# ---- data_mem ----
==> data_mem/placement.png <==
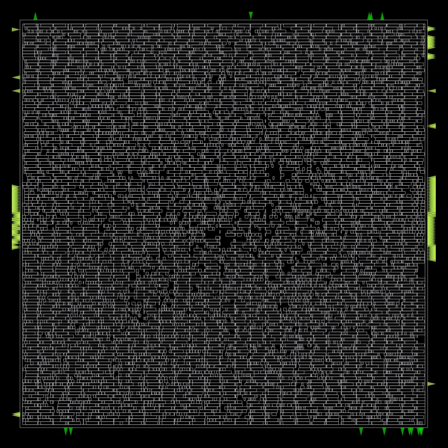

**src/rtl/data_mem_pkg.sv**
```systemverilog
// Shared types and constants for the data memory: bus width, access size codes, I/O address.
package data_mem_pkg;

  localparam int          BUS_WIDTH   = 32;
  localparam int          DEPTH_BYTES = 256;
  localparam logic [31:0] IO_ADDR     = 32'h100;

  // 2'b11 is decoded as a full word everywhere
  typedef enum logic [1:0] {
    BYTE      = 2'b00,
    HALF_WORD = 2'b01,
    WORD      = 2'b10,
    WORD_ALT  = 2'b11
  } mem_size_e;

endpackage

```
**src/rtl/data_mem_ld_ext.sv**
```systemverilog
// Load extender: picks the byte/half lane out of a raw little-endian word and sign/zero-extends it.
// Purely combinational, zero latency, no backpressure.
module d_mem_ld_ext (
  input  logic [31:0] raw_i,
  input  logic [1:0]  off_i,
  input  logic [1:0]  size_i,
  input  logic        sz_ex_i,
  output logic [31:0] rd_data_o
);
  import data_mem_pkg::*;

  logic [7:0]  byte_sel;
  logic [15:0] half_sel;

  always_comb begin
    byte_sel = raw_i[7:0];
    unique case (off_i)
      2'd0: byte_sel = raw_i[7:0];
      2'd1: byte_sel = raw_i[15:8];
      2'd2: byte_sel = raw_i[23:16];
      2'd3: byte_sel = raw_i[31:24];
      default: byte_sel = raw_i[7:0];
    endcase
    half_sel = off_i[1] ? raw_i[31:16] : raw_i[15:0];

    rd_data_o = raw_i;
    unique case (mem_size_e'(size_i))
      BYTE:      rd_data_o = {{24{sz_ex_i & byte_sel[7]}}, byte_sel};
      HALF_WORD: rd_data_o = {{16{sz_ex_i & half_sel[15]}}, half_sel};
      default:   rd_data_o = raw_i;
    endcase
  end

endmodule

```
**src/rtl/data_mem.sv**
```systemverilog
// Byte-addressed data memory with combinational little-endian loads and rising-edge stores; optional
// memory-mapped I/O word at IO_ADDR enabled by MEM_MAP_IO_EN. Zero-latency reads, no backpressure.
module data_mem #(
  parameter int          BUS_WIDTH   = data_mem_pkg::BUS_WIDTH,
  parameter int          DEPTH_BYTES = data_mem_pkg::DEPTH_BYTES,
  parameter logic [31:0] IO_ADDR     = data_mem_pkg::IO_ADDR
) (
  input  logic                 clk,
  input  logic                 rst,
  input  logic [BUS_WIDTH-1:0] d_mem_address,
  input  logic [BUS_WIDTH-1:0] d_mem_wr_data,
  input  logic                 d_mem_wr_en,
  input  logic [1:0]           d_mem_size,
  input  logic                 d_mem_sz_ex,
  output logic [BUS_WIDTH-1:0] d_mem_rd_data,
  output logic [BUS_WIDTH-1:0] mem_map_io
);
  import data_mem_pkg::*;

  localparam int                   AW      = $clog2(DEPTH_BYTES);
  localparam logic [BUS_WIDTH-1:0] DEPTH_W = BUS_WIDTH'(DEPTH_BYTES);
`ifdef MEM_MAP_IO_EN
  localparam bit IO_EN = 1'b1;
`else
  localparam bit IO_EN = 1'b0;
`endif

  logic [7:0]           mem_q [DEPTH_BYTES];
  logic [BUS_WIDTH-1:0] word_addr;
  logic                 in_ram;
  logic                 is_io;
  logic                 ram_we;
  logic [3:0]           lane_en;
  logic [31:0]          lane_dat;
  logic [31:0]          ram_word;
  logic [31:0]          raw_word;
  logic [31:0]          io_q;

  // Every access is resolved against its containing word; lane_en picks the bytes inside it.
  assign word_addr = {d_mem_address[BUS_WIDTH-1:2], 2'b00};
  assign is_io     = IO_EN && (word_addr == IO_ADDR);
  assign in_ram    = (word_addr < DEPTH_W) && !is_io;
  assign ram_we    = d_mem_wr_en && in_ram;

  always_comb begin
    lane_en  = 4'b1111;
    lane_dat = d_mem_wr_data;
    unique case (mem_size_e'(d_mem_size))
      BYTE: begin
        lane_en  = 4'b0001 << d_mem_address[1:0];
        lane_dat = {4{d_mem_wr_data[7:0]}};
      end
      HALF_WORD: begin
        lane_en  = d_mem_address[1] ? 4'b1100 : 4'b0011;
        lane_dat = {2{d_mem_wr_data[15:0]}};
      end
      default: begin
        lane_en  = 4'b1111;
        lane_dat = d_mem_wr_data;
      end
    endcase
  end

  always_ff @(posedge clk) begin
    if (rst) begin
      for (int i = 0; i < DEPTH_BYTES; i++) mem_q[i] <= '0;
    end else if (ram_we) begin
      for (int i = 0; i < 4; i++) begin
        if (lane_en[i]) mem_q[{word_addr[AW-1:2], 2'(i)}] <= lane_dat[8*i +: 8];
      end
    end
  end

  always_comb begin
    ram_word = '0;
    for (int i = 0; i < 4; i++) ram_word[8*i +: 8] = mem_q[{word_addr[AW-1:2], 2'(i)}];
  end

`ifdef MEM_MAP_IO_EN
  logic [31:0] io_d;

  always_comb begin
    io_d = io_q;
    if (d_mem_wr_en && is_io) begin
      for (int i = 0; i < 4; i++) begin
        if (lane_en[i]) io_d[8*i +: 8] = lane_dat[8*i +: 8];
      end
    end
  end

  always_ff @(posedge clk) begin
    if (rst) io_q <= '0;
    else     io_q <= io_d;
  end
`else
  assign io_q = '0;
`endif

  // Unmapped addresses feed zero into the extender, which keeps it zero.
  assign raw_word = is_io ? io_q : (in_ram ? ram_word : 32'h0);

  d_mem_ld_ext u_ld_ext (
    .raw_i     (raw_word),
    .off_i     (d_mem_address[1:0]),
    .size_i    (d_mem_size),
    .sz_ex_i   (d_mem_sz_ex),
    .rd_data_o (d_mem_rd_data)
  );

  assign mem_map_io = io_q;

endmodule

```
**config.mk**
```make
export PLATFORM = sky130hd
export DESIGN_NAME = data_mem
export DESIGN_NICKNAME = d
export VERILOG_FILES = /design/src/rtl/data_mem_pkg.sv /design/src/rtl/data_mem_ld_ext.sv /design/src/rtl/data_mem.sv
export SDC_FILE = /design/constraint.sdc
export NUM_CORES = 2
export LEC_CHECK = 0
export CAP_MARGIN = 20
export CORE_MARGIN = 2
export CORE_UTILIZATION = 68
export DETAILED_ROUTE_END_ITERATION = 8
export MAX_ROUTING_LAYER = met4
export PLACE_DENSITY_LB_ADDON = 0.15
export SLEW_MARGIN = 25
export SYNTH_ARGS = -nofsm -noshare
export SYNTH_HDL_FRONTEND = slang
export SYNTH_SLANG_ARGS = --single-unit
```
**constraint.sdc**
```tcl
create_clock -name clk -period 7.7 [get_ports clk]
set_input_delay 1.54 -clock clk [delete_from_list [all_inputs] [get_ports clk]]
set_output_delay 1.54 -clock clk [all_outputs]
set_load 0.05 [all_outputs]
```
# ---- rect_filler ----
<file path="config.mk">
export PLATFORM = sky130hd
export DESIGN_NAME = rect_filler
export DESIGN_NICKNAME = d
export VERILOG_FILES = /design/src/rtl/rect_filler_pkg.sv /design/src/rtl/rect_filler_scan.sv /design/src/rtl/rect_filler.sv
export SDC_FILE = /design/constraint.sdc
export NUM_CORES = 1
export LEC_CHECK = 0
export CAP_MARGIN = 30
export CORE_MARGIN = 4
export CORE_UTILIZATION = 50
export DETAILED_ROUTE_END_ITERATION = 7
export DONT_BUFFER_PORTS = 1
export PLACE_DENSITY = 0.65
export RECOVER_POWER = 25
export SLEW_MARGIN = 5
export SYNTH_ARGS = -nofsm -noshare
export SYNTH_HDL_FRONTEND = slang
export SYNTH_SLANG_ARGS = --single-unit
</file>
<file path="constraint.sdc">
create_clock -name clk -period 9.7 [get_ports clk]
set_input_delay 1.94 -clock clk [delete_from_list [all_inputs] [get_ports clk]]
set_output_delay 1.94 -clock clk [all_outputs]
set_load 0.01 [all_outputs]
</file>
<file path="src/rtl/rect_filler_pkg.sv">
// Shared types and constants for the rectangle fill engine.
package rect_filler_pkg;
  typedef enum logic [1:0] {IDLE, SETUP, BEAT0, BEAT1} state_t;

  localparam logic [2:0]  AF_CMD_WRITE    = 3'b000;
  localparam int          PIX_PER_BEAT    = 4;
  localparam int          BEATS_PER_BURST = 2;
  localparam logic [15:0] MASK_NONE       = 16'hFFFF;
endpackage

</file>
<file path="src/rtl/rect_filler_scan.sv">
// Row/block scan counters for rect_filler and the registered DDR burst address.
module rect_filler_scan
  import rect_filler_pkg::*;
#(
  parameter int X_W = 10,
  parameter int Y_W = 10
) (
  input  logic           clk,
  input  logic           rst_n,
  input  logic           load,
  input  logic           advance,
  input  logic [X_W-1:0] xl,
  input  logic [X_W-1:0] xr,
  input  logic [Y_W-1:0] yt,
  input  logic [Y_W-1:0] yb,
  input  logic [30:0]    base,
  output logic [X_W-4:0] blk_next,
  output logic           done,
  output logic [30:0]    addr
);
  logic [X_W-4:0] blk, blk_first, blk_last;
  logic [Y_W-1:0] row, row_next;

  assign blk_first = xl[X_W-1:3];
  assign blk_last  = xr[X_W-1:3];
  // Equality compares keep coordinates at the counter maximum from wrapping.
  assign done      = (blk == blk_last) && (row == yb);

  always_comb begin
    row_next = row;
    blk_next = blk;
    if (load) begin
      row_next = yt;
      blk_next = blk_first;
    end else if (advance) begin
      if (blk != blk_last) begin
        blk_next = blk + 1'b1;
      end else if (row != yb) begin
        row_next = row + 1'b1;
        blk_next = blk_first;
      end
    end
  end

  // Address tracks the next counter values so it is valid in the beat it is pushed.
  always_ff @(posedge clk or negedge rst_n) begin
    if (!rst_n) begin
      row  <= '0;
      blk  <= '0;
      addr <= '0;
    end else begin
      row  <= row_next;
      blk  <= blk_next;
      addr <= base + (31'(row_next) << (X_W-1)) + (31'(blk_next) << $clog2(PIX_PER_BEAT));
    end
  end
endmodule

</file>
<file path="src/rtl/rect_filler.sv">
// Rectangle fill engine: FSM, edge masking and DDR FIFO interface.
// Optional frame clipping is enabled by defining RECT_FILLER_CLIP_EN.
module rect_filler
  import rect_filler_pkg::*;
#(
  parameter int X_W     = 10,
  parameter int Y_W     = 10,
  parameter int FRAME_W = 800,
  parameter int FRAME_H = 600
) (
  input  logic           clk,
  input  logic           rst_n,
  input  logic           valid,
  output logic           ready,
  input  logic [X_W-1:0] x0,
  input  logic [X_W-1:0] x1,
  input  logic [Y_W-1:0] y0,
  input  logic [Y_W-1:0] y1,
  input  logic [31:0]    color,
  input  logic [31:0]    frame_base,
  input  logic           af_full,
  output logic [2:0]     af_cmd_din,
  output logic [30:0]    af_addr_din,
  output logic           af_wr_en,
  input  logic           wdf_full,
  output logic [127:0]   wdf_din,
  output logic [15:0]    wdf_mask_din,
  output logic           wdf_wr_en
);
`ifdef RECT_FILLER_CLIP_EN
  localparam bit CLIP = 1'b1;
`else
  localparam bit CLIP = 1'b0;
`endif
  localparam logic [X_W-1:0] X_MAX = X_W'(FRAME_W - 1);
  localparam logic [Y_W-1:0] Y_MAX = Y_W'(FRAME_H - 1);

  state_t         state, state_next;
  logic [X_W-1:0] x0_q, x1_q, xl, xr, xr_s;
  logic [Y_W-1:0] y0_q, y1_q, yt, yb, yb_s;
  logic [31:0]    color_q;
  logic [30:0]    base_q;
  logic           off_screen, load, advance, done;
  logic [X_W-4:0] blk_next;
  logic [15:0]    mask_next;
  logic [127:0]   din_next;
  logic           unused_base_msb;

  assign unused_base_msb = frame_base[31];
  assign af_cmd_din      = AF_CMD_WRITE;

  function automatic logic [15:0] lane_mask(input logic [X_W-4:0] b, input logic beat,
                                            input logic [X_W-1:0] lo, input logic [X_W-1:0] hi);
    logic [X_W-1:0] x;
    lane_mask = MASK_NONE;
    for (int p = 0; p < PIX_PER_BEAT; p++) begin
      x = {b, beat, 2'(p)};
      if (x >= lo && x <= hi) lane_mask[15-4*p -: 4] = 4'h0;
    end
  endfunction

  always_ff @(posedge clk) begin
    if (state == IDLE && valid) begin
      x0_q    <= x0;
      x1_q    <= x1;
      y0_q    <= y0;
      y1_q    <= y1;
      color_q <= color;
      base_q  <= frame_base[30:0];
    end
  end

  // Corner sort and optional clamp; latched corners are stable for the whole command.
  always_comb begin
    xl         = (x0_q <= x1_q) ? x0_q : x1_q;
    xr_s       = (x0_q <= x1_q) ? x1_q : x0_q;
    yt         = (y0_q <= y1_q) ? y0_q : y1_q;
    yb_s       = (y0_q <= y1_q) ? y1_q : y0_q;
    xr         = xr_s;
    yb         = yb_s;
    off_screen = 1'b0;
    if (CLIP) begin
      if (xr_s > X_MAX) xr = X_MAX;
      if (yb_s > Y_MAX) yb = Y_MAX;
      off_screen = (xl > X_MAX) || (yt > Y_MAX);
    end
  end

  rect_filler_scan #(.X_W(X_W), .Y_W(Y_W)) u_scan (
    .clk      (clk),
    .rst_n    (rst_n),
    .load     (load),
    .advance  (advance),
    .xl       (xl),
    .xr       (xr),
    .yt       (yt),
    .yb       (yb),
    .base     (base_q),
    .blk_next (blk_next),
    .done     (done),
    .addr     (af_addr_din)
  );

  always_comb begin
    state_next = state;
    af_wr_en   = 1'b0;
    wdf_wr_en  = 1'b0;
    load       = 1'b0;
    advance    = 1'b0;
    case (state)
      IDLE:  if (valid) state_next = SETUP;
      SETUP: begin
        load       = 1'b1;
        state_next = off_screen ? IDLE : BEAT0;
      end
      BEAT0: if (!af_full && !wdf_full) begin
        af_wr_en   = 1'b1;
        wdf_wr_en  = 1'b1;
        state_next = BEAT1;
      end
      BEAT1: if (!wdf_full) begin
        wdf_wr_en  = 1'b1;
        advance    = 1'b1;
        state_next = done ? IDLE : BEAT0;
      end
      default: state_next = IDLE;
    endcase
  end

  // Beat data is prepared one cycle ahead, keyed to the state being entered.
  always_comb begin
    mask_next = MASK_NONE;
    din_next  = '0;
    if (state_next == BEAT0 || state_next == BEAT1) begin
      mask_next = lane_mask(blk_next, state_next == BEAT1, xl, xr);
      for (int p = 0; p < PIX_PER_BEAT; p++)
        if (mask_next[15-4*p -: 4] == 4'h0) din_next[127-32*p -: 32] = color_q;
    end
  end

  always_ff @(posedge clk or negedge rst_n) begin
    if (!rst_n) begin
      state        <= IDLE;
      ready        <= 1'b1;
      wdf_din      <= '0;
      wdf_mask_din <= MASK_NONE;
    end else begin
      state        <= state_next;
      ready        <= (state_next == IDLE);
      wdf_din      <= din_next;
      wdf_mask_din <= mask_next;
    end
  end
endmodule
</file>
# ---- pipe_stage_chain ----
**src/rtl/pipe_chain_pkg.sv**
```systemverilog
// Shared types and helpers for the pipeline stage chain and its debug controller.
package pipe_chain_pkg;

    typedef enum logic [1:0] {
        S_RUN  = 2'd0,
        S_HALT = 2'd1,
        S_STEP = 2'd2
    } dbg_state_e;

    localparam int CYCLE_CNT_W = 32;

    // Low bit index of stage k within a flattened NUM_STAGES*width bus.
    function automatic int stage_slice(input int k, input int width);
        return k * width;
    endfunction

endpackage

```
**src/rtl/pipe_stage_reg.sv**
```systemverilog
// One pipeline register: data plus valid, with flush, hold and bubble control.
module pipe_stage_reg #(
    parameter int WIDTH = 129
) (
    input  logic             i_clk,
    input  logic             i_rst_n,
    input  logic             i_adv,
    input  logic             i_flush,
    input  logic             i_hold,
    input  logic             i_bubble,
    input  logic [WIDTH-1:0] i_data,
    input  logic             i_valid,
    output logic [WIDTH-1:0] o_data,
    output logic             o_valid
);

    logic [WIDTH-1:0] r_data;
    logic             r_valid;

    // Flush outranks hold so a squashed entry cannot be kept alive by a stall.
    always_ff @(posedge i_clk) begin
        if (!i_rst_n) begin
            r_data  <= '0;
            r_valid <= 1'b0;
        end else if (i_adv) begin
            if (i_flush || (!i_hold && i_bubble)) begin
                r_data  <= '0;
                r_valid <= 1'b0;
            end else if (!i_hold) begin
                r_data  <= i_data;
                r_valid <= i_valid;
            end
        end
    end

    assign o_data  = r_data;
    assign o_valid = r_valid;

endmodule

```
**src/rtl/pipe_stage_chain.sv**
```systemverilog
// Parametrised pipeline register chain with run/halt/step debug control and stage snapshot.
// Optional advance-cycle counter enabled by defining PIPE_STAGE_CHAIN_CYCLE_CNT_EN.
//
// state  | meaning
// S_RUN  | pipeline advances every cycle
// S_HALT | all stages frozen, waiting for a step burst or return to run
// S_STEP | advancing for a loaded number of cycles, then back to halt/run
module pipe_stage_chain
    import pipe_chain_pkg::*;
#(
    parameter int NUM_STAGES = 4,
    parameter int WIDTH      = 129,
    parameter int STEP_W     = 8,
    parameter int SEL_W      = $clog2(NUM_STAGES)
) (
    input  logic                        i_clk,
    input  logic                        i_rst_n,
    input  logic [NUM_STAGES*WIDTH-1:0] i_data,
    input  logic                        i_valid,
    input  logic [NUM_STAGES-1:0]       i_stall,
    input  logic [NUM_STAGES-1:0]       i_flush,
    output logic [NUM_STAGES*WIDTH-1:0] o_data,
    output logic [NUM_STAGES-1:0]       o_valid,
    input  logic                        i_dbg_mode,
    input  logic                        i_dbg_step,
    input  logic [STEP_W-1:0]           i_dbg_steps,
    input  logic [SEL_W-1:0]            i_dbg_sel,
    output logic [WIDTH-1:0]            o_dbg_word,
    output logic                        o_dbg_busy,
    output logic                        o_dbg_done,
    output logic                        o_halted,
    output logic [CYCLE_CNT_W-1:0]      o_cycle_cnt
);

    dbg_state_e              r_state;
    dbg_state_e              w_state_nxt;
    logic [STEP_W-1:0]       r_cnt;
    logic [STEP_W-1:0]       w_cnt_nxt;
    logic                    r_done;
    logic                    w_done_nxt;
    logic                    w_adv;

    logic [NUM_STAGES-1:0]       w_hold;
    logic [NUM_STAGES-1:0]       w_bubble;
    logic [NUM_STAGES-1:0]       w_valid_in;
    logic [NUM_STAGES-1:0]       w_valid;
    logic [NUM_STAGES*WIDTH-1:0] w_data;
    logic [WIDTH-1:0]            w_sel_word;
    logic [WIDTH-1:0]            r_dbg_word;

    always_ff @(posedge i_clk) begin
        if (!i_rst_n) begin
            r_state <= S_RUN;
            r_cnt   <= '0;
            r_done  <= 1'b0;
        end else begin
            r_state <= w_state_nxt;
            r_cnt   <= w_cnt_nxt;
            r_done  <= w_done_nxt;
        end
    end

    // The RUN->HALT transition cycle does not advance, so halting never slips one entry.
    always_comb begin
        w_state_nxt = r_state;
        w_cnt_nxt   = r_cnt;
        w_done_nxt  = 1'b0;
        w_adv       = 1'b0;
        case (r_state)
            S_RUN: begin
                if (i_dbg_mode) begin
                    w_state_nxt = S_HALT;
                end else begin
                    w_adv = 1'b1;
                end
            end
            S_HALT: begin
                if (!i_dbg_mode) begin
                    w_state_nxt = S_RUN;
                end else if (i_dbg_step && (i_dbg_steps != '0)) begin
                    w_state_nxt = S_STEP;
                    w_cnt_nxt   = i_dbg_steps;
                end
            end
            S_STEP: begin
                w_adv     = 1'b1;
                w_cnt_nxt = r_cnt - STEP_W'(1);
                if (r_cnt == STEP_W'(1)) begin
                    w_done_nxt  = 1'b1;
                    w_state_nxt = i_dbg_mode ? S_HALT : S_RUN;
                end
            end
            default: w_state_nxt = S_RUN;
        endcase
    end

    always_comb begin
        w_hold = '0;
        for (int k = 0; k < NUM_STAGES; k++) begin
            w_hold[k] = |(i_stall >> k);
        end
    end

    assign w_bubble   = {w_hold[NUM_STAGES-2:0], 1'b0};
    assign w_valid_in = {w_valid[NUM_STAGES-2:0], i_valid};

    for (genvar k = 0; k < NUM_STAGES; k++) begin : g_stage
        pipe_stage_reg #(
            .WIDTH(WIDTH)
        ) u_stage (
            .i_clk   (i_clk),
            .i_rst_n (i_rst_n),
            .i_adv   (w_adv),
            .i_flush (i_flush[k]),
            .i_hold  (w_hold[k]),
            .i_bubble(w_bubble[k]),
            .i_data  (i_data[stage_slice(k, WIDTH) +: WIDTH]),
            .i_valid (w_valid_in[k]),
            .o_data  (w_data[stage_slice(k, WIDTH) +: WIDTH]),
            .o_valid (w_valid[k])
        );
    end

    // Out-of-range selectors fall through the loop and read as zero.
    always_comb begin
        w_sel_word = '0;
        for (int k = 0; k < NUM_STAGES; k++) begin
            if (i_dbg_sel == SEL_W'(k)) begin
                w_sel_word = w_data[stage_slice(k, WIDTH) +: WIDTH];
            end
        end
    end

    always_ff @(posedge i_clk) begin
        if (!i_rst_n) begin
            r_dbg_word <= '0;
        end else begin
            r_dbg_word <= w_sel_word;
        end
    end

`ifdef PIPE_STAGE_CHAIN_CYCLE_CNT_EN
    logic [CYCLE_CNT_W-1:0] r_cycle_cnt;

    always_ff @(posedge i_clk) begin
        if (!i_rst_n) begin
            r_cycle_cnt <= '0;
        end else if (w_adv) begin
            r_cycle_cnt <= r_cycle_cnt + CYCLE_CNT_W'(1);
        end
    end

    assign o_cycle_cnt = r_cycle_cnt;
`else
    assign o_cycle_cnt = '0;
`endif

    assign o_data     = w_data;
    assign o_valid    = w_valid;
    assign o_dbg_word = r_dbg_word;
    assign o_dbg_busy = (r_state == S_STEP);
    assign o_dbg_done = r_done;
    assign o_halted   = (r_state == S_HALT);

endmodule
```
**config.mk**
```make
export PLATFORM = sky130hd
export DESIGN_NAME = pipe_stage_chain
export DESIGN_NICKNAME = d
export VERILOG_FILES = /design/src/rtl/pipe_chain_pkg.sv /design/src/rtl/pipe_stage_reg.sv /design/src/rtl/pipe_stage_chain.sv
export SDC_FILE = /design/constraint.sdc
export NUM_CORES = 1
export LEC_CHECK = 0
export CAP_MARGIN = 20
export CORE_AREA = 5 5 468 470
export DETAILED_ROUTE_END_ITERATION = 10
export DIE_AREA = 0 0 473 475
export PLACE_DENSITY_LB_ADDON = 0.1
export SYNTH_ARGS = -nofsm -noshare
export SYNTH_HDL_FRONTEND = slang
export SYNTH_HIERARCHICAL = 1
export SYNTH_SLANG_ARGS = --single-unit
export TNS_END_PERCENT = 1
```
**constraint.sdc**
```tcl
create_clock -name i_clk -period 2.4 [get_ports i_clk]
set_clock_uncertainty 0.05 [all_clocks]
set_input_delay 0.48 -clock i_clk [delete_from_list [all_inputs] [get_ports i_clk]]
set_output_delay 0.48 -clock i_clk [all_outputs]
set_load 0.01 [all_outputs]
```
==> rect_filler/placement.png <==
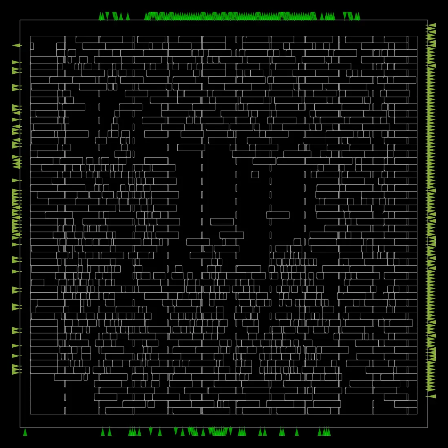
Tap Count: 319
fill count: 1,891
# rows: 56
Seq/total area: 56.9%

==> rect_filler/power_grid.png <==
(3 px per µm) Pins as bars on the die edge.
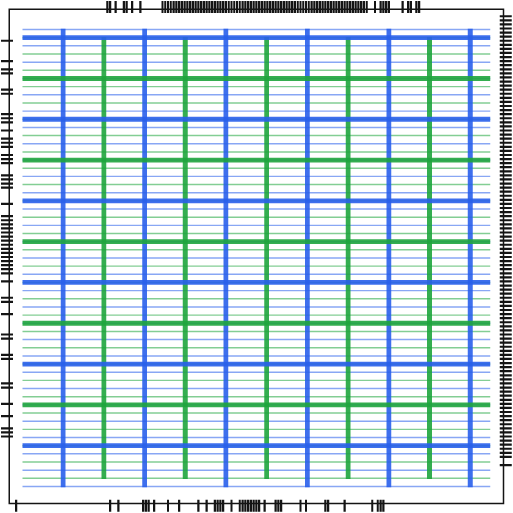
net	color
VSS	blue
VDD	green
met5 straps	11
met4 straps	11
signal pins	290
Core Footprint: 23,800 µm²
Die W: 164 µm
maximum vdd drop: 0.152 mV
Die H: 164 µm

==> GITHUB_STEP_SUMMARY, rect_filler <==
### Flow metrics

| Metric | Value |
|---|---|
| Outcome | `complete, no violations` |
| Most flops, register | `wdf_din` |
| Worst Setup EP | `u_scan.addr[22]$_DFF_PN0_` |
| Comb area share | `30.3%` |
| Post-CTS Hold Buffers | `0` |
| Seq pwr share | `49.2%` |
| Met2 Wirelength | `13,600 µm` |
| Max Fclk | `135 MHz` |
| Signal buf overhead | `1.07%` |
| MUX share of area | `2.08%` |
| #MultiIn Comb | `574` |
| Tool warnings | `32` |
| Post_cts resized | `0` |
| PnR Total Power | `2.93 mW` |
| Nonclk buf count | `14` |
rect_filler: metrics by stage:
stage | area (µm²) | hold slack (ns) | setup WS (ns) | utilization [%] | cells
finish | 13500 | 0.352 | 2.31 | 56.8 | 1292
global route | 13500 | 0.367 | 1.73 | 56.8 | 1291
detailed placement | 12500 | 0.336 | 2.40 | 52.4 | 1236
CTS | 13500 | 0.358 | 2.36 | 56.7 | 1290
floorplan | 12200 | 0.331 | 4.11 | - | 962
global placement | 12400 | 0.333 | 2.14 | 52.2 | 1233
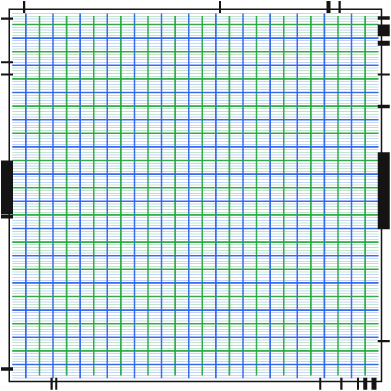
(data_mem/power_grid.png)
(1 px per µm) Pins as bars on the die edge.
net	color
VSS	blue
VDD	green
met4 straps	26
met1 rails	135
met5 straps	26
rows	134
signal pins	134

==> data_mem/detail.png <==
Window x 160 to 210, y 235 to 285 µm. Cells in gray, sequential cells in the stronger gray; small squares are vias.
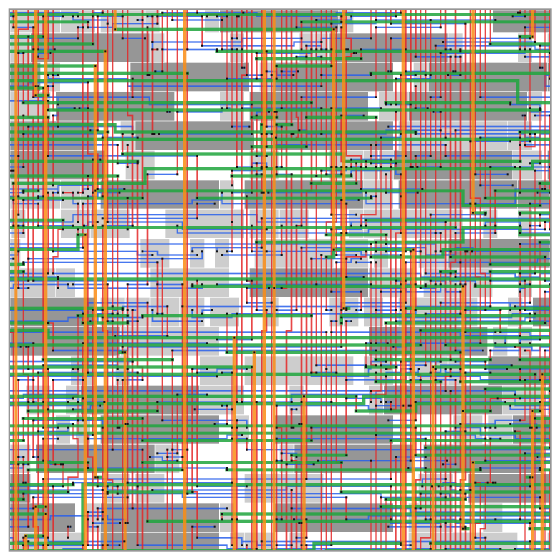
layer	color
metal 1	blue
metal 2	red
metal 3	green
metal 4	orange
sequential cells in the window	35
cells with their middle in the window	144
netlist names of flops here include	mem_q (35)
most frequent	edfxtp_1 (35), nor2_1 (34), nand2_1 (16)

## Picture notes: data_mem/placement.png
fill count: 8,241
Tap Count: 1,768
Flop Count: 2,048
# rows: 134
Core Footprint: 133,000 µm²

==> GITHUB_STEP_SUMMARY, data_mem <==
### Flow metrics

| Metric | Value |
|---|---|
| Outcome | `finished with violations` |
| Failing checks | `negative setup slack` |
| Residual DRC count | `0` |
| M2 GR Usage | `68.3%` |
| Adder Share, Synth | `0%` |
| Hold Fails Final Rpt | `0` |
| Most used logic cell in the final layout | `edfxtp_1` |
| Final Cell Area | `102,000 µm²` |
| Total die size | `138,000 µm²` |
| Sequential area share after synthesis | `67.2%` |
| Hold path cells | `2` |
| Max Cap Viol | `0` |
| Final WS setup | `-0.156 ns` |
| Dpl cells | `8,873` |
| Die H | `371 µm` |
| CP Launch Type | `input pin` |
| Setup Viol. Count Final | `1` |
| Post_cts resized | `0` |
| Largest registers | `mem_q x2048` |
| Largest net degree at the start of global routing | `77` |
| Maximum vdd drop | `0.248 mV` |
| Met3 usage | `21.9%` |
| Met2 Wirelength | `141,000 µm` |
| Top_reg_cell synth | `edfxtp_1` |
| Remaining Overflow, GRT | `0` |
| Synthesized registers | `2,048` |
| YS chip area | `91,500 µm²` |
-- data_mem: cell type report --
cell class	instances	area [µm²]
Inverter	14	57.6
Timing Repair Buffer	462	4280
Clock inverter	123	1190
Fill cell	8241	31500
Clock buffer	242	5200
Multi-Input combinational cell	4583	27400
Tap cell	1768	2210
Antenna cell	57	143
Sequential cell	2048	61500
-- data_mem: report_power, final --
group	internal, mW	leakage [nW]	switching [mW]
Sequential	12.8	19.4	0.196
Clock	5.45	3.11	4.35
Combinational	0.579	12.1	1.62
Total	18.8	34.6	6.16
==> pipe_stage_chain/placement.png <==
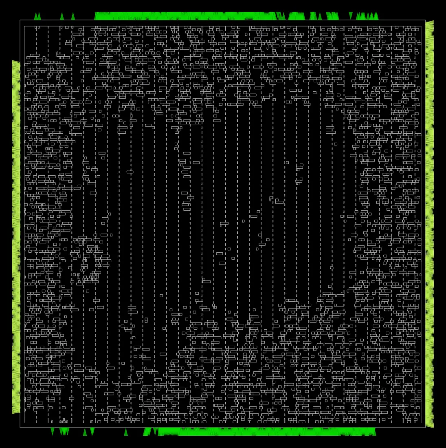
fill count: 23,366
Flop Count: 660
Core Footprint: 214,000 µm²
# rows: 170

==> GITHUB_STEP_SUMMARY, pipe_stage_chain <==
### Flow metrics

| Metric | Value |
|---|---|
| Die W | `473 µm` |
| Worst Path Arrival | `1.77 ns` |
| Slowest CP cell | `clkdlybuf4s50_1` |
| Worst Hold Class | `in2reg` |
| Outcome | `complete, no violations` |
| CTS Buffer Depth | `3` |
| Met1 Wirelength | `71,100 µm` |
| Top routing layer in use | `met5` |
| Crit-path cells | `clkdlybuf4s50_1` |
| Max Slew Vio Count | `0` |
| Top area cell types | `dfxtp_1 57%, a22o_1 20%, mux4_2 13%, and2_1 3.5%, buf_6 1.9%` |
| Top cells by count, synth | `660 x dfxtp_1, 520 x a22o_1, 129 x and2_1, 129 x mux4_2, 76 x buf_2` |
| Basic Gates by Area | `4.69%` |
| Residual DRC count | `0` |
| CTS H-tree depth | `3` |
| R2R Setup Slk | `0.33 ns` |
| Yosys xor share | `0%` |
| Setup Viol. Count Final | `0` |
| Maximum vdd drop | `0.477 mV` |
| Adder Share, Synth | `0.108%` |
| Worst-margin pin slew | `0.691 ns` |
| Final antenna-violating net count | `0` |
| Met3 usage | `5.69%` |
| I/O Buffers | `1,190` |
| Area after DPL | `39,400 µm²` |
| Total die size | `225,000 µm²` |
| Sequential area share after synthesis | `56.9%` |
| Post-CTS Hold Buffers | `1` |
| CP Launch Type | `flop` |
| Top cells excl fill/tap | `1,052 x clkdlybuf4s50_1, 616 x dfxtp_1, 520 x a22o_1` |
| YS chip area | `23,200 µm²` |
| Slew headroom | `53.3%` |
| Vias in the first global route | `21,840` |
| GRT Total Usage | `14.6%` |
| Met2 Wirelength | `82,100 µm` |
| Wire per inst | `29.1 µm` |
| Leading area contributor after synthesis | `dfxtp_1` |
| RePlAce Congestion | `0.812` |
| CTS Root Cell | `clkbuf_16` |
| Busiest grt layer | `met2` |
| Setup CP Type | `reg2out` |
| PnR Total Power | `27.5 mW` |
| Fin Hold WS | `0.301 ns` |
| Remaining Overflow, GRT | `0` |
| Max FO, Critical Path | `3` |
| DR iter-0 viols | `1,040` |
| Unique cell types | `42` |
| Fp_density | `10.9%` |
| Post-layout min period | `2.30 ns` |
| Fin util | `19.9%` |
==> pipe_stage_chain: final cells by class <==
cell class                      count  area [µm²]
Antenna cell                       14        35.0
Clock buffer                      139        2690
Clock inverter                     34         433
Fill cell                       23366      171000
Inverter                            5        18.8
Multi-Input combinational cell    880        8970
Sequential cell                   660       13300
Tap cell                         2838        3550
Timing Repair Buffer             1342       13500
==> pipe_stage_chain: report_power, final <==
part	internal, mW	leakage, nW	switching (mW)	total [mW]
clock network	8.45	1.52	5.93	14.4
registers	11.0	5.34	0.0569	11.1
logic	1.17	9.09	0.919	2.09
total	20.6	16.0	6.91	27.5

# ---- tile_locator_flat ----
--- config.mk ---
export PLATFORM = sky130hd
export DESIGN_NAME = tile_locator_flat
export DESIGN_NICKNAME = d
export VERILOG_FILES = /design/src/rtl/tile_locator_pkg.sv /design/src/rtl/tile_locator_if.sv /design/src/rtl/tile_locator_pitch_divider.sv /design/src/rtl/tile_locator.sv /design/src/flat_wrapper.sv
export SDC_FILE = /design/constraint.sdc
export NUM_CORES = 1
export LEC_CHECK = 0
export CAP_MARGIN = 15
export CORE_ASPECT_RATIO = 2
export CORE_UTILIZATION = 41
export DETAILED_ROUTE_END_ITERATION = 12
export PLACE_DENSITY_LB_ADDON = 0.05
export SLEW_MARGIN = 40
export SYNTH_ARGS = -nofsm -noshare
export SYNTH_HDL_FRONTEND = slang
export SYNTH_SLANG_ARGS = --single-unit
--- constraint.sdc ---
create_clock -name clock -period 3.4 [get_ports clock]
set_clock_uncertainty 0.1 [all_clocks]
set_input_delay 0.51 -clock clock [delete_from_list [all_inputs] [get_ports clock]]
set_output_delay 0.51 -clock clock [all_outputs]
set_load 0.02 [all_outputs]
--- src/rtl/tile_locator_pkg.sv ---
// Shared geometry constants, field widths and FSM state type for the tile locator.
package tile_geom_pkg;
    localparam int unsigned WIDTH    = 20;
    localparam int unsigned SPACING  = 5;
    localparam int unsigned PITCH    = WIDTH + SPACING;
    localparam int unsigned GRID_DIM = 16;

    localparam int unsigned PIX_W  = 11;
    localparam int unsigned POS_W  = 4;
    localparam int unsigned ADDR_W = 9;
    localparam int unsigned OFF_W  = 5;
    // Shifted coordinate (pixel + SPACING) needs one extra bit.
    localparam int unsigned O_W    = PIX_W + 1;

    typedef enum logic [1:0] {
        IDLE,
        DIV,
        DONE
    } state_t;
endpackage

--- src/rtl/tile_locator_if.sv ---
// Request/response bundle for tile_locator; offset fields exist only with TILE_LOCATOR_OFFSET_EN.
interface tile_locator_if;
    import tile_geom_pkg::*;

    logic              in_valid;
    logic              in_ready;
    logic [PIX_W-1:0]  pixelX;
    logic [PIX_W-1:0]  pixelY;
    logic              out_valid;
    logic              out_ready;
    logic [POS_W-1:0]  positionX;
    logic [POS_W-1:0]  positionY;
    logic [ADDR_W-1:0] address;
    logic              hit;
    logic              oob;
`ifdef TILE_LOCATOR_OFFSET_EN
    logic [OFF_W-1:0]  offsetX;
    logic [OFF_W-1:0]  offsetY;
`endif

    modport master (
        output in_valid, pixelX, pixelY, out_ready,
        input  in_ready, out_valid, positionX, positionY, address, hit, oob
`ifdef TILE_LOCATOR_OFFSET_EN
        , input offsetX, offsetY
`endif
    );

    modport slave (
        input  in_valid, pixelX, pixelY, out_ready,
        output in_ready, out_valid, positionX, positionY, address, hit, oob
`ifdef TILE_LOCATOR_OFFSET_EN
        , output offsetX, offsetY
`endif
    );
endinterface

--- src/rtl/tile_locator_pitch_divider.sv ---
// Per-axis restoring divider: one subtraction of DIVISOR per step while r >= DIVISOR.
module pitch_divider
    import tile_geom_pkg::*;
#(
    parameter int unsigned DIVISOR = PITCH
) (
    input  logic             clock,
    input  logic             resetn,
    input  logic             load,
    input  logic [O_W-1:0]   load_val,
    input  logic             step,
    output logic             done,
    output logic [O_W-1:0]   r,
    output logic [POS_W-1:0] q
);
    localparam logic [O_W-1:0] DIV_O = O_W'(DIVISOR);

    logic [O_W-1:0]   r_q, r_d;
    logic [POS_W-1:0] q_q, q_d;
    logic             ge;

    assign ge   = (r_q >= DIV_O);
    assign done = !ge;
    assign r    = r_q;
    assign q    = q_q;

    always_comb begin
        r_d = r_q;
        q_d = q_q;
        if (load) begin
            r_d = load_val;
            q_d = '0;
        end else if (step && ge) begin
            r_d = r_q - DIV_O;
            q_d = q_q + POS_W'(1);
        end
    end

    always_ff @(posedge clock or negedge resetn) begin
        if (!resetn) begin
            r_q <= '0;
            q_q <= '0;
        end else begin
            r_q <= r_d;
            q_q <= q_d;
        end
    end
endmodule

--- src/rtl/tile_locator.sv ---
// Pixel -> tile grid position / BRAM address with hit and out-of-bounds flags.
// Optional offset outputs are built when TILE_LOCATOR_OFFSET_EN is defined.
module tile_locator #(
    parameter int unsigned WIDTH   = tile_geom_pkg::WIDTH,
    parameter int unsigned SPACING = tile_geom_pkg::SPACING
) (
    input  logic           clock,
    input  logic           resetn,
    tile_locator_if.slave  bus
);
    import tile_geom_pkg::*;

    localparam int unsigned    TILE_PITCH = WIDTH + SPACING;
    localparam logic [O_W-1:0] WIDTH_O    = O_W'(WIDTH);
    localparam logic [O_W-1:0] SPACING_O  = O_W'(SPACING);
    localparam logic [O_W-1:0] LIMIT_O    = O_W'(GRID_DIM * TILE_PITCH);

    state_t            state_q, state_d;
    logic              out_valid_q, out_valid_d;
    logic [POS_W-1:0]  pos_x_q, pos_x_d;
    logic [POS_W-1:0]  pos_y_q, pos_y_d;
    logic [ADDR_W-1:0] address_q, address_d;
    logic              hit_q, hit_d;
    logic              oob_q, oob_d;
`ifdef TILE_LOCATOR_OFFSET_EN
    logic [OFF_W-1:0]  offset_x_q, offset_x_d;
    logic [OFF_W-1:0]  offset_y_q, offset_y_d;
`endif

    logic             load, step, oob_now;
    logic             done_x, done_y;
    logic [O_W-1:0]   o_x, o_y, r_x, r_y;
    logic [POS_W-1:0] q_x, q_y;

    assign bus.in_ready = (state_q == IDLE);
    assign load         = (state_q == IDLE) && bus.in_valid;
    assign o_x          = {1'b0, bus.pixelX} + SPACING_O;
    assign o_y          = {1'b0, bus.pixelY} + SPACING_O;

    // Remainders only shrink, so r >= LIMIT can only be seen on the first DIV edge.
    assign oob_now = (r_x >= LIMIT_O) || (r_y >= LIMIT_O);
    assign step    = (state_q == DIV) && !oob_now;

    pitch_divider #(.DIVISOR(TILE_PITCH)) u_div_x (
        .clock    (clock),
        .resetn   (resetn),
        .load     (load),
        .load_val (o_x),
        .step     (step),
        .done     (done_x),
        .r        (r_x),
        .q        (q_x)
    );

    pitch_divider #(.DIVISOR(TILE_PITCH)) u_div_y (
        .clock    (clock),
        .resetn   (resetn),
        .load     (load),
        .load_val (o_y),
        .step     (step),
        .done     (done_y),
        .r        (r_y),
        .q        (q_y)
    );

    always_comb begin
        state_d     = state_q;
        out_valid_d = out_valid_q;
        pos_x_d     = pos_x_q;
        pos_y_d     = pos_y_q;
        address_d   = address_q;
        hit_d       = hit_q;
        oob_d       = oob_q;
`ifdef TILE_LOCATOR_OFFSET_EN
        offset_x_d  = offset_x_q;
        offset_y_d  = offset_y_q;
`endif
        unique case (state_q)
            IDLE: begin
                if (bus.in_valid) state_d = DIV;
            end
            DIV: begin
                if (oob_now) begin
                    state_d     = DONE;
                    out_valid_d = 1'b1;
                    pos_x_d     = '0;
                    pos_y_d     = '0;
                    address_d   = '0;
                    hit_d       = 1'b0;
                    oob_d       = 1'b1;
`ifdef TILE_LOCATOR_OFFSET_EN
                    offset_x_d  = '0;
                    offset_y_d  = '0;
`endif
                end else if (done_x && done_y) begin
                    state_d     = DONE;
                    out_valid_d = 1'b1;
                    pos_x_d     = q_x;
                    pos_y_d     = q_y;
                    address_d   = {1'b0, q_y, q_x};
                    hit_d       = (r_x < WIDTH_O) && (r_y < WIDTH_O);
                    oob_d       = 1'b0;
`ifdef TILE_LOCATOR_OFFSET_EN
                    offset_x_d  = r_x[OFF_W-1:0];
                    offset_y_d  = r_y[OFF_W-1:0];
`endif
                end
            end
            DONE: begin
                if (bus.out_ready) begin
                    state_d     = IDLE;
                    out_valid_d = 1'b0;
                end
            end
            default: state_d = IDLE;
        endcase
    end

    always_ff @(posedge clock or negedge resetn) begin
        if (!resetn) begin
            state_q     <= IDLE;
            out_valid_q <= 1'b0;
            pos_x_q     <= '0;
            pos_y_q     <= '0;
            address_q   <= '0;
            hit_q       <= 1'b0;
            oob_q       <= 1'b0;
`ifdef TILE_LOCATOR_OFFSET_EN
            offset_x_q  <= '0;
            offset_y_q  <= '0;
`endif
        end else begin
            state_q     <= state_d;
            out_valid_q <= out_valid_d;
            pos_x_q     <= pos_x_d;
            pos_y_q     <= pos_y_d;
            address_q   <= address_d;
            hit_q       <= hit_d;
            oob_q       <= oob_d;
`ifdef TILE_LOCATOR_OFFSET_EN
            offset_x_q  <= offset_x_d;
            offset_y_q  <= offset_y_d;
`endif
        end
    end

    assign bus.out_valid = out_valid_q;
    assign bus.positionX = pos_x_q;
    assign bus.positionY = pos_y_q;
    assign bus.address   = address_q;
    assign bus.hit       = hit_q;
    assign bus.oob       = oob_q;
`ifdef TILE_LOCATOR_OFFSET_EN
    assign bus.offsetX   = offset_x_q;
    assign bus.offsetY   = offset_y_q;
`endif
endmodule
--- src/flat_wrapper.sv ---
// flat-port wrapper written by rule: the top's interface ports become plain ports
module tile_locator_flat import tile_geom_pkg::*;
#(
    parameter int unsigned WIDTH   = tile_geom_pkg::WIDTH,
    parameter int unsigned SPACING = tile_geom_pkg::SPACING
)
  (clock, resetn, bus_in_valid, bus_pixelX, bus_pixelY, bus_out_ready, bus_in_ready, bus_out_valid, bus_positionX, bus_positionY, bus_address, bus_hit, bus_oob);
  tile_locator_if bus_i ();
  input  logic clock;
  input  logic resetn;
  input wire logic [$bits(bus_i.in_valid)-1:0] bus_in_valid;
  input wire logic [$bits(bus_i.pixelX)-1:0] bus_pixelX;
  input wire logic [$bits(bus_i.pixelY)-1:0] bus_pixelY;
  input wire logic [$bits(bus_i.out_ready)-1:0] bus_out_ready;
  output wire logic [$bits(bus_i.in_ready)-1:0] bus_in_ready;
  output wire logic [$bits(bus_i.out_valid)-1:0] bus_out_valid;
  output wire logic [$bits(bus_i.positionX)-1:0] bus_positionX;
  output wire logic [$bits(bus_i.positionY)-1:0] bus_positionY;
  output wire logic [$bits(bus_i.address)-1:0] bus_address;
  output wire logic [$bits(bus_i.hit)-1:0] bus_hit;
  output wire logic [$bits(bus_i.oob)-1:0] bus_oob;
  assign bus_i.in_valid = bus_in_valid;
  assign bus_i.pixelX = bus_pixelX;
  assign bus_i.pixelY = bus_pixelY;
  assign bus_i.out_ready = bus_out_ready;
  assign bus_in_ready = bus_i.in_ready;
  assign bus_out_valid = bus_i.out_valid;
  assign bus_positionX = bus_i.positionX;
  assign bus_positionY = bus_i.positionY;
  assign bus_address = bus_i.address;
  assign bus_hit = bus_i.hit;
  assign bus_oob = bus_i.oob;
  tile_locator #(.WIDTH(WIDTH), .SPACING(SPACING)) u_core (.clock(clock), .resetn(resetn), .bus(bus_i));
endmodule
# ---- sram_ctrl_flat ----
==> src/rtl/sram_ctrl_if.sv <==
// sram_ctrl_if: groups the bus-side request/response signals and the SRAM pad
// signals of sram_ctrl.
//   Bus side : req, we, size, addr, wdata (to controller); busy, resp, err,
//              rdata (from controller).
//   Pad side : sram_ce_bar, sram_oe_bar, sram_we_bar, sram_addr, sram_dq_o,
//              sram_dq_oe (from controller); sram_dq_i (to controller).
// modport slave is the controller. modport master is everything around it,
// i.e. the bus decoder plus the pad wrapper that returns sram_dq_i.
interface sram_ctrl_if;
    logic        req;
    logic        we;
    logic [1:0]  size;
    logic [18:0] addr;
    logic [31:0] wdata;
    logic        busy;
    logic        resp;
    logic        err;
    logic [31:0] rdata;
    logic        sram_ce_bar;
    logic        sram_oe_bar;
    logic        sram_we_bar;
    logic [18:0] sram_addr;
    logic [7:0]  sram_dq_o;
    logic        sram_dq_oe;
    logic [7:0]  sram_dq_i;

    modport master (
        output req, we, size, addr, wdata, sram_dq_i,
        input  busy, resp, err, rdata,
        input  sram_ce_bar, sram_oe_bar, sram_we_bar, sram_addr, sram_dq_o, sram_dq_oe
    );

    modport slave (
        input  req, we, size, addr, wdata, sram_dq_i,
        output busy, resp, err, rdata,
        output sram_ce_bar, sram_oe_bar, sram_we_bar, sram_addr, sram_dq_o, sram_dq_oe
    );
endinterface

==> src/rtl/sram_ctrl.sv <==
// sram_ctrl: sequencer for a 512 KiB x8 asynchronous SRAM. Byte, halfword and
// word requests are split into byte-wide SRAM cycles; each access strobe lasts
// WAIT_CYCLES+1 clocks. Writes are framed by one setup and one hold cycle.
// Ports:
//   clk  - system clock
//   rst  - synchronous active-high reset
//   bus  - sram_ctrl_if.slave: request/response bus and SRAM pad signals
// All outputs are registered.
module sram_ctrl #(
    parameter int unsigned WAIT_CYCLES = 1
) (
    input  logic        clk,
    input  logic        rst,
    sram_ctrl_if.slave  bus
);
    typedef enum logic [2:0] {StIdle, StSetup, StAcc, StHold, StDone} state_e;

    state_e      r_state;
    logic        r_we;
    logic [18:0] r_base;
    logic [31:0] r_wdata;
    logic [1:0]  r_last;     // byte count minus one
    logic [1:0]  r_idx;      // current byte index k
    logic [3:0]  r_wcnt;     // cycles already spent in the current strobe
    logic        r_busy;
    logic        r_resp;
    logic        r_err;
    logic [31:0] r_rdata;
    logic        r_ce_bar;
    logic        r_oe_bar;
    logic        r_we_bar;
    logic [18:0] r_addr;
    logic [7:0]  r_dq_o;
    logic        r_dq_oe;

    logic [1:0]  w_next_idx;
    logic [18:0] w_next_addr;
    logic [7:0]  w_next_byte;
    logic        w_acc_last;
    logic        w_more;

    assign w_next_idx  = r_idx + 2'd1;
    // 19-bit add gives the modulo-2^19 address wrap for free.
    assign w_next_addr = r_base + 19'(w_next_idx);
    assign w_next_byte = r_wdata[{w_next_idx, 3'b000} +: 8];
    assign w_acc_last  = (r_wcnt == 4'(WAIT_CYCLES));
    assign w_more      = (r_idx != r_last);

    always_ff @(posedge clk) begin
        if (rst) begin
            r_state  <= StIdle;
            r_we     <= 1'b0;
            r_base   <= '0;
            r_wdata  <= '0;
            r_last   <= '0;
            r_idx    <= '0;
            r_wcnt   <= '0;
            r_busy   <= 1'b0;
            r_resp   <= 1'b0;
            r_err    <= 1'b0;
            r_rdata  <= '0;
            r_ce_bar <= 1'b1;
            r_oe_bar <= 1'b1;
            r_we_bar <= 1'b1;
            r_addr   <= '0;
            r_dq_o   <= '0;
            r_dq_oe  <= 1'b0;
        end else begin
            unique case (r_state)
                StIdle: begin
                    if (bus.req) begin
                        r_we    <= bus.we;
                        r_base  <= bus.addr;
                        r_wdata <= bus.wdata;
                        r_last  <= bus.size;
                        r_idx   <= '0;
                        r_wcnt  <= '0;
                        r_rdata <= '0;
                        r_busy  <= 1'b1;
                        if (bus.size == 2'd3) begin
                            // Illegal size: answer at once, SRAM pins untouched.
                            r_state <= StDone;
                            r_resp  <= 1'b1;
                            r_err   <= 1'b1;
                        end else begin
                            r_ce_bar <= 1'b0;
                            r_addr   <= bus.addr;
                            if (bus.we) begin
                                r_state <= StSetup;
                                r_dq_oe <= 1'b1;
                                r_dq_o  <= bus.wdata[7:0];
                            end else begin
                                r_state  <= StAcc;
                                r_oe_bar <= 1'b0;
                            end
                        end
                    end
                end
                StSetup: begin
                    r_state  <= StAcc;
                    r_we_bar <= 1'b0;
                end
                StAcc: begin
                    if (w_acc_last) begin
                        r_wcnt <= '0;
                        if (r_we) begin
                            r_state  <= StHold;
                            r_we_bar <= 1'b1;
                        end else begin
                            r_rdata[{r_idx, 3'b000} +: 8] <= bus.sram_dq_i;
                            if (w_more) begin
                                // Next read byte follows with ce_bar/oe_bar held low.
                                r_idx  <= w_next_idx;
                                r_addr <= w_next_addr;
                            end else begin
                                r_state  <= StDone;
                                r_ce_bar <= 1'b1;
                                r_oe_bar <= 1'b1;
                                r_resp   <= 1'b1;
                            end
                        end
                    end else begin
                        r_wcnt <= r_wcnt + 4'd1;
                    end
                end
                StHold: begin
                    if (w_more) begin
                        r_state <= StSetup;
                        r_idx   <= w_next_idx;
                        r_addr  <= w_next_addr;
                        r_dq_o  <= w_next_byte;
                    end else begin
                        r_state  <= StDone;
                        r_ce_bar <= 1'b1;
                        r_dq_oe  <= 1'b0;
                        r_resp   <= 1'b1;
                    end
                end
                StDone: begin
                    r_state <= StIdle;
                    r_resp  <= 1'b0;
                    r_err   <= 1'b0;
                    r_busy  <= 1'b0;
                end
                default: r_state <= StIdle;
            endcase
        end
    end

    assign bus.busy        = r_busy;
    assign bus.resp        = r_resp;
    assign bus.err         = r_err;
    assign bus.rdata       = r_rdata;
    assign bus.sram_ce_bar = r_ce_bar;
    assign bus.sram_oe_bar = r_oe_bar;
    assign bus.sram_we_bar = r_we_bar;
    assign bus.sram_addr   = r_addr;
    assign bus.sram_dq_o   = r_dq_o;
    assign bus.sram_dq_oe  = r_dq_oe;
endmodule

==> src/flat_wrapper.sv <==
// flat-port wrapper written by rule: the top's interface ports become plain ports
module sram_ctrl_flat 
#(
    parameter int unsigned WAIT_CYCLES = 1
)
  (clk, rst, bus_req, bus_we, bus_size, bus_addr, bus_wdata, bus_sram_dq_i, bus_busy, bus_resp, bus_err, bus_rdata, bus_sram_ce_bar, bus_sram_oe_bar, bus_sram_we_bar, bus_sram_addr, bus_sram_dq_o, bus_sram_dq_oe);
  sram_ctrl_if bus_i ();
  input  logic clk;
  input  logic rst;
  input wire logic [$bits(bus_i.req)-1:0] bus_req;
  input wire logic [$bits(bus_i.we)-1:0] bus_we;
  input wire logic [$bits(bus_i.size)-1:0] bus_size;
  input wire logic [$bits(bus_i.addr)-1:0] bus_addr;
  input wire logic [$bits(bus_i.wdata)-1:0] bus_wdata;
  input wire logic [$bits(bus_i.sram_dq_i)-1:0] bus_sram_dq_i;
  output wire logic [$bits(bus_i.busy)-1:0] bus_busy;
  output wire logic [$bits(bus_i.resp)-1:0] bus_resp;
  output wire logic [$bits(bus_i.err)-1:0] bus_err;
  output wire logic [$bits(bus_i.rdata)-1:0] bus_rdata;
  output wire logic [$bits(bus_i.sram_ce_bar)-1:0] bus_sram_ce_bar;
  output wire logic [$bits(bus_i.sram_oe_bar)-1:0] bus_sram_oe_bar;
  output wire logic [$bits(bus_i.sram_we_bar)-1:0] bus_sram_we_bar;
  output wire logic [$bits(bus_i.sram_addr)-1:0] bus_sram_addr;
  output wire logic [$bits(bus_i.sram_dq_o)-1:0] bus_sram_dq_o;
  output wire logic [$bits(bus_i.sram_dq_oe)-1:0] bus_sram_dq_oe;
  assign bus_i.req = bus_req;
  assign bus_i.we = bus_we;
  assign bus_i.size = bus_size;
  assign bus_i.addr = bus_addr;
  assign bus_i.wdata = bus_wdata;
  assign bus_i.sram_dq_i = bus_sram_dq_i;
  assign bus_busy = bus_i.busy;
  assign bus_resp = bus_i.resp;
  assign bus_err = bus_i.err;
  assign bus_rdata = bus_i.rdata;
  assign bus_sram_ce_bar = bus_i.sram_ce_bar;
  assign bus_sram_oe_bar = bus_i.sram_oe_bar;
  assign bus_sram_we_bar = bus_i.sram_we_bar;
  assign bus_sram_addr = bus_i.sram_addr;
  assign bus_sram_dq_o = bus_i.sram_dq_o;
  assign bus_sram_dq_oe = bus_i.sram_dq_oe;
  sram_ctrl #(.WAIT_CYCLES(WAIT_CYCLES)) u_core (.clk(clk), .rst(rst), .bus(bus_i));
endmodule
==> config.mk <==
export PLATFORM = sky130hd
export DESIGN_NAME = sram_ctrl_flat
export DESIGN_NICKNAME = d
export VERILOG_FILES = /design/src/rtl/sram_ctrl_if.sv /design/src/rtl/sram_ctrl.sv /design/src/flat_wrapper.sv
export SDC_FILE = /design/constraint.sdc
export NUM_CORES = 1
export LEC_CHECK = 0
export ABC_CLOCK_PERIOD_IN_PS = 4150
export CAP_MARGIN = 20
export CORE_ASPECT_RATIO = 1.4
export CORE_MARGIN = 1.5
export CORE_UTILIZATION = 45
export DETAILED_ROUTE_END_ITERATION = 8
export PLACE_DENSITY_LB_ADDON = 0.3
export SETUP_SLACK_MARGIN = 0.02
export SYNTH_ARGS = -nofsm -noshare
export SYNTH_HDL_FRONTEND = slang
export SYNTH_SLANG_ARGS = --single-unit
==> constraint.sdc <==
create_clock -name clk -period 4.15 [get_ports clk]
set_input_delay 0.83 -clock clk [delete_from_list [all_inputs] [get_ports clk]]
set_output_delay 0.83 -clock clk [all_outputs]
set_load 0.005 [all_outputs]
# ---- pattern_sram_loader ----
**src/rtl/pattern_sram_loader.sv**
```systemverilog
// Pattern SRAM loader: streams host bytes into the pattern SRAM and publishes the
// last written address to pattern_gen. Loading is locked out while playback runs.
module pattern_sram_loader #(
   parameter int                ADDR_W   = 19,
   parameter logic [ADDR_W-1:0] MAX_ADDR = {ADDR_W{1'b1}}
) (
   input  logic              clk,
   input  logic              rst_n,
   input  logic              load_start,
   input  logic [ADDR_W-1:0] start_addr_load,
   input  logic              load_stop,
   input  logic              byte_valid,
   input  logic [7:0]        byte_data,
   output logic              byte_ready,
   input  logic              pattern_active,
   input  logic [ADDR_W-1:0] sram_addr_pat_gen,
   output logic [ADDR_W-1:0] sram_addr,
   output logic [7:0]        sram_wdata,
   output logic              sram_we,
   output logic [23:0]       end_address_pat_gen,
   output logic              load_busy,
   output logic              load_done,
   output logic              load_overflow,
   output logic [ADDR_W:0]   byte_count
);

   localparam logic [1:0] S_IDLE = 2'd0;
   localparam logic [1:0] S_LOAD = 2'd1;
   localparam logic [1:0] S_DONE = 2'd2;

   typedef struct packed {
      logic              vld;
      logic [ADDR_W-1:0] addr;
      logic [7:0]        data;
   } wr_req_t;

   logic [1:0]        state;
   logic [ADDR_W-1:0] wptr;
   logic [ADDR_W-1:0] last_addr;
   logic [ADDR_W:0]   count;
   logic [23:0]       end_addr;
   logic              full;
   logic              overflow_q;
   logic              stop_pend;
   wr_req_t           wr;

   logic in_load;
   logic start_ok;
   logic ready_c;
   logic accept;
   logic stop_now;
   logic at_max;

   // A stop that arrives during playback is held until playback ends, so the
   // published end address never moves while pattern_gen is reading it.
   always_comb begin
      in_load  = (state == S_LOAD);
      start_ok = load_start && !pattern_active;
      ready_c  = in_load && !pattern_active && !full && !stop_pend;
      accept   = byte_valid && ready_c;
      stop_now = in_load && !start_ok && !pattern_active && (load_stop || stop_pend);
      at_max   = (wptr == MAX_ADDR);
   end

   always_ff @(posedge clk) begin
      if (!rst_n) begin
         state      <= S_IDLE;
         wptr       <= '0;
         last_addr  <= '0;
         count      <= '0;
         end_addr   <= '0;
         full       <= 1'b0;
         overflow_q <= 1'b0;
         stop_pend  <= 1'b0;
         wr         <= '0;
      end else begin
         // The write is registered from the accept cycle and always completes,
         // even if the session restarts or closes in that same cycle.
         wr.vld <= accept;
         if (accept) begin
            wr.addr <= wptr;
            wr.data <= byte_data;
         end

         if (start_ok) begin
            state      <= S_LOAD;
            wptr       <= start_addr_load;
            count      <= '0;
            full       <= 1'b0;
            overflow_q <= 1'b0;
            stop_pend  <= 1'b0;
         end else if (in_load) begin
            if (accept) begin
               count     <= count + 1'b1;
               last_addr <= wptr;
               if (at_max) full <= 1'b1;
               else        wptr <= wptr + 1'b1;
            end
            if (byte_valid && full)
               overflow_q <= 1'b1;
            if (stop_now) begin
               state     <= S_DONE;
               stop_pend <= 1'b0;
               if (accept || count != '0)
                  end_addr <= 24'(accept ? wptr : last_addr);
            end else if (load_stop && pattern_active) begin
               stop_pend <= 1'b1;
            end
         end
      end
   end

   assign byte_ready          = ready_c;
   assign sram_we             = wr.vld;
   assign sram_wdata          = wr.data;
   assign sram_addr           = wr.vld ? wr.addr : (in_load ? wptr : sram_addr_pat_gen);
   assign end_address_pat_gen = end_addr;
   assign load_busy           = in_load;
   assign load_done           = (state == S_DONE);
   assign load_overflow       = overflow_q;
   assign byte_count          = count;

endmodule

```
**config.mk**
```make
export PLATFORM = sky130hd
export DESIGN_NAME = pattern_sram_loader
export DESIGN_NICKNAME = d
export VERILOG_FILES = /design/src/rtl/pattern_sram_loader.sv
export SDC_FILE = /design/constraint.sdc
export NUM_CORES = 1
export LEC_CHECK = 0
export CAP_MARGIN = 40
export CELL_PAD_IN_SITES_DETAIL_PLACEMENT = 2
export CELL_PAD_IN_SITES_GLOBAL_PLACEMENT = 2
export CORE_MARGIN = 2
export CORE_UTILIZATION = 36
export CTS_CLUSTER_DIAMETER = 100
export DETAILED_ROUTE_END_ITERATION = 10
export DONT_BUFFER_PORTS = 1
export PLACE_DENSITY_LB_ADDON = 0.1
export SYNTH_ARGS = -nofsm -noshare
export SYNTH_HDL_FRONTEND = slang
export SYNTH_SLANG_ARGS = --single-unit
```
**constraint.sdc**
```tcl
create_clock -name clk -period 3 [get_ports clk]
set_input_delay 0.9 -clock clk [delete_from_list [all_inputs] [get_ports clk]]
set_output_delay 0.9 -clock clk [all_outputs]
set_load 0.01 [all_outputs]
```

==> screenshots <==
Cell sizes after repair.
shot_01.png
(2 px per µm)
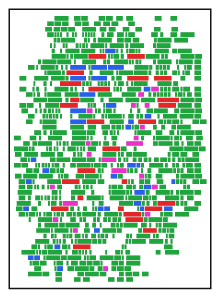
shot_02.png
(3 px per µm)
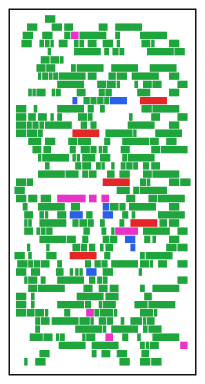
shot_03.png
(2 px per µm)
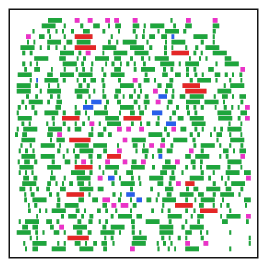
For sram_ctrl_flat, see shot_01.png.
For tile_locator_flat, see shot_02.png.
For pattern_sram_loader, see shot_03.png.

==> pattern_sram_loader/metal_density.png <==
(3 px per µm) The die is cut into 25 by 25 equal tiles; dark purple is low, yellow is high, scaled to the fullest tile. Values are wire area over tile area, all layers added.
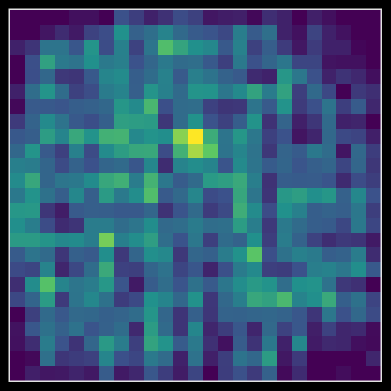
fullest tile	0.58
tiles over half the peak	13%
nearly empty tiles	5.3%
mean over tiles	0.17
final WL: 17,000 µm
wire per inst: 20.4 µm
GRT Total Usage: 23.2%

==> GITHUB_STEP_SUMMARY, pattern_sram_loader <==
### Flow metrics

| Metric | Value |
|---|---|
| Comb pwr share | `7.1%` |
| Antenna violations before repair | `0` |
| # rows | `43` |
| Crit Reg-Reg Endpoint | `wptr[2]$_SDFFE_PN0P_` |
| Worst clock skew | `0.0102 ns` |
| Area share, top type | `42.8%` |
| Area after DPL | `5420 µm²` |
| Seq/total area | `38.0%` |
| Average vias per placed instance | `5.60` |
| Leading area contributor after synthesis | `dfxtp_1` |
| Fin util | `41.5%` |
| First-pass GRT wire length | `27,200 µm` |
| Residual DRC count | `0` |
| DRT Pass-1 Iters | `4` |
| Maximum vdd drop | `0.262 mV` |
| Outcome | `complete, no violations` |
| Seq pwr share | `46.9%` |
| Busiest grt layer | `met2` |
| R2R Setup Slk | `0.66 ns` |
| Top power group | `sequential cells` |
| Flop Count | `110` |
| Post-CTS Hold Buffers | `0` |
| HP Start | `wr[14]$_SDFFE_PN0P_` |
| Syn avg cell area | `7.89 µm²` |
| Max reg flops | `20` |
| Static leakage | `1.85 nW` |
| CP Launch Type | `flop` |
| Adder Share, Synth | `0.730%` |
| Setup Viol. Count Final | `0` |
| DR iter-0 viols | `208` |
| Final WS setup | `0.265 ns` |
| Setup CP Type | `reg2out` |
| Diode count | `0` |
| Dpl cells | `815` |
| Hold Fails Final Rpt | `0` |
| Nets | `701` |
| Met2 Wirelength | `8480 µm` |
| Final antenna-violating net count | `0` |
| Signal buf overhead | `5.53%` |
| Unrepaired setup endpoints after global routing | `no` |
| Top routing layer in use | `met4` |
pattern_sram_loader: cells in the mapped netlist (2+ instances only):
cell,count
buf_2,13
nand4_1,13
clkbuf_1,30
nand3_1,32
a311oi_1,18
a31oi_1,4
buf_4,13
and3_1,4
o21a_1,2
a21oi_1,66
a2111oi_2,2
or3_1,3
nor4b_2,2
nor2_1,49
and4_1,4
xnor2_1,23
nor4_1,8
o31ai_1,2
dfxtp_1,110
a21boi_0,7
ha_1,3
buf_1,6
xor2_1,5
o21ai_0,39
nand2_1,134
nor3_1,13
inv_1,8
mux2i_1,19
a211oi_1,3
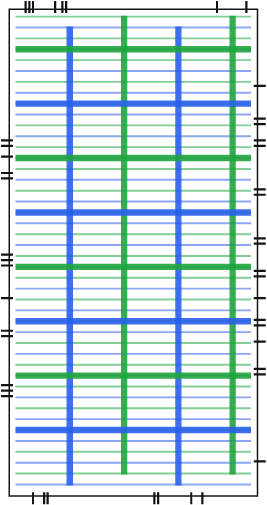
(tile_locator_flat/power_grid.png)
(4 px per µm) Pins as bars on the die edge.
net	color
VSS	blue
VDD	green
met1 rails	44
met5 straps	8
met4 straps	4

==> GITHUB_STEP_SUMMARY, tile_locator_flat <==
### Flow metrics

| Metric | Value |
|---|---|
| Routed vias | `2,405` |
| Die H | `121 µm` |
| CTS Root Cell | `clkbuf_16` |
| DR iter-0 viols | `105` |
| Sequential area share after synthesis | `38.6%` |
| Seq pwr share | `40.5%` |
| I/O Buffers | `45` |
| Seq power | `0.913 mW` |
| MUX share of area | `2.79%` |
| Max FO, Critical Path | `9` |
| R2R Setup Slk | `0.89 ns` |
| Critical Path RT | `3.51 ns` |
| Remaining Overflow, GRT | `0` |
| R2R depth | `7` |
| Top area cell types | `dfrtp_1 39%, xor2_1 6.3%, ha_1 5.6%, xnor2_1 3.9%, nand4_1 3.6%` |
| Setup CP Type | `reg2reg` |
| Pwr dens | `640 nW/µm²` |
| GRT Total Usage | `20.3%` |
| Total die size | `7480 µm²` |
| Yosys xor share | `10.2%` |
| Maximum vdd drop | `0.251 mV` |
| Max Cap Viol | `0` |
| Busiest grt layer | `met2` |
| # Post-CTS Setup Buffers | `0` |
| RePlAce Congestion | `0.853` |
| Fin Hold WS | `0.109 ns` |
| Top_reg_cell synth | `dfrtp_1` |
| Most used logic cell in the final layout | `dfrtp_1` |
| Worst Setup EP | `u_core.u_div_y.r[7]$_DFFE_PN0P_` |
| Max Fclk | `398 MHz` |
| Crit Reg-Reg Endpoint | `u_core.u_div_y.r[7]$_DFFE_PN0P_` |
| Non-clk invs | `12` |
| # Cells Yosys | `309` |
| Top cells excl fill/tap | `45 x dfrtp_1, 44 x clkdlybuf4s50_1, 22 x nand2_1` |
| Tap Count | `90` |
| DP Worst Slack | `0.878 ns` |
| Post-synthesis compound-gate area fraction | `15.9%` |
| YS chip area | `2920 µm²` |
| Met1 Wirelength | `2450 µm` |
| Switch share | `40.7%` |
| Static leakage | `1.46 nW` |
| Crit path capture type | `flop` |
| Outcome | `complete, no violations` |
| Vias in the first global route | `2,364` |
| Met2 Wirelength | `3780 µm` |
| Crit Reg-Reg Startpoint | `u_core.u_div_y.r[0]$_DFFE_PN0P_` |
| Slowest CP cell | `o211ai_1` |
| Clk latency late pin | `0.29 ns` |
| Clock sinks | `45` |
| Worst path bufs/invs | `1` |
| Worst-margin pin slew | `0.666 ns` |
## tile_locator_flat: state kept, by name, summed over array words and instances (netlist names)
signal,count
u_core.u_div_y.q,4
u_core.bus.oob,1
u_core.bus.positionY,3
u_core.bus.positionX,3
u_core.u_div_y.r,12
u_core.bus.address,2
u_core.state_q,2
u_core.bus.hit,1
u_core.u_div_x.q,4
u_core.u_div_x.r,12
u_core.bus.out_valid,1
==> sram_ctrl_flat/power_grid.png <==
(3 px per µm) Pins as bars on the die edge.
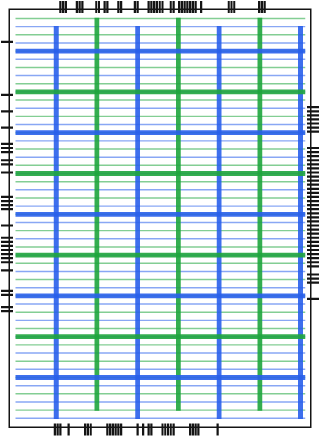
net	color
VDD	green
VSS	blue
met4 straps	7
rows	49
met5 straps	9
signal pins	131

==> GITHUB_STEP_SUMMARY, sram_ctrl_flat <==
### Flow metrics

| Metric | Value |
|---|---|
| Core Footprint | `12,900 µm²` |
| Post_cts resized | `0` |
| Most used logic cell in the final layout | `nand2_1` |
| Worst clock skew | `0.00876 ns` |
| Slew headroom | `30.3%` |
| Fin util | `61.3%` |
| Top area cell types | `dfxtp_1 44%, nand2_1 8.9%, a21oi_1 7.7%, nor2_1 3.9%, mux4_2 3.0%` |
| Tool warnings | `31` |
| Top_reg_cell synth | `dfxtp_1` |
| Top power group | `combinational cells` |
| Internal power | `3.25 mW` |
| Total die size | `13,900 µm²` |
| CP Launch Type | `flop` |
| DP Worst Slack | `1.12 ns` |
| Nonclk buf count | `137` |
| Final antenna-violating net count | `0` |
| Final Non-Filler Cells | `981` |
| Clkbuf count | `18` |
| Post-CTS Hold Buffers | `0` |
| Comb area share | `38.9%` |
| Mapped Area | `5930 µm²` |
| Outcome | `complete, no violations` |
| Comb. cell area | `3070 µm²` |
| Fp_density | `46.1%` |
| Worst-margin pin slew | `1.05 ns` |
| Yosys Warn Count | `0` |
| Switch share | `36.2%` |
| HP Start | `u_core.bus.sram_addr[1]$_SDFFE_PP0P_` |
| Number of flops mapped to enable cells by yosys | `0` |
| Clock transition at path regs | `0.06 ns` |
| # Cells Yosys | `705` |
| RePlAce Congestion | `0.888` |
| Comb pwr share | `34.9%` |
-- sram_ctrl_flat: layer usage --
layer	vias to the layer above	part of all wire, %
li1	2700	-
met1	2667	41
met2	206	51
met3	33	4.7
met4	0	2.7
met5	-	0
-- sram_ctrl_flat: sequential cells by signal (all words and copies together), names as in the netlist, 2 cells and up --
register              count
u_core.r_idx              2
u_core.r_last             2
u_core.r_wdata           32
u_core.bus.sram_addr     19
u_core.bus.rdata         32
u_core.r_state            3
u_core.r_wcnt             4
u_core.bus.sram_dq_o      8
u_core.r_base            19

# ---- midi_merge_arbiter ----
==> midi_merge_arbiter/detail.png <==
Window x 29 to 79, y 50 to 100 µm. Cells in gray, sequential cells in the stronger gray; small squares are vias.
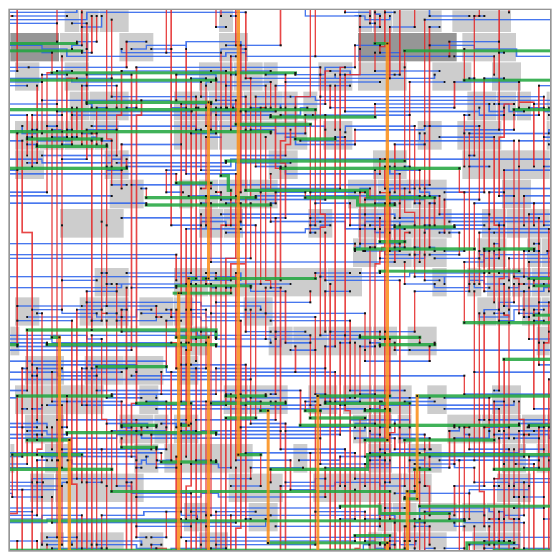

`config.mk`:
```
export PLATFORM = sky130hd
export DESIGN_NAME = midi_merge_arbiter
export DESIGN_NICKNAME = d
export VERILOG_FILES = /design/src/rtl/midi_merge_arbiter.sv
export SDC_FILE = /design/constraint.sdc
export NUM_CORES = 1
export LEC_CHECK = 0
export CAP_MARGIN = 20
export CORE_UTILIZATION = 50
export CTS_CLUSTER_SIZE = 16
export DETAILED_ROUTE_END_ITERATION = 8
export MAX_ROUTING_LAYER = met4
export PLACE_DENSITY_LB_ADDON = 0.1
export SYNTH_ARGS = -nofsm -noshare
export SYNTH_HDL_FRONTEND = slang
export SYNTH_SLANG_ARGS = --single-unit
```
`constraint.sdc`:
```
create_clock -name clk -period 8.13 [get_ports clk]
set_input_delay 2.0325 -clock clk [delete_from_list [all_inputs] [get_ports clk]]
set_output_delay 2.0325 -clock clk [all_outputs]
set_load 0.03 [all_outputs]
```
`src/rtl/midi_merge_arbiter.sv`:
```
// MIDI merge: N byte streams share one output. Whole messages are granted round-robin,
// running status is re-inserted per input, and realtime bytes cut in between message bytes.
module midi_merge_lane (
  input  logic       clk,
  input  logic       rst_n,
  input  logic [7:0] data_i,
  input  logic       valid_i,
  input  logic       en_i,
  input  logic       take_i,
  output logic       rt_req_o,
  output logic       nrt_vld_o,
  output logic       is_stat_o,
  output logic [7:0] rs_o
);
  logic       is_rt;
  logic [7:0] rs_q, rs_d;

  assign is_rt     = data_i >= 8'hF8;
  assign rt_req_o  = valid_i && en_i && is_rt;
  assign nrt_vld_o = valid_i && !is_rt;
  assign is_stat_o = data_i[7] && !is_rt;
  assign rs_o      = rs_q;

  // Channel status is remembered; system common / sysex cancels running status.
  always_comb begin
    rs_d = rs_q;
    if (take_i && is_stat_o) rs_d = (data_i < 8'hF0) ? data_i : 8'h00;
  end

  always_ff @(posedge clk or negedge rst_n) begin
    if (!rst_n) rs_q <= 8'h00;
    else        rs_q <= rs_d;
  end
endmodule

module midi_merge_arbiter #(
  parameter int              N       = 4,
  parameter int              TO_W    = 16,
  parameter logic [TO_W-1:0] TIMEOUT = 16'd50000
) (
  input  logic           clk,
  input  logic           rst_n,
  input  logic [N-1:0]   en_mask,
  input  logic [8*N-1:0] in_data,
  input  logic [N-1:0]   in_valid,
  output logic [N-1:0]   in_ready,
  output logic [7:0]     out_data,
  output logic           out_valid,
  input  logic           out_ready,
  output logic [N-1:0]   grant,
  output logic           err_timeout
);
  localparam int IW = (N > 1) ? $clog2(N) : 1;

  typedef enum logic [1:0] {S_IDLE, S_INSERT, S_FWD, S_SYSEX} state_t;

  function automatic logic [1:0] data_need(input logic [7:0] s);
    data_need = 2'd0;
    case (s[7:4])
      4'h8, 4'h9, 4'hA, 4'hB, 4'hE: data_need = 2'd2;
      4'hC, 4'hD:                   data_need = 2'd1;
      4'hF:
        case (s[3:0])
          4'h1, 4'h3: data_need = 2'd1;
          4'h2:       data_need = 2'd2;
          default:    data_need = 2'd0;
        endcase
      default: data_need = 2'd0;
    endcase
  endfunction

  state_t              state_q, state_d;
  logic [N-1:0]        grant_q, grant_d;
  logic [IW-1:0]       gidx_q, gidx_d, rr_q, rr_d;
  logic [1:0]          cnt_q, cnt_d;
  logic [TO_W-1:0]     to_q, to_d;
  logic                err_q, err_d;
  logic [7:0]          od_q, od_d;
  logic                ov_q, ov_d;

  logic [N-1:0][7:0]   din, rs;
  logic [N-1:0]        rt_req, nrt_vld, is_stat, rdy;
  logic                can_load, ld, rt_hit, found, taken, release_g;
  logic [7:0]          ld_byte;
  logic [IW-1:0]       rt_idx, sel, cand;

  assign din = in_data;

  for (genvar g = 0; g < N; g++) begin : g_lane
    midi_merge_lane u_lane (
      .clk      (clk),
      .rst_n    (rst_n),
      .data_i   (din[g]),
      .valid_i  (in_valid[g]),
      .en_i     (en_mask[g]),
      .take_i   (in_ready[g]),
      .rt_req_o (rt_req[g]),
      .nrt_vld_o(nrt_vld[g]),
      .is_stat_o(is_stat[g]),
      .rs_o     (rs[g])
    );
  end

  always_comb begin
    state_d = state_q; grant_d = grant_q; gidx_d = gidx_q; rr_d = rr_q;
    cnt_d = cnt_q; to_d = to_q; err_d = 1'b0;
    ld = 1'b0; ld_byte = od_q; rdy = '0;
    rt_hit = 1'b0; rt_idx = '0; found = 1'b0; sel = '0; cand = '0;
    taken = 1'b0; release_g = 1'b0;
    can_load = !ov_q || out_ready;

    for (int i = N-1; i >= 0; i--)
      if (rt_req[i]) begin rt_hit = 1'b1; rt_idx = IW'(i); end
    for (int k = 0; k < N; k++) begin
      cand = IW'((int'(rr_q) + k) % N);
      if (!found && en_mask[cand] && nrt_vld[cand]) begin found = 1'b1; sel = cand; end
    end

    // Realtime wins the output slot in every state and leaves the message machinery alone.
    if (can_load && rt_hit) begin
      ld = 1'b1; ld_byte = din[rt_idx]; rdy[rt_idx] = 1'b1;
    end

    case (state_q)
      S_IDLE: begin
        if (can_load && !rt_hit && found) begin
          rr_d = (sel == IW'(N-1)) ? '0 : sel + 1'b1;
          if (is_stat[sel]) begin
            ld = 1'b1; ld_byte = din[sel]; rdy[sel] = 1'b1;
            if (din[sel] == 8'hF0) begin
              state_d = S_SYSEX; grant_d = '0; grant_d[sel] = 1'b1; gidx_d = sel;
            end else if (data_need(din[sel]) != 2'd0) begin
              state_d = S_FWD; cnt_d = data_need(din[sel]);
              grant_d = '0; grant_d[sel] = 1'b1; gidx_d = sel;
            end
          end else if (rs[sel] != 8'h00) begin
            state_d = S_INSERT; grant_d = '0; grant_d[sel] = 1'b1; gidx_d = sel;
          end else begin
            rdy[sel] = 1'b1;  // orphan data with no running status is dropped
          end
        end
      end
      default: begin
        if (can_load && !rt_hit) begin
          case (state_q)
            S_INSERT: begin
              ld = 1'b1; ld_byte = rs[gidx_q];
              cnt_d = data_need(rs[gidx_q]); state_d = S_FWD;
            end
            S_FWD: begin
              if (nrt_vld[gidx_q]) begin
                if (is_stat[gidx_q]) release_g = 1'b1;
                else begin
                  ld = 1'b1; ld_byte = din[gidx_q]; rdy[gidx_q] = 1'b1; taken = 1'b1;
                  cnt_d = cnt_q - 1'b1;
                  if (cnt_q == 2'd1) release_g = 1'b1;
                end
              end
            end
            S_SYSEX: begin
              if (nrt_vld[gidx_q]) begin
                if (!is_stat[gidx_q] || din[gidx_q] == 8'hF7) begin
                  ld = 1'b1; ld_byte = din[gidx_q]; rdy[gidx_q] = 1'b1; taken = 1'b1;
                end
                if (is_stat[gidx_q]) release_g = 1'b1;
              end
            end
            default: ;
          endcase
        end
        // A stalled output register does not count against the sender.
        if (can_load) begin
          if (taken) to_d = '0;
          else if (!release_g) begin
            if ((to_q + 1'b1) == TIMEOUT) begin release_g = 1'b1; err_d = 1'b1; end
            else to_d = to_q + 1'b1;
          end
        end
        if (release_g) begin state_d = S_IDLE; grant_d = '0; to_d = '0; end
      end
    endcase

    od_d = ld ? ld_byte : od_q;
    ov_d = ld ? 1'b1 : (out_ready ? 1'b0 : ov_q);
  end

  always_ff @(posedge clk or negedge rst_n) begin
    if (!rst_n) begin
      state_q <= S_IDLE; grant_q <= '0; gidx_q <= '0; rr_q <= '0;
      cnt_q <= 2'd0; to_q <= '0; err_q <= 1'b0; od_q <= 8'h00; ov_q <= 1'b0;
    end else begin
      state_q <= state_d; grant_q <= grant_d; gidx_q <= gidx_d; rr_q <= rr_d;
      cnt_q <= cnt_d; to_q <= to_d; err_q <= err_d; od_q <= od_d; ov_q <= ov_d;
    end
  end

  assign in_ready    = rdy & {N{rst_n}};
  assign out_data    = od_q;
  assign out_valid   = ov_q;
  assign grant       = grant_q;
  assign err_timeout = err_q;
endmodule
```
# ---- id_ex_reg ----
[src/rtl/pipe_pkg.sv]
// Shared pipeline definitions for the 5-stage RISC-V core: control-vector
// layout, control bundle type and default datapath widths.
package pipe_pkg;

  localparam int XLEN_DEFAULT       = 64;
  localparam int REG_ADDR_W_DEFAULT = 5;

  // Control vector layout; positions are fixed so later stages can forward
  // the vector unchanged.
  localparam int CTRL_W          = 10;
  localparam int CTRL_BRANCH     = 0;
  localparam int CTRL_MEM_READ   = 1;
  localparam int CTRL_MEM_TO_REG = 2;
  localparam int CTRL_OP_LSB     = 3;
  localparam int CTRL_OP_MSB     = 6;
  localparam int CTRL_MEM_WRITE  = 7;
  localparam int CTRL_ALU_SRC    = 8;
  localparam int CTRL_REG_WRITE  = 9;

  typedef logic [CTRL_W-1:0] ctrl_t;

  // Assemble the control vector from its individual fields.
  function automatic ctrl_t pack_ctrl(
    input logic       branch,
    input logic       mem_read,
    input logic       mem_to_reg,
    input logic [3:0] op,
    input logic       mem_write,
    input logic       alu_src,
    input logic       reg_write_en
  );
    ctrl_t c;
    c                                = {CTRL_W{1'b0}};
    c[CTRL_BRANCH]                   = branch;
    c[CTRL_MEM_READ]                 = mem_read;
    c[CTRL_MEM_TO_REG]               = mem_to_reg;
    c[CTRL_OP_MSB:CTRL_OP_LSB]       = op;
    c[CTRL_MEM_WRITE]                = mem_write;
    c[CTRL_ALU_SRC]                  = alu_src;
    c[CTRL_REG_WRITE]                = reg_write_en;
    return c;
  endfunction

endpackage

[src/rtl/pipe_reg_sc.sv]
// Generic pipeline flop vector: async active-low reset, synchronous clear
// (higher priority) and load enable. Shared by IF/ID, ID/EX and EX/MEM.
module pipe_reg_sc #(
  parameter int W = 1
) (
  input  logic         clk,
  input  logic         rst_n,
  input  logic         clr,
  input  logic         en,
  input  logic [W-1:0] d,
  output logic [W-1:0] q
);

  // Flop vector: reset > clear > load > hold.
  always_ff @(posedge clk or negedge rst_n) begin
    if (!rst_n) begin
      q <= {W{1'b0}};
    end else if (clr) begin
      q <= {W{1'b0}};
    end else if (en) begin
      q <= d;
    end else begin
      q <= q;
    end
  end

endmodule

[src/rtl/id_ex_reg.sv]
// ID/EX pipeline register. Captures the (possibly bubbled) control bundle,
// valid bit, operands and register indices; supports stall hold and flush.
// Optional build macro ID_EX_PERF_EN adds a saturating bubble_count port.
module id_ex_reg
  import pipe_pkg::*;
#(
  parameter int XLEN       = XLEN_DEFAULT,
  parameter int REG_ADDR_W = REG_ADDR_W_DEFAULT
) (
  input  logic                  clk,
  input  logic                  rst_n,
  input  logic                  stall,
  input  logic                  flush,
  input  logic                  valid_in,
  input  logic                  branch_in,
  input  logic                  mem_read_in,
  input  logic                  mem_to_reg_in,
  input  logic                  mem_write_in,
  input  logic                  alu_src_in,
  input  logic                  reg_write_en_in,
  input  logic [3:0]            op_in,
  input  logic [XLEN-1:0]       pc_in,
  input  logic [XLEN-1:0]       rs1_data_in,
  input  logic [XLEN-1:0]       rs2_data_in,
  input  logic [XLEN-1:0]       imm_in,
  input  logic [REG_ADDR_W-1:0] rs1_in,
  input  logic [REG_ADDR_W-1:0] rs2_in,
  input  logic [REG_ADDR_W-1:0] rd_in,
  output logic                  valid_out,
  output logic                  branch_out,
  output logic                  mem_read_out,
  output logic                  mem_to_reg_out,
  output logic                  mem_write_out,
  output logic                  alu_src_out,
  output logic                  reg_write_en_out,
  output logic [3:0]            op_out,
  output logic [XLEN-1:0]       pc_out,
  output logic [XLEN-1:0]       rs1_data_out,
  output logic [XLEN-1:0]       rs2_data_out,
  output logic [XLEN-1:0]       imm_out,
  output logic [REG_ADDR_W-1:0] rs1_out,
  output logic [REG_ADDR_W-1:0] rs2_out,
  output logic [REG_ADDR_W-1:0] rd_out
`ifdef ID_EX_PERF_EN
  ,
  output logic [31:0]           bubble_count
`endif
);

  localparam int DATA_W = 4 * XLEN;
  localparam int IDX_W  = 3 * REG_ADDR_W;

  ctrl_t                  ctrl_in_s;
  ctrl_t                  ctrl_q_s;
  logic                   valid_q_s;
  logic [DATA_W-1:0]      data_q_s;
  logic [IDX_W-1:0]       idx_q_s;
  logic                   load_en_s;

  assign ctrl_in_s = pack_ctrl(branch_in, mem_read_in, mem_to_reg_in, op_in,
                               mem_write_in, alu_src_in, reg_write_en_in);
  assign load_en_s = ~stall;

  // Valid bit plus control bundle share one register group so a flush
  // clears both together.
  pipe_reg_sc #(.W(CTRL_W + 1)) u_ctrl_reg (
    .clk   (clk),
    .rst_n (rst_n),
    .clr   (flush),
    .en    (load_en_s),
    .d     ({valid_in, ctrl_in_s}),
    .q     ({valid_q_s, ctrl_q_s})
  );

  pipe_reg_sc #(.W(DATA_W)) u_data_reg (
    .clk   (clk),
    .rst_n (rst_n),
    .clr   (flush),
    .en    (load_en_s),
    .d     ({pc_in, rs1_data_in, rs2_data_in, imm_in}),
    .q     (data_q_s)
  );

  pipe_reg_sc #(.W(IDX_W)) u_idx_reg (
    .clk   (clk),
    .rst_n (rst_n),
    .clr   (flush),
    .en    (load_en_s),
    .d     ({rs1_in, rs2_in, rd_in}),
    .q     (idx_q_s)
  );

  assign valid_out        = valid_q_s;
  assign branch_out       = ctrl_q_s[CTRL_BRANCH];
  assign mem_read_out     = ctrl_q_s[CTRL_MEM_READ];
  assign mem_to_reg_out   = ctrl_q_s[CTRL_MEM_TO_REG];
  assign op_out           = ctrl_q_s[CTRL_OP_MSB:CTRL_OP_LSB];
  assign mem_write_out    = ctrl_q_s[CTRL_MEM_WRITE];
  assign alu_src_out      = ctrl_q_s[CTRL_ALU_SRC];
  assign reg_write_en_out = ctrl_q_s[CTRL_REG_WRITE];
  assign {pc_out, rs1_data_out, rs2_data_out, imm_out} = data_q_s;
  assign {rs1_out, rs2_out, rd_out}                    = idx_q_s;

`ifdef ID_EX_PERF_EN
  logic [31:0] bubble_count_r;
  logic        bubble_evt_s;

  // A bubble enters EX on a flush, or on a load of an all-zero control bundle.
  always_comb begin
    bubble_evt_s = 1'b0;
    if (flush) begin
      bubble_evt_s = 1'b1;
    end else if (!stall && (ctrl_in_s == {CTRL_W{1'b0}})) begin
      bubble_evt_s = 1'b1;
    end else begin
      bubble_evt_s = 1'b0;
    end
  end

  // Saturating bubble counter, cleared only by reset.
  always_ff @(posedge clk or negedge rst_n) begin
    if (!rst_n) begin
      bubble_count_r <= 32'h0000_0000;
    end else if (bubble_evt_s && (bubble_count_r != 32'hFFFF_FFFF)) begin
      bubble_count_r <= bubble_count_r + 32'd1;
    end else begin
      bubble_count_r <= bubble_count_r;
    end
  end

  assign bubble_count = bubble_count_r;
`endif

endmodule

[config.mk]
export PLATFORM = sky130hd
export DESIGN_NAME = id_ex_reg
export DESIGN_NICKNAME = d
export VERILOG_FILES = /design/src/rtl/pipe_pkg.sv /design/src/rtl/pipe_reg_sc.sv /design/src/rtl/id_ex_reg.sv
export SDC_FILE = /design/constraint.sdc
export NUM_CORES = 1
export LEC_CHECK = 0
export CAP_MARGIN = 20
export CORE_AREA = 8 8 213 215
export CTS_CLUSTER_DIAMETER = 40
export DETAILED_ROUTE_END_ITERATION = 8
export DIE_AREA = 0 0 221 223
export GPL_TIMING_DRIVEN = 0
export SLEW_MARGIN = 20
export SYNTH_ARGS = -nofsm -noshare
export SYNTH_HDL_FRONTEND = slang
export SYNTH_SLANG_ARGS = --single-unit
[constraint.sdc]
create_clock -name clk -period 1.6 [get_ports clk]
set_input_delay 0.32 -clock clk [delete_from_list [all_inputs] [get_ports clk]]
set_output_delay 0.32 -clock clk [all_outputs]
set_load 0.005 [all_outputs]
# ---- cp1_port_writer ----
==> src/rtl/cp1_port_writer.sv <==
// Queued 68K-style port-write initiator for the PROG CPLD latches (P2_BANK, GSEL).
// Each non-empty-BE command is replayed as setup / strobe / hold around a rising nPORTWEx edge.
module cp1_port_writer #(
  parameter int SETUP_CYC  = 2,
  parameter int STROBE_CYC = 3,
  parameter int HOLD_CYC   = 2,
  parameter int FIFO_DEPTH = 4
) (
  input  logic        i_clk,
  input  logic        i_reset,
  input  logic        i_cmd_valid,
  output logic        o_cmd_ready,
  input  logic [18:0] i_cmd_addr,
  input  logic [15:0] i_cmd_data,
  input  logic [1:0]  i_cmd_be,
  output logic [18:0] o_m68k_addr,
  output logic [15:0] o_m68k_data,
  output logic        o_m68k_data_oe,
  output logic        o_nas,
  output logic        o_m68k_rw,
  output logic        o_nportwel,
  output logic        o_nportweu,
  output logic        o_busy,
  output logic        o_done
);

  localparam int PW = $clog2(FIFO_DEPTH);
  localparam logic [PW:0]   LP_DEPTH  = (PW+1)'(FIFO_DEPTH);
  localparam logic [PW:0]   LP_ONE_C  = (PW+1)'(1);
  localparam logic [PW-1:0] LP_ONE_P  = PW'(1);
  localparam logic [7:0]    LP_SETUP  = 8'(SETUP_CYC - 1);
  localparam logic [7:0]    LP_STROBE = 8'(STROBE_CYC - 1);
  localparam logic [7:0]    LP_HOLD   = 8'(HOLD_CYC - 1);

  // IDLE: bus parked, pop | SETUP: addr/data/nAS | STROBE: WE low | HOLD: WE high, bus held
  typedef enum logic [1:0] {ST_IDLE, ST_SETUP, ST_STROBE, ST_HOLD} state_t;

  logic [18:0]   r_fifo_addr [FIFO_DEPTH];
  logic [15:0]   r_fifo_data [FIFO_DEPTH];
  logic [1:0]    r_fifo_be   [FIFO_DEPTH];
  logic [PW-1:0] r_wptr, r_rptr;
  logic [PW:0]   r_count;

  state_t        r_state, w_next_state;
  logic [7:0]    r_cnt;
  logic [1:0]    r_be;

  logic [18:0]   r_addr;
  logic [15:0]   r_data;
  logic          r_oe, r_nas, r_rw, r_wel, r_weu, r_busy, r_done, r_ready;

  logic          w_push, w_pop, w_start;
  logic [1:0]    w_head_be;
  logic [PW:0]   w_count_next;
  logic          w_nas, w_rw, w_oe, w_wel, w_weu, w_done, w_busy, w_ready;

  assign w_push    = i_cmd_valid && r_ready;
  assign w_pop     = (r_state == ST_IDLE) && (r_count != '0);
  assign w_head_be = r_fifo_be[r_rptr];
  assign w_start   = w_pop && (w_head_be != 2'b00);

  always_comb begin
    w_count_next = r_count;
    if (w_push && !w_pop)
      w_count_next = r_count + LP_ONE_C;
    else if (!w_push && w_pop)
      w_count_next = r_count - LP_ONE_C;
  end

  always_ff @(posedge i_clk) begin
    if (w_push) begin
      r_fifo_addr[r_wptr] <= i_cmd_addr;
      r_fifo_data[r_wptr] <= i_cmd_data;
      r_fifo_be[r_wptr]   <= i_cmd_be;
    end
  end

  always_ff @(posedge i_clk or posedge i_reset) begin
    if (i_reset) begin
      r_wptr  <= '0;
      r_rptr  <= '0;
      r_count <= '0;
    end else begin
      if (w_push) r_wptr <= r_wptr + LP_ONE_P;
      if (w_pop)  r_rptr <= r_rptr + LP_ONE_P;
      r_count <= w_count_next;
    end
  end

  // state register and per-state down-counter
  always_ff @(posedge i_clk or posedge i_reset) begin
    if (i_reset) begin
      r_state <= ST_IDLE;
      r_cnt   <= 8'd0;
      r_be    <= 2'b00;
    end else begin
      r_state <= w_next_state;
      if (w_start) r_be <= w_head_be;
      if (w_next_state != r_state) begin
        case (w_next_state)
          ST_SETUP:  r_cnt <= LP_SETUP;
          ST_STROBE: r_cnt <= LP_STROBE;
          ST_HOLD:   r_cnt <= LP_HOLD;
          default:   r_cnt <= 8'd0;
        endcase
      end else if (r_cnt != 8'd0) begin
        r_cnt <= r_cnt - 8'd1;
      end
    end
  end

  always_comb begin
    w_next_state = r_state;
    case (r_state)
      ST_IDLE:   if (w_start)        w_next_state = ST_SETUP;
      ST_SETUP:  if (r_cnt == 8'd0)  w_next_state = ST_STROBE;
      ST_STROBE: if (r_cnt == 8'd0)  w_next_state = ST_HOLD;
      ST_HOLD:   if (r_cnt == 8'd0)  w_next_state = ST_IDLE;
      default:                       w_next_state = ST_IDLE;
    endcase
  end

  // outputs decoded from the next state so each registered output matches its cycle
  always_comb begin
    w_nas = 1'b1;
    w_rw  = 1'b1;
    w_oe  = 1'b0;
    w_wel = 1'b1;
    w_weu = 1'b1;
    if (w_next_state != ST_IDLE) begin
      w_nas = 1'b0;
      w_rw  = 1'b0;
      w_oe  = 1'b1;
    end
    if (w_next_state == ST_STROBE) begin
      w_wel = !r_be[0];
      w_weu = !r_be[1];
    end
    w_done  = (r_state == ST_HOLD) && (w_next_state == ST_IDLE);
    w_busy  = (w_next_state != ST_IDLE) || (w_count_next != '0);
    w_ready = (w_count_next != LP_DEPTH);
  end

  always_ff @(posedge i_clk or posedge i_reset) begin
    if (i_reset) begin
      r_addr  <= '0;
      r_data  <= '0;
      r_oe    <= 1'b0;
      r_nas   <= 1'b1;
      r_rw    <= 1'b1;
      r_wel   <= 1'b1;
      r_weu   <= 1'b1;
      r_done  <= 1'b0;
      r_busy  <= 1'b0;
      r_ready <= 1'b1;
    end else begin
      if (w_start) begin
        r_addr <= r_fifo_addr[r_rptr];
        r_data <= r_fifo_data[r_rptr];
      end
      r_oe    <= w_oe;
      r_nas   <= w_nas;
      r_rw    <= w_rw;
      r_wel   <= w_wel;
      r_weu   <= w_weu;
      r_done  <= w_done;
      r_busy  <= w_busy;
      r_ready <= w_ready;
    end
  end

  assign o_cmd_ready    = r_ready;
  assign o_m68k_addr    = r_addr;
  assign o_m68k_data    = r_data;
  assign o_m68k_data_oe = r_oe;
  assign o_nas          = r_nas;
  assign o_m68k_rw      = r_rw;
  assign o_nportwel     = r_wel;
  assign o_nportweu     = r_weu;
  assign o_busy         = r_busy;
  assign o_done         = r_done;

endmodule

==> config.mk <==
export PLATFORM = sky130hd
export DESIGN_NAME = cp1_port_writer
export DESIGN_NICKNAME = d
export VERILOG_FILES = /design/src/rtl/cp1_port_writer.sv
export SDC_FILE = /design/constraint.sdc
export NUM_CORES = 1
export LEC_CHECK = 0
export CAP_MARGIN = 5
export CORE_MARGIN = 5
export CORE_UTILIZATION = 35
export DETAILED_ROUTE_END_ITERATION = 10
export GPL_ROUTABILITY_DRIVEN = 0
export SLEW_MARGIN = 20
export SYNTH_ARGS = -nofsm -noshare
export SYNTH_HDL_FRONTEND = slang
export SYNTH_SLANG_ARGS = --single-unit
==> constraint.sdc <==
create_clock -name i_clk -period 2.7 [get_ports i_clk]
set_input_delay 0.27 -clock i_clk [delete_from_list [all_inputs] [get_ports i_clk]]
set_output_delay 0.27 -clock i_clk [all_outputs]
set_load 0.01 [all_outputs]
==> id_ex_reg/detail.png <==
Window x 86 to 136, y 131 to 181 µm. Cells in gray, sequential cells in the stronger gray; small squares are vias.
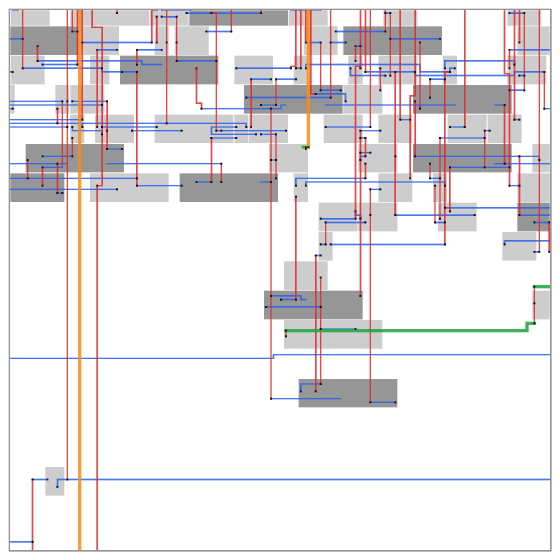
layer	color
metal 1	blue
metal 3	green
metal 2	red
metal 4	orange
netlist names of flops here include	u_data_reg.q (12)
cells with their middle in the window	59
most frequent	dfrtp_1 (12), clkdlybuf4s50_1 (10), dlygate4sd2_1 (10)
sequential cells in the window	12

==> GITHUB_STEP_SUMMARY, id_ex_reg <==
### Flow metrics

| Metric | Value |
|---|---|
| CTS Buffer Depth | `3` |
| Worst Hold Class | `in2reg` |
| HP Start | `flush` |
| CTS tree | `built` |
| Outcome | `complete, no violations` |
| Switch share | `24.1%` |
| Clk pwr | `10.4 mW` |
| Top area cell types | `dfrtp_1 60%, mux2i_1 24%, nor2_1 9.0%, buf_12 5.3%, buf_2 0.77%` |
| Hold Path Sink | `u_idx_reg.q[8]$_DFFE_PN0P_` |
| Top power group | `the clock network` |
| Number of flops mapped to enable cells by yosys | `0` |
| Async set or reset register ratio after synthesis | `100%` |
| GR Layer Usage met1 | `18.5%` |
| Busiest grt layer | `met2` |
| Net Switching | `5.04 mW` |
| Max Slew Vio Count | `0` |
| Setup CP Type | `reg2out` |
| Worst clock skew | `0 ns` |
| CTS H-tree depth | `2` |
| YS chip area | `11,700 µm²` |
| Routed vias | `9,201` |
| Mapped Nets | `1,195` |
| Final WL | `42,900 µm` |
| Io pins | `568` |
| Crit-path cells | `dlygate4sd2_1` |
| R2R Setup Slk | `0.76 ns` |
| Clk pwr share | `49.7%` |
| Area after DPL | `18,100 µm²` |
| Top cells excl fill/tap | `282 x mux2i_1, 282 x nor2_1, 282 x clkdlybuf4s50_1, 282 x dfrtp_1, 252 x dlygate4sd2_1` |
| Maximum vdd drop | `0.675 mV` |
| Internal power | `15.9 mW` |
| DR iter-0 viols | `437` |
| Post-DP HPWL | `32,900 µm` |
==> id_ex_reg: flip-flops by register name, indices dropped and copies added (netlist names) <==
signal        cells
u_ctrl_reg.q     11
u_data_reg.q    256
u_idx_reg.q      15
==> id_ex_reg: cell type report <==
class                   instances  area, µm²
plain buffers                  63        771
clock buffers                  65       1410
clock inverters                27        263
fillers                      4019      22700
multi-input cells             564       3880
flip-flops and latches        282       7060
well taps                     546        683
repair buffers                574       5510
==> id_ex_reg: logic make-up after synthesis <==
kind of cell  after synthesis  synth area share [%]
buf+inv                    63                  6.58
flops                     282                  60.3
mux                       282                  24.1
simple gates              282                  9.04
==> midi_merge_arbiter/power_grid.png <==
(4 px per µm) Pins as bars on the die edge.
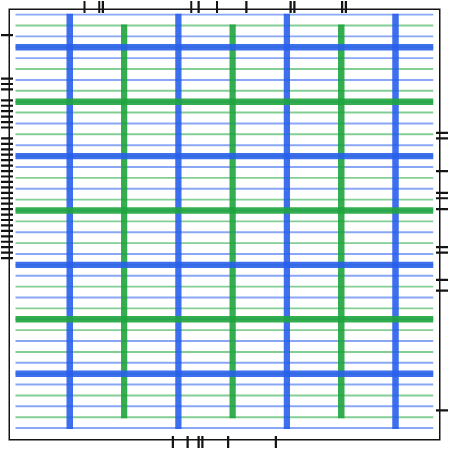
net	color
VDD	green
VSS	blue
met5 straps	7
met1 rails	39
met4 straps	7

==> midi_merge_arbiter/sizes.png <==
(2 px per µm)
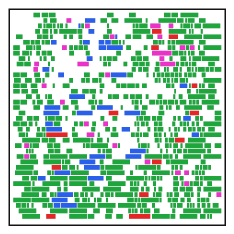
size	color	cells
_0 and _1 cells	green	603
_6 and larger	red	13
_3 and _4 cells	magenta	29
_2 cells	blue	38
nonclk buf count: 80
Final WS setup: 0.275 ns
Area Growth Syn to Fin: 18.1%
Final Cell Area: 6540 µm²

About midi_merge_arbiter/detail.png:
layer	color
metal 1	blue
metal 2	red
metal 3	green
metal 4	orange
most frequent	nand4_1 (9), nor2_1 (8)
sequential cells in the window	1
netlist names of flops here include	gidx_q (1)
cells with their middle in the window	151

==> GITHUB_STEP_SUMMARY, midi_merge_arbiter <==
### Flow metrics

| Metric | Value |
|---|---|
| Yosys Warn Count | `0` |
| Final critical-path share of the clock period | `96.6%` |
| DRT Pass-1 Iters | `6` |
| Io pins | `61` |
| Average vias per placed instance | `7.10` |
| Internal power | `1.11 mW` |
| Post-synthesis compound-gate area fraction | `26.7%` |
| Worst-margin pin slew | `1.02 ns` |
| Slew headroom | `31.5%` |
| Unrepaired setup endpoints after global routing | `no` |
| Setup CP Type | `in2out` |
| Worst path bufs/invs | `2` |
| Routed vias | `5,843` |
| Fp_density | `51.3%` |
| Top power group | `combinational cells` |
| Top area cell types | `dfrtp_1 32%, mux4_2 7.7%, o21ai_0 4.1%, mux2i_1 4.0%, nand2_1 3.9%` |
| Net Switching | `0.962 mW` |
| Post-layout min period | `7.86 ns` |
| Residual DRC count | `0` |
| Clk pwr share | `16.3%` |
| Hold Fails Final Rpt | `0` |
| Async set or reset register ratio after synthesis | `100%` |
| Post-DP HPWL | `15,400 µm` |
| Critical Path RT | `6.10 ns` |
| Nets | `725` |
| RePlAce Congestion | `1.03` |
| Final WL | `20,200 µm` |
| Fin Hold WS | `0.515 ns` |
| Outcome | `complete, no violations` |
| Setup crit start | `in_data[7]` |
| Clock transition at path regs | `0.08 ns` |
| Crit Reg-Reg Endpoint | `to_q[11]$_DFFE_PN0P_` |
| Die W | `107 µm` |
| # Cells Yosys | `621` |
| Final Non-Filler Cells | `823` |
| Dpl cells | `807` |
| R2R depth | `6` |
| Mapped Area | `5540 µm²` |
| Most frequent cell after synthesis | `dfrtp_1` |
| Static leakage | `2.64 nW` |
| Leading area contributor after synthesis | `dfrtp_1` |
| CP Depth | `10` |
[midi_merge_arbiter: layout make-up]
class	instances	area, µm²	area share (%)
sequential	70	1750	26.8
multi-input combinational	492	3540	54.1
timing repair buffer	80	748	11.4
tap	140	175	2.68
inverter	25	93.8	1.44
clock inverter	7	106	1.63
clock buffer	9	124	1.89
[midi_merge_arbiter: per-layer routing]
layer / vias to the layer above / track usage, % / wire, µm
met5: - / - / 0
met4: 0 / 15.6 / 758
met3: 58 / 7.54 / 1760
met2: 340 / 56.1 / 9010
met1: 2867 / 52.0 / 8710
li1: 2578 / - / -
==> cp1_port_writer/metal_density.png <==
(2 px per µm) The die is cut into 32 by 32 equal tiles; dark purple is low, yellow is high, scaled to the fullest tile. Values are wire area over tile area, all layers added.
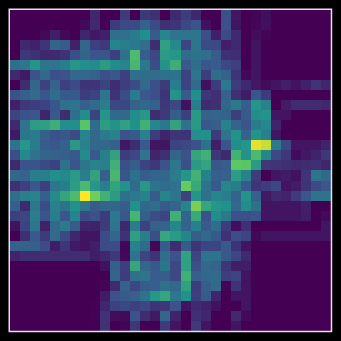
nearly empty tiles	27%
emptiest ninth of the die	bottom right
mean over tiles	0.095
tiles over half the peak	8.3%
GRT Total Usage: 12.1%
wire per inst: 19.2 µm
routed vias: 3,894
final WL: 15,400 µm

==> cp1_port_writer/sizes.png <==
(1.5 px per µm)
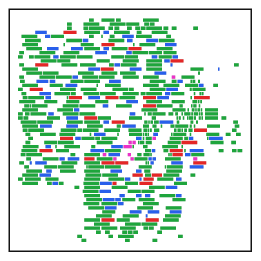
size	color	cells
_6 and larger	red	31
_0 and _1 cells	green	385
_3 and _4 cells	magenta	10
_2 cells	blue	92

==> GITHUB_STEP_SUMMARY, cp1_port_writer <==
### Flow metrics

| Metric | Value |
|---|---|
| Busiest grt layer | `met2` |
| Setup crit start | `r_rptr[0]$_DFFE_PP0P_` |
| Tool warnings | `30` |
| Static leakage | `3.53 nW` |
| Comb. cell area | `1840 µm²` |
| Outcome | `complete, no violations` |
| Slew headroom | `57.2%` |
| Final antenna-violating net count | `0` |
| Fill count | `1,940` |
| Clk latency late pin | `0.50 ns` |
| Combinational power | `3.44 mW` |
| Worst-margin pin slew | `0.633 ns` |
| Worst Path Arrival | `2.57 ns` |
| Post_cts resized | `0` |
| First-pass GRT wire length | `24,700 µm` |
| GR Layer Usage met1 | `16.3%` |
| Internal power | `8.02 mW` |
| Most frequent cell after synthesis | `edfxtp_1` |
| MUX share of area | `16.2%` |
| Max Fclk | `454 MHz` |
| Worst clock skew | `0.00797 ns` |
| Met3 WL | `931 µm` |
| M2 GR Usage | `19.8%` |
| Post-synthesis compound-gate area fraction | `1.58%` |
| Unrepaired setup endpoints after global routing | `no` |
| Top area cell types | `edfxtp_1 56%, dfrtp_1 18%, mux4_2 11%, mux2_2 5.3%, dfstp_2 1.3%` |
| Post-layout min period | `2.20 ns` |
| Mapped Nets | `445` |
| Most flops, register | `r_fifo_addr` |
## cp1_port_writer: cell type report
type                            count  share of cell area, %
Multi-Input combinational cell    162                   18.6
Timing Repair Buffer               95                   9.90
Clock buffer                       28                   6.00
Tap cell                          285                   3.60
Inverter                           11                  0.417
Sequential cell                   209                   60.3
Clock inverter                     13                   1.17
## cp1_port_writer: per-stage QoR
stage | util (%) | setup WS, ns
2_1_floorplan | - | 0.667
3_3_place_gp | 41.0 | 0.504
3_5_place_dp | 41.0 | 0.474
4_1_cts | 44.2 | 0.461
5_1_grt | 44.2 | 0.352
6_report | 44.2 | 0.499

## Gallery

Placement view.
picture 1
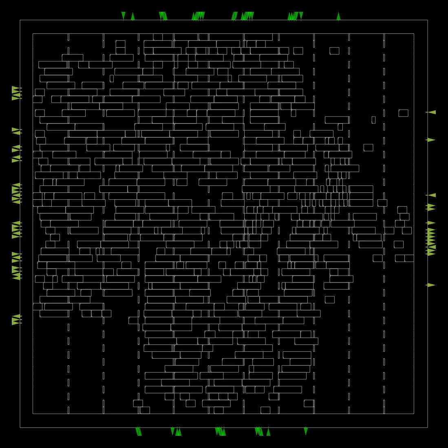
picture 2
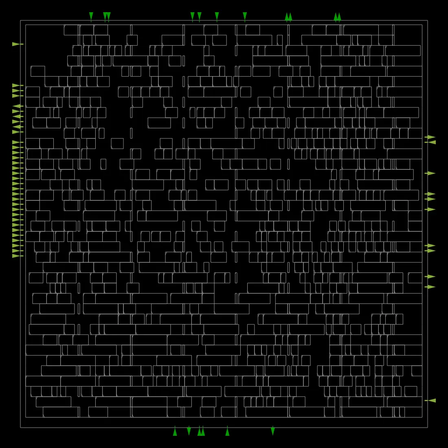
picture 3
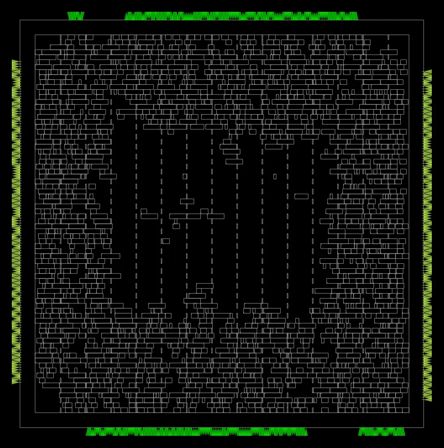
- most sequential cells: picture 3
| from | picture |
|---|---|
| id_ex_reg | picture 3 |
| midi_merge_arbiter | picture 2 |
| cp1_port_writer | picture 1 |


# ---- srt4_div_ctrl ----
==> srt4_div_ctrl/metal_density.png <==
(8 px per µm) The die is cut into 8 by 9 equal tiles; dark purple is low, yellow is high, scaled to the fullest tile. Values are wire area over tile area, all layers added.
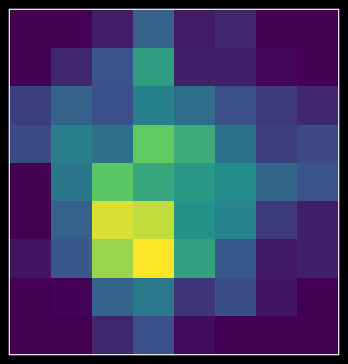

### src/rtl/srt4_div_ctrl.sv
// srt4_div_ctrl: control sequencer for the radix-4 SRT divider datapath.
// It generates the operand mux selects, the staging-register load strobes and
// the quotient shift/finalise strobes. It counts quotient digits,
// short-circuits divide-by-zero, and pulses done for one cycle at the end.
// Every output is decoded from registered state only, so start, abort and
// dzero have no combinational path to any output.
module srt4_div_ctrl #(
    parameter int NUM_DIGITS = 13,
    parameter int CNT_W      = 4
) (
    input  logic             clk,
    input  logic             resetn,
    input  logic             start,
    input  logic             abort,
    input  logic             dzero,
    output logic             loadR,
    output logic             loadD,
    output logic             loadRreg27,
    output logic             loadDreg27,
    output logic             shiftq,
    output logic             doneq,
    output logic             busy,
    output logic             done,
    output logic             err,
    output logic [CNT_W-1:0] digit_cnt
);

    typedef enum logic [2:0] {
        S_IDLE,
        S_LOAD,
        S_ITER,
        S_FINISH,
        S_DONE
    } state_t;

    // Index of the final digit; ITER leaves for FINISH when the count reaches it.
    localparam logic [CNT_W-1:0] LAST_CNT = CNT_W'(NUM_DIGITS - 1);

    state_t           state_q, state_d;
    logic             err_q, err_d;
    logic [CNT_W-1:0] digit_cnt_q, digit_cnt_d;

    // State, error flag and digit counter registers, cleared by the async reset.
    always_ff @(posedge clk or negedge resetn) begin
        if (!resetn) begin
            state_q     <= S_IDLE;
            err_q       <= 1'b0;
            digit_cnt_q <= '0;
        end else begin
            state_q     <= state_d;
            err_q       <= err_d;
            digit_cnt_q <= digit_cnt_d;
        end
    end

    // Next-state logic: sequence the digit count, with abort overriding everything.
    always_comb begin
        state_d     = state_q;
        err_d       = err_q;
        digit_cnt_d = digit_cnt_q;
        case (state_q)
            S_IDLE, S_DONE: begin
                state_d     = S_IDLE;
                digit_cnt_d = '0;
                if (start) begin
                    if (dzero) begin
                        state_d = S_DONE;
                        err_d   = 1'b1;
                    end else begin
                        state_d = S_LOAD;
                        err_d   = 1'b0;
                    end
                end
            end
            S_LOAD: begin
                state_d     = S_ITER;
                digit_cnt_d = CNT_W'(1);
            end
            S_ITER: begin
                if (digit_cnt_q == LAST_CNT) begin
                    state_d     = S_FINISH;
                    digit_cnt_d = '0;
                end else begin
                    digit_cnt_d = digit_cnt_q + CNT_W'(1);
                end
            end
            S_FINISH: begin
                state_d = S_DONE;
            end
            default: begin
                state_d     = S_IDLE;
                digit_cnt_d = '0;
            end
        endcase
        if (abort && (state_q == S_LOAD || state_q == S_ITER || state_q == S_FINISH)) begin
            state_d     = S_IDLE;
            digit_cnt_d = '0;
        end
    end

    // Output decode from the registered state. In ITER the R staging register
    // still reloads every cycle, taking the fed-back partial remainder.
    always_comb begin
        loadR      = 1'b0;
        loadD      = 1'b0;
        loadRreg27 = 1'b0;
        loadDreg27 = 1'b0;
        shiftq     = 1'b0;
        doneq      = 1'b0;
        busy       = 1'b0;
        done       = 1'b0;
        err        = err_q;
        digit_cnt  = digit_cnt_q;
        case (state_q)
            S_LOAD: begin
                loadR      = 1'b1;
                loadD      = 1'b1;
                loadRreg27 = 1'b1;
                loadDreg27 = 1'b1;
                shiftq     = 1'b1;
                busy       = 1'b1;
            end
            S_ITER: begin
                loadD      = 1'b1;
                loadRreg27 = 1'b1;
                shiftq     = 1'b1;
                busy       = 1'b1;
            end
            S_FINISH: begin
                loadD = 1'b1;
                doneq = 1'b1;
                busy  = 1'b1;
            end
            S_DONE: begin
                done = 1'b1;
            end
            default: begin
                busy = 1'b0;
            end
        endcase
    end

endmodule
### config.mk
export PLATFORM = sky130hd
export DESIGN_NAME = srt4_div_ctrl
export DESIGN_NICKNAME = d
export VERILOG_FILES = /design/src/rtl/srt4_div_ctrl.sv
export SDC_FILE = /design/constraint.sdc
export NUM_CORES = 1
export LEC_CHECK = 0
export CORE_AREA = 2 2 39 41
export DETAILED_ROUTE_END_ITERATION = 10
export DIE_AREA = 0 0 41 43
export GPL_TIMING_DRIVEN = 0
export PLACE_DENSITY = 0.69
export RECOVER_POWER = 100
export SLEW_MARGIN = 20
export SYNTH_ARGS = -nofsm -noshare
export SYNTH_HDL_FRONTEND = slang
export SYNTH_SLANG_ARGS = --single-unit
### constraint.sdc
create_clock -name clk -period 1.44 [get_ports clk]
set_input_delay 0.144 -clock clk [delete_from_list [all_inputs] [get_ports clk]]
set_output_delay 0.144 -clock clk [all_outputs]
set_load 0.1 [all_outputs]
# ---- rt8_errcomp ----
$ cat src/rtl/rt8_errcomp_pkg.sv
// Shared definitions for the rt8 error-compensation consumer.
// Holds the column weights, the exact-count limit, the packed result record
// and the per-sample arithmetic so the top and any future users agree on it.
package rt8_errcomp_pkg;

  localparam int SUM_W       = 1;  // column weight of the compressor sum
  localparam int CARRY_W     = 2;  // column weight of carry / cout1 / cout2
  localparam int ERR_PENALTY = 2;  // column-weight loss per asserted stage flag
  localparam int MAX_EXACT   = 8;  // largest count eight one-bit inputs can make

  typedef struct packed {
    logic       inconsistent;
    logic [2:0] delta;
    logic [3:0] exact;
    logic [2:0] apx;
  } res_t;

  localparam int RES_W = $bits(res_t);

  // Reconstruct approximate/exact counts from one compressor sample.
  // Worst case is 7 + 6 = 13, so 4 bits never overflow.
  function automatic res_t calc_res(input logic s, input logic c,
                                    input logic c1, input logic c2,
                                    input logic [2:0] u);
    res_t       r;
    logic [3:0] a;
    logic [3:0] pc;
    logic [3:0] d;
    logic [3:0] e;
    a  = (s  ? 4'(SUM_W)   : 4'd0) + (c  ? 4'(CARRY_W) : 4'd0)
       + (c1 ? 4'(CARRY_W) : 4'd0) + (c2 ? 4'(CARRY_W) : 4'd0);
    pc = {3'b0, u[0]} + {3'b0, u[1]} + {3'b0, u[2]};
    d  = 4'(ERR_PENALTY) * pc;
    e  = a + d;
    r.apx          = a[2:0];
    r.delta        = d[2:0];
    r.exact        = e;
    r.inconsistent = (e > 4'(MAX_EXACT));
    return r;
  endfunction

endpackage

$ cat src/rtl/rt8_errcomp_fifo.sv
// Generic DEPTH x WIDTH synchronous FIFO with count-based full/empty.
// Ports: clk, rst_n (async low); push/pop requests (qualified internally by
// full/empty); wdata in; rdata = head entry; full, empty status.
// There is no push-through: full is derived from the registered count only,
// so a push is refused when full even if a pop happens in the same cycle.
module rt8_errcomp_fifo #(
  parameter int DEPTH = 4,
  parameter int WIDTH = 8
) (
  input  logic             clk,
  input  logic             rst_n,
  input  logic             push,
  input  logic             pop,
  input  logic [WIDTH-1:0] wdata,
  output logic [WIDTH-1:0] rdata,
  output logic             full,
  output logic             empty
);

  localparam int PW = $clog2(DEPTH);

  logic [DEPTH-1:0][WIDTH-1:0] mem;
  logic [PW-1:0]               wr_ptr;
  logic [PW-1:0]               rd_ptr;
  logic [PW:0]                 count;
  logic                        do_push;
  logic                        do_pop;

  assign full    = (count == (PW+1)'(DEPTH));
  assign empty   = (count == '0);
  assign do_push = push & ~full;
  assign do_pop  = pop & ~empty;
  assign rdata   = mem[rd_ptr];

  // Storage carries no reset; validity is tracked by count alone.
  always_ff @(posedge clk) begin
    if (do_push) mem[wr_ptr] <= wdata;
  end

  // Pointers wrap naturally because DEPTH is a power of two.
  always_ff @(posedge clk or negedge rst_n) begin
    if (!rst_n) begin
      wr_ptr <= '0;
      rd_ptr <= '0;
      count  <= '0;
    end else begin
      if (do_push) wr_ptr <= wr_ptr + 1'b1;
      if (do_pop)  rd_ptr <= rd_ptr + 1'b1;
      case ({do_push, do_pop})
        2'b10:   count <= count + 1'b1;
        2'b01:   count <= count - 1'b1;
        default: count <= count;
      endcase
    end
  end

endmodule

$ cat src/rtl/rt8_errcomp.sv
// Consumer of the 8:2 approximate-compressor column outputs.
// Per accepted sample it rebuilds the approximate count, the compensation
// delta (2 per under-reporting 4:2 stage), the exact count and a flag for
// exact counts that eight real inputs cannot produce. Results queue in a
// small FIFO; saturating statistics track samples, error events and the
// accumulated error magnitude.
// Ports: clk, rst_n (async low); in_valid/in_ready + sample fields
// (sum_i, carry_i, cout1_i, cout2_i, u_err_i); out_valid/out_ready + result
// fields (apx_cnt, exact_cnt, delta, inconsistent); clr_stats and the three
// statistics counters.
module rt8_errcomp
  import rt8_errcomp_pkg::*;
#(
  parameter int DEPTH = 4,
  parameter int CNT_W = 16
) (
  input  logic             clk,
  input  logic             rst_n,
  input  logic             in_valid,
  output logic             in_ready,
  input  logic             sum_i,
  input  logic             carry_i,
  input  logic             cout1_i,
  input  logic             cout2_i,
  input  logic [2:0]       u_err_i,
  output logic             out_valid,
  input  logic             out_ready,
  output logic [2:0]       apx_cnt,
  output logic [3:0]       exact_cnt,
  output logic [2:0]       delta,
  output logic             inconsistent,
  input  logic             clr_stats,
  output logic [CNT_W-1:0] sample_cnt,
  output logic [CNT_W-1:0] err_evt_cnt,
  output logic [CNT_W-1:0] err_mag_acc
);

  localparam int CW1 = CNT_W + 1;

  res_t res_in;
  res_t res_head;
  res_t res_out;
  logic full;
  logic empty;
  logic push;

  assign res_in    = calc_res(sum_i, carry_i, cout1_i, cout2_i, u_err_i);
  assign in_ready  = ~full;
  assign out_valid = ~empty;
  assign push      = in_valid & in_ready;

  rt8_errcomp_fifo #(
    .DEPTH (DEPTH),
    .WIDTH (RES_W)
  ) u_fifo (
    .clk   (clk),
    .rst_n (rst_n),
    .push  (in_valid),
    .pop   (out_ready),
    .wdata (res_in),
    .rdata (res_head),
    .full  (full),
    .empty (empty)
  );

  // Storage is not reset, so mask the head to zero whenever nothing is held.
  assign res_out      = empty ? '0 : res_head;
  assign apx_cnt      = res_out.apx;
  assign exact_cnt    = res_out.exact;
  assign delta        = res_out.delta;
  assign inconsistent = res_out.inconsistent;

  function automatic logic [CNT_W-1:0] sat_add(input logic [CNT_W-1:0] a,
                                               input logic [2:0] b);
    logic [CNT_W:0] s;
    s = {1'b0, a} + CW1'(b);
    return s[CNT_W] ? '1 : s[CNT_W-1:0];
  endfunction

  // Clear wins over a same-cycle push; the sample still enters the FIFO.
  always_ff @(posedge clk or negedge rst_n) begin
    if (!rst_n) begin
      sample_cnt  <= '0;
      err_evt_cnt <= '0;
      err_mag_acc <= '0;
    end else if (clr_stats) begin
      sample_cnt  <= '0;
      err_evt_cnt <= '0;
      err_mag_acc <= '0;
    end else if (push) begin
      sample_cnt  <= sat_add(sample_cnt, 3'd1);
      err_evt_cnt <= sat_add(err_evt_cnt, {2'b0, |u_err_i});
      err_mag_acc <= sat_add(err_mag_acc, res_in.delta);
    end
  end

endmodule

$ cat config.mk
export PLATFORM = sky130hd
export DESIGN_NAME = rt8_errcomp
export DESIGN_NICKNAME = d
export VERILOG_FILES = /design/src/rtl/rt8_errcomp_pkg.sv /design/src/rtl/rt8_errcomp_fifo.sv /design/src/rtl/rt8_errcomp.sv
export SDC_FILE = /design/constraint.sdc
export NUM_CORES = 1
export LEC_CHECK = 0
export CORE_MARGIN = 2
export CORE_UTILIZATION = 58
export CTS_CLUSTER_DIAMETER = 50
export DETAILED_ROUTE_END_ITERATION = 10
export HOLD_SLACK_MARGIN = 0.05
export PLACE_DENSITY = 0.85
export SLEW_MARGIN = 40
export SYNTH_ARGS = -nofsm -noshare
export SYNTH_HDL_FRONTEND = slang
export SYNTH_SLANG_ARGS = --single-unit
$ cat constraint.sdc
create_clock -name clk -period 4.6 [get_ports clk]
set_input_delay 1.38 -clock clk [delete_from_list [all_inputs] [get_ports clk]]
set_output_delay 1.38 -clock clk [all_outputs]
set_load 0.02 [all_outputs]
==> srt4_div_ctrl/placement.png <==
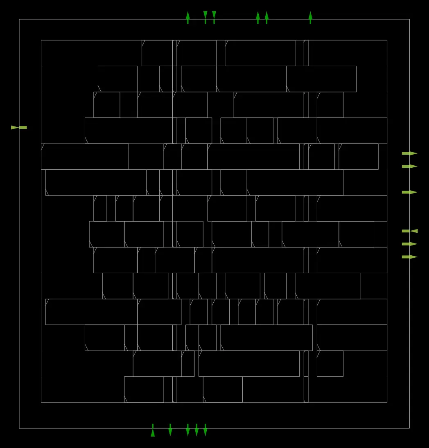
# rows: 14
fin util: 68.3%
Seq/total area: 22.5%
Flop Count: 8
fill count: 101

==> srt4_div_ctrl/flops_by_reg.png <==
(8 px per µm) Other sequential cells in the stronger gray, the rest of the logic in the fainter gray.
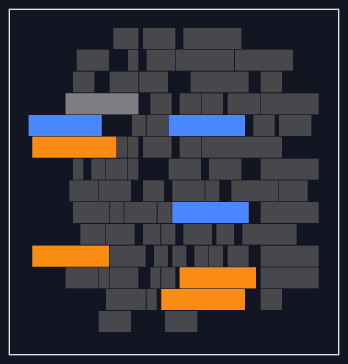
netlist name	color	flops
digit_cnt	orange	4
state_q	blue	3
not colored	1

Notes on srt4_div_ctrl/metal_density.png above:
fullest tile	0.45
mean over tiles	0.12
tiles over half the peak	17%
routed vias: 478
GRT Total Usage: 16.2%

==> GITHUB_STEP_SUMMARY, srt4_div_ctrl <==
### Flow metrics

| Metric | Value |
|---|---|
| Outcome | `finished with violations` |
| Failing checks | `negative setup slack` |
| Setup Viol. Count Final | `7` |
| Worst Hold Class | `in2async` |
| Top routing layer in use | `met4` |
| Yosys Warn Count | `0` |
| # Cells Yosys | `50` |
| Met3 usage | `3.14%` |
| Max FO, Critical Path | `3` |
| Comb. cell area | `294 µm²` |
| CTS H-tree depth | `1` |
| CTS tree | `built` |
| Hold Fails Final Rpt | `0` |
| Final WS setup | `-0.118 ns` |
| Mapped Area | `473 µm²` |
## srt4_div_ctrl: cells by family after synthesis
| group | share of synthesized area (%) |
|---|---|
| compound gates | 13.0 |
| xor+xnor | 1.85 |
| fa+ha+maj | 5.29 |
| buf+inv | 11.1 |
| flops | 42.3 |
| mux | 4.23 |
| simple gates | 22.2 |
## srt4_div_ctrl: worst max-delay path: stages (launching register included)
cell and delay, ns:
dfrtp_1 0.37, buf_6 0.12, buf_4 0.16, xnor2_4 0.13
nor2_4 0.11, buf_6 0.11, buf_12 0.16
==> rt8_errcomp/metal_density.png <==
(4 px per µm) The die is cut into 19 by 19 equal tiles; dark purple is low, yellow is high, scaled to the fullest tile. Values are wire area over tile area, all layers added.
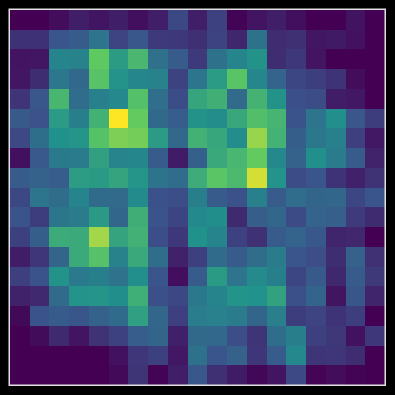
emptiest ninth of the die	top right
tiles over half the peak	18%
fullest tile	0.62
nearly empty tiles	8.6%
mean over tiles	0.18

==> GITHUB_STEP_SUMMARY, rt8_errcomp <==
### Flow metrics

| Metric | Value |
|---|---|
| # rows | `32` |
| Number of flops mapped to enable cells by yosys | `36` |
| Antenna violations before repair | `0` |
| Static leakage | `2.12 nW` |
| Dpl cells | `562` |
| #MultiIn Comb | `275` |
| Yosys Warn Count | `0` |
| Yosys xor share | `2.07%` |
| Clock sinks | `91` |
| Outcome | `complete, no violations` |
| Post-synthesis compound-gate area fraction | `12.5%` |
| Comb. cell area | `2040 µm²` |
| CP Launch Type | `flop` |
| M2 GR Usage | `41.2%` |
| CTS buffer count | `9` |
| Routed vias | `3,568` |
| Crit-path cells | `mux4_2 -> and2_1 -> clkdlybuf4s50_1` |
==> rt8_errcomp: where the power goes <==
| part | switching (mW) | internal (mW) | total (mW) |
|---|---|---|---|
| clock | 0.274 | 0.248 | 0.523 |
| sequential | 0.107 | 0.976 | 1.08 |
| combinational | 0.435 | 0.386 | 0.821 |
| total | 0.816 | 1.61 | 2.43 |
==> rt8_errcomp: sequential cells by signal, summed over array words and instances, names as in the netlist <==
signal and count:
u_fifo.wr_ptr 2, u_fifo.mem 36, err_mag_acc 16, u_fifo.rd_ptr 2
sample_cnt 16, u_fifo.count 3, err_evt_cnt 16

==> layout pictures side by side <==
Cell sizes after repair.
(a)
(3 px per µm)
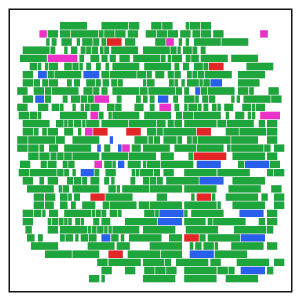
(b)
(6 px per µm)
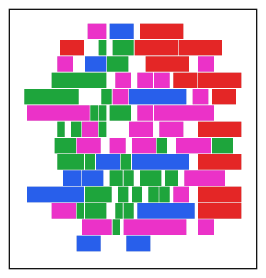
- (b) = srt4_div_ctrl
- (a) = rt8_errcomp
- most cells: (a)
- largest die: (a)

Key to (a):
size	color	cells
_2 cells	blue	21
_3 and _4 cells	magenta	11
_6 and larger	red	10
_0 and _1 cells	green	434



==> gallery <==
Routed metal per tile.
panel A
(4 px per µm) The die is cut into 12 by 24 equal tiles; dark purple is low, yellow is high, scaled to the fullest tile. Values are wire area over tile area, all layers added.
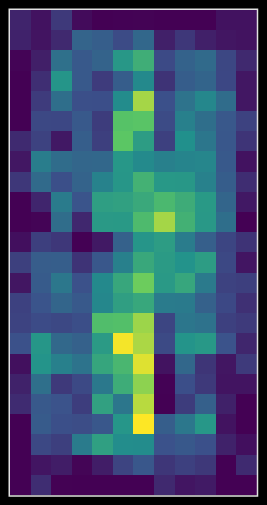
panel B
(3 px per µm) The die is cut into 21 by 21 equal tiles; dark purple is low, yellow is high, scaled to the fullest tile. Values are wire area over tile area, all layers added.
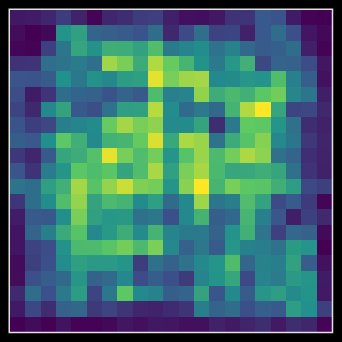
panel C
(1.5 px per µm) The die is cut into 22 by 22 equal tiles; dark purple is low, yellow is high, scaled to the fullest tile. Values are wire area over tile area, all layers added.
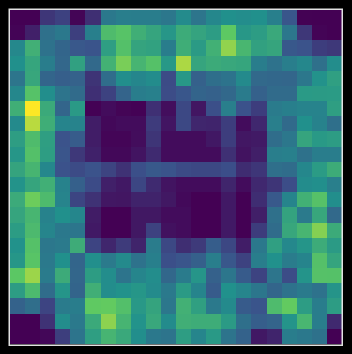
panel D
The die is cut into 24 by 24 equal tiles; dark purple is low, yellow is high, scaled to the fullest tile. Values are wire area over tile area, all layers added.
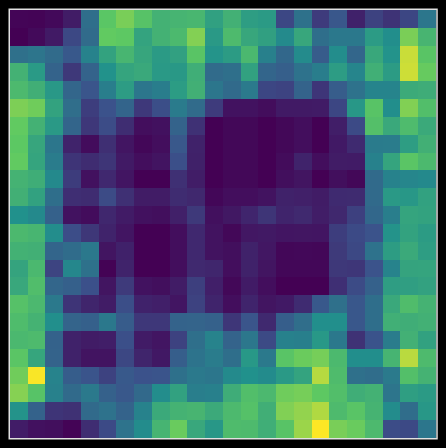
panel E
(3 px per µm) The die is cut into 20 by 28 equal tiles; dark purple is low, yellow is high, scaled to the fullest tile. Values are wire area over tile area, all layers added.
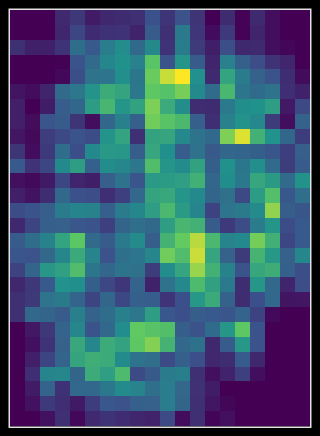
panel F
(2 px per µm) The die is cut into 33 by 33 equal tiles; dark purple is low, yellow is high, scaled to the fullest tile. Values are wire area over tile area, all layers added.
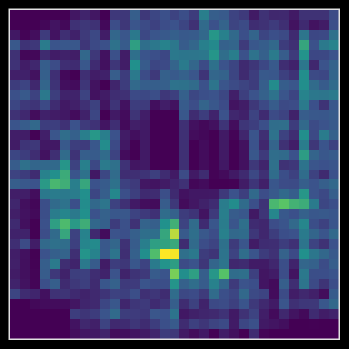
- smallest die: panel A
- largest die: panel D
sram_ctrl_flat is panel E.
pipe_stage_chain is panel D.
id_ex_reg is panel C.
midi_merge_arbiter is panel B.
rect_filler is panel F.
tile_locator_flat is panel A.

Key to panel F:
mean over tiles	0.17
nearly empty tiles	8.7%
tiles over half the peak	3.8%
fullest tile	0.80
emptiest ninth of the die	middle


==> gallery <==
A small window of the routed layout.
image #1
Window x 37 to 87, y 61 to 111 µm. Cells in gray, sequential cells in the stronger gray; small squares are vias.
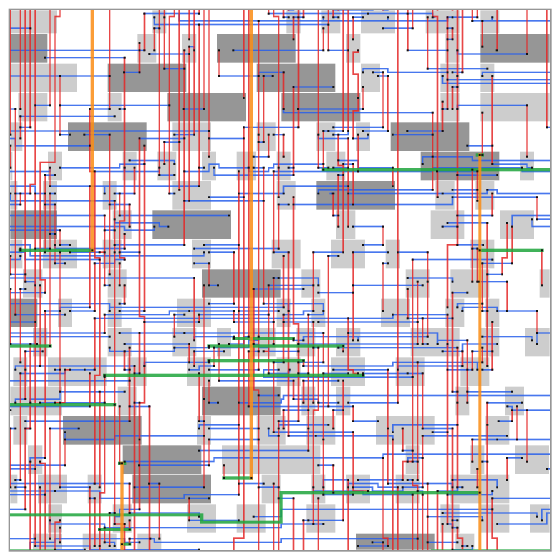
image #2
Window x 22 to 72, y 41 to 91 µm. Cells in gray, sequential cells in the stronger gray; small squares are vias.
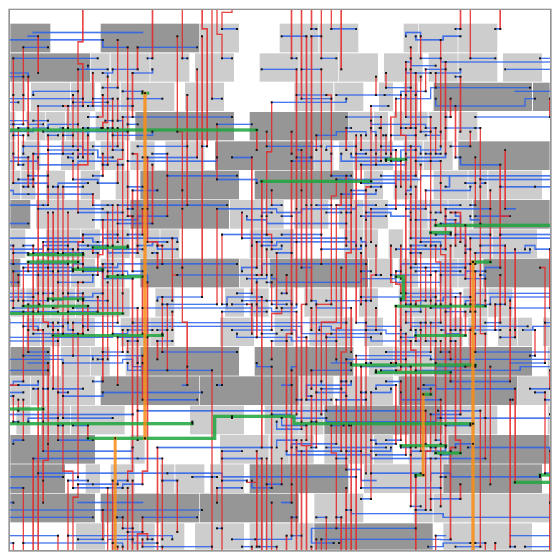
image #3
Window x 55 to 105, y 87 to 137 µm. Cells in gray, sequential cells in the stronger gray; small squares are vias.
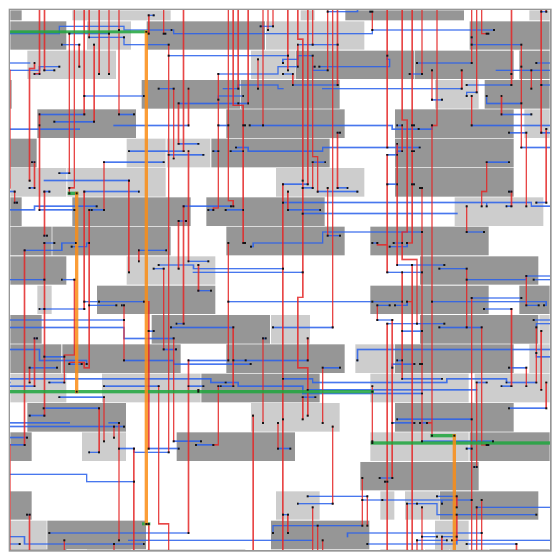
image #4
Window x 25 to 75, y 72 to 122 µm. Cells in gray, sequential cells in the stronger gray; small squares are vias.
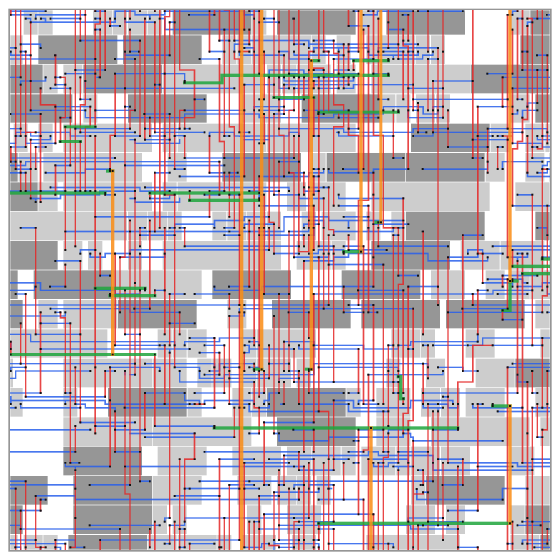
image #5
Window x 57 to 107, y 90 to 140 µm. Cells in gray, sequential cells in the stronger gray; small squares are vias.
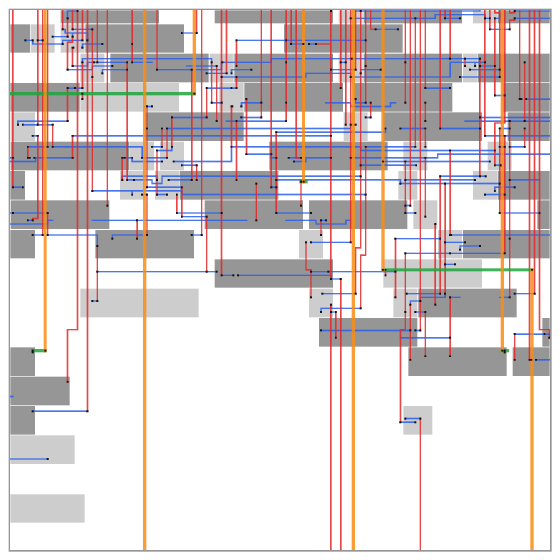
Image #3 comes from cp1_port_writer.
Image #1 comes from pattern_sram_loader.
Image #4 comes from sram_ctrl_flat.
Image #5 comes from rect_filler.
Image #2 comes from rt8_errcomp.

Power and IR drop assume default switching activity.
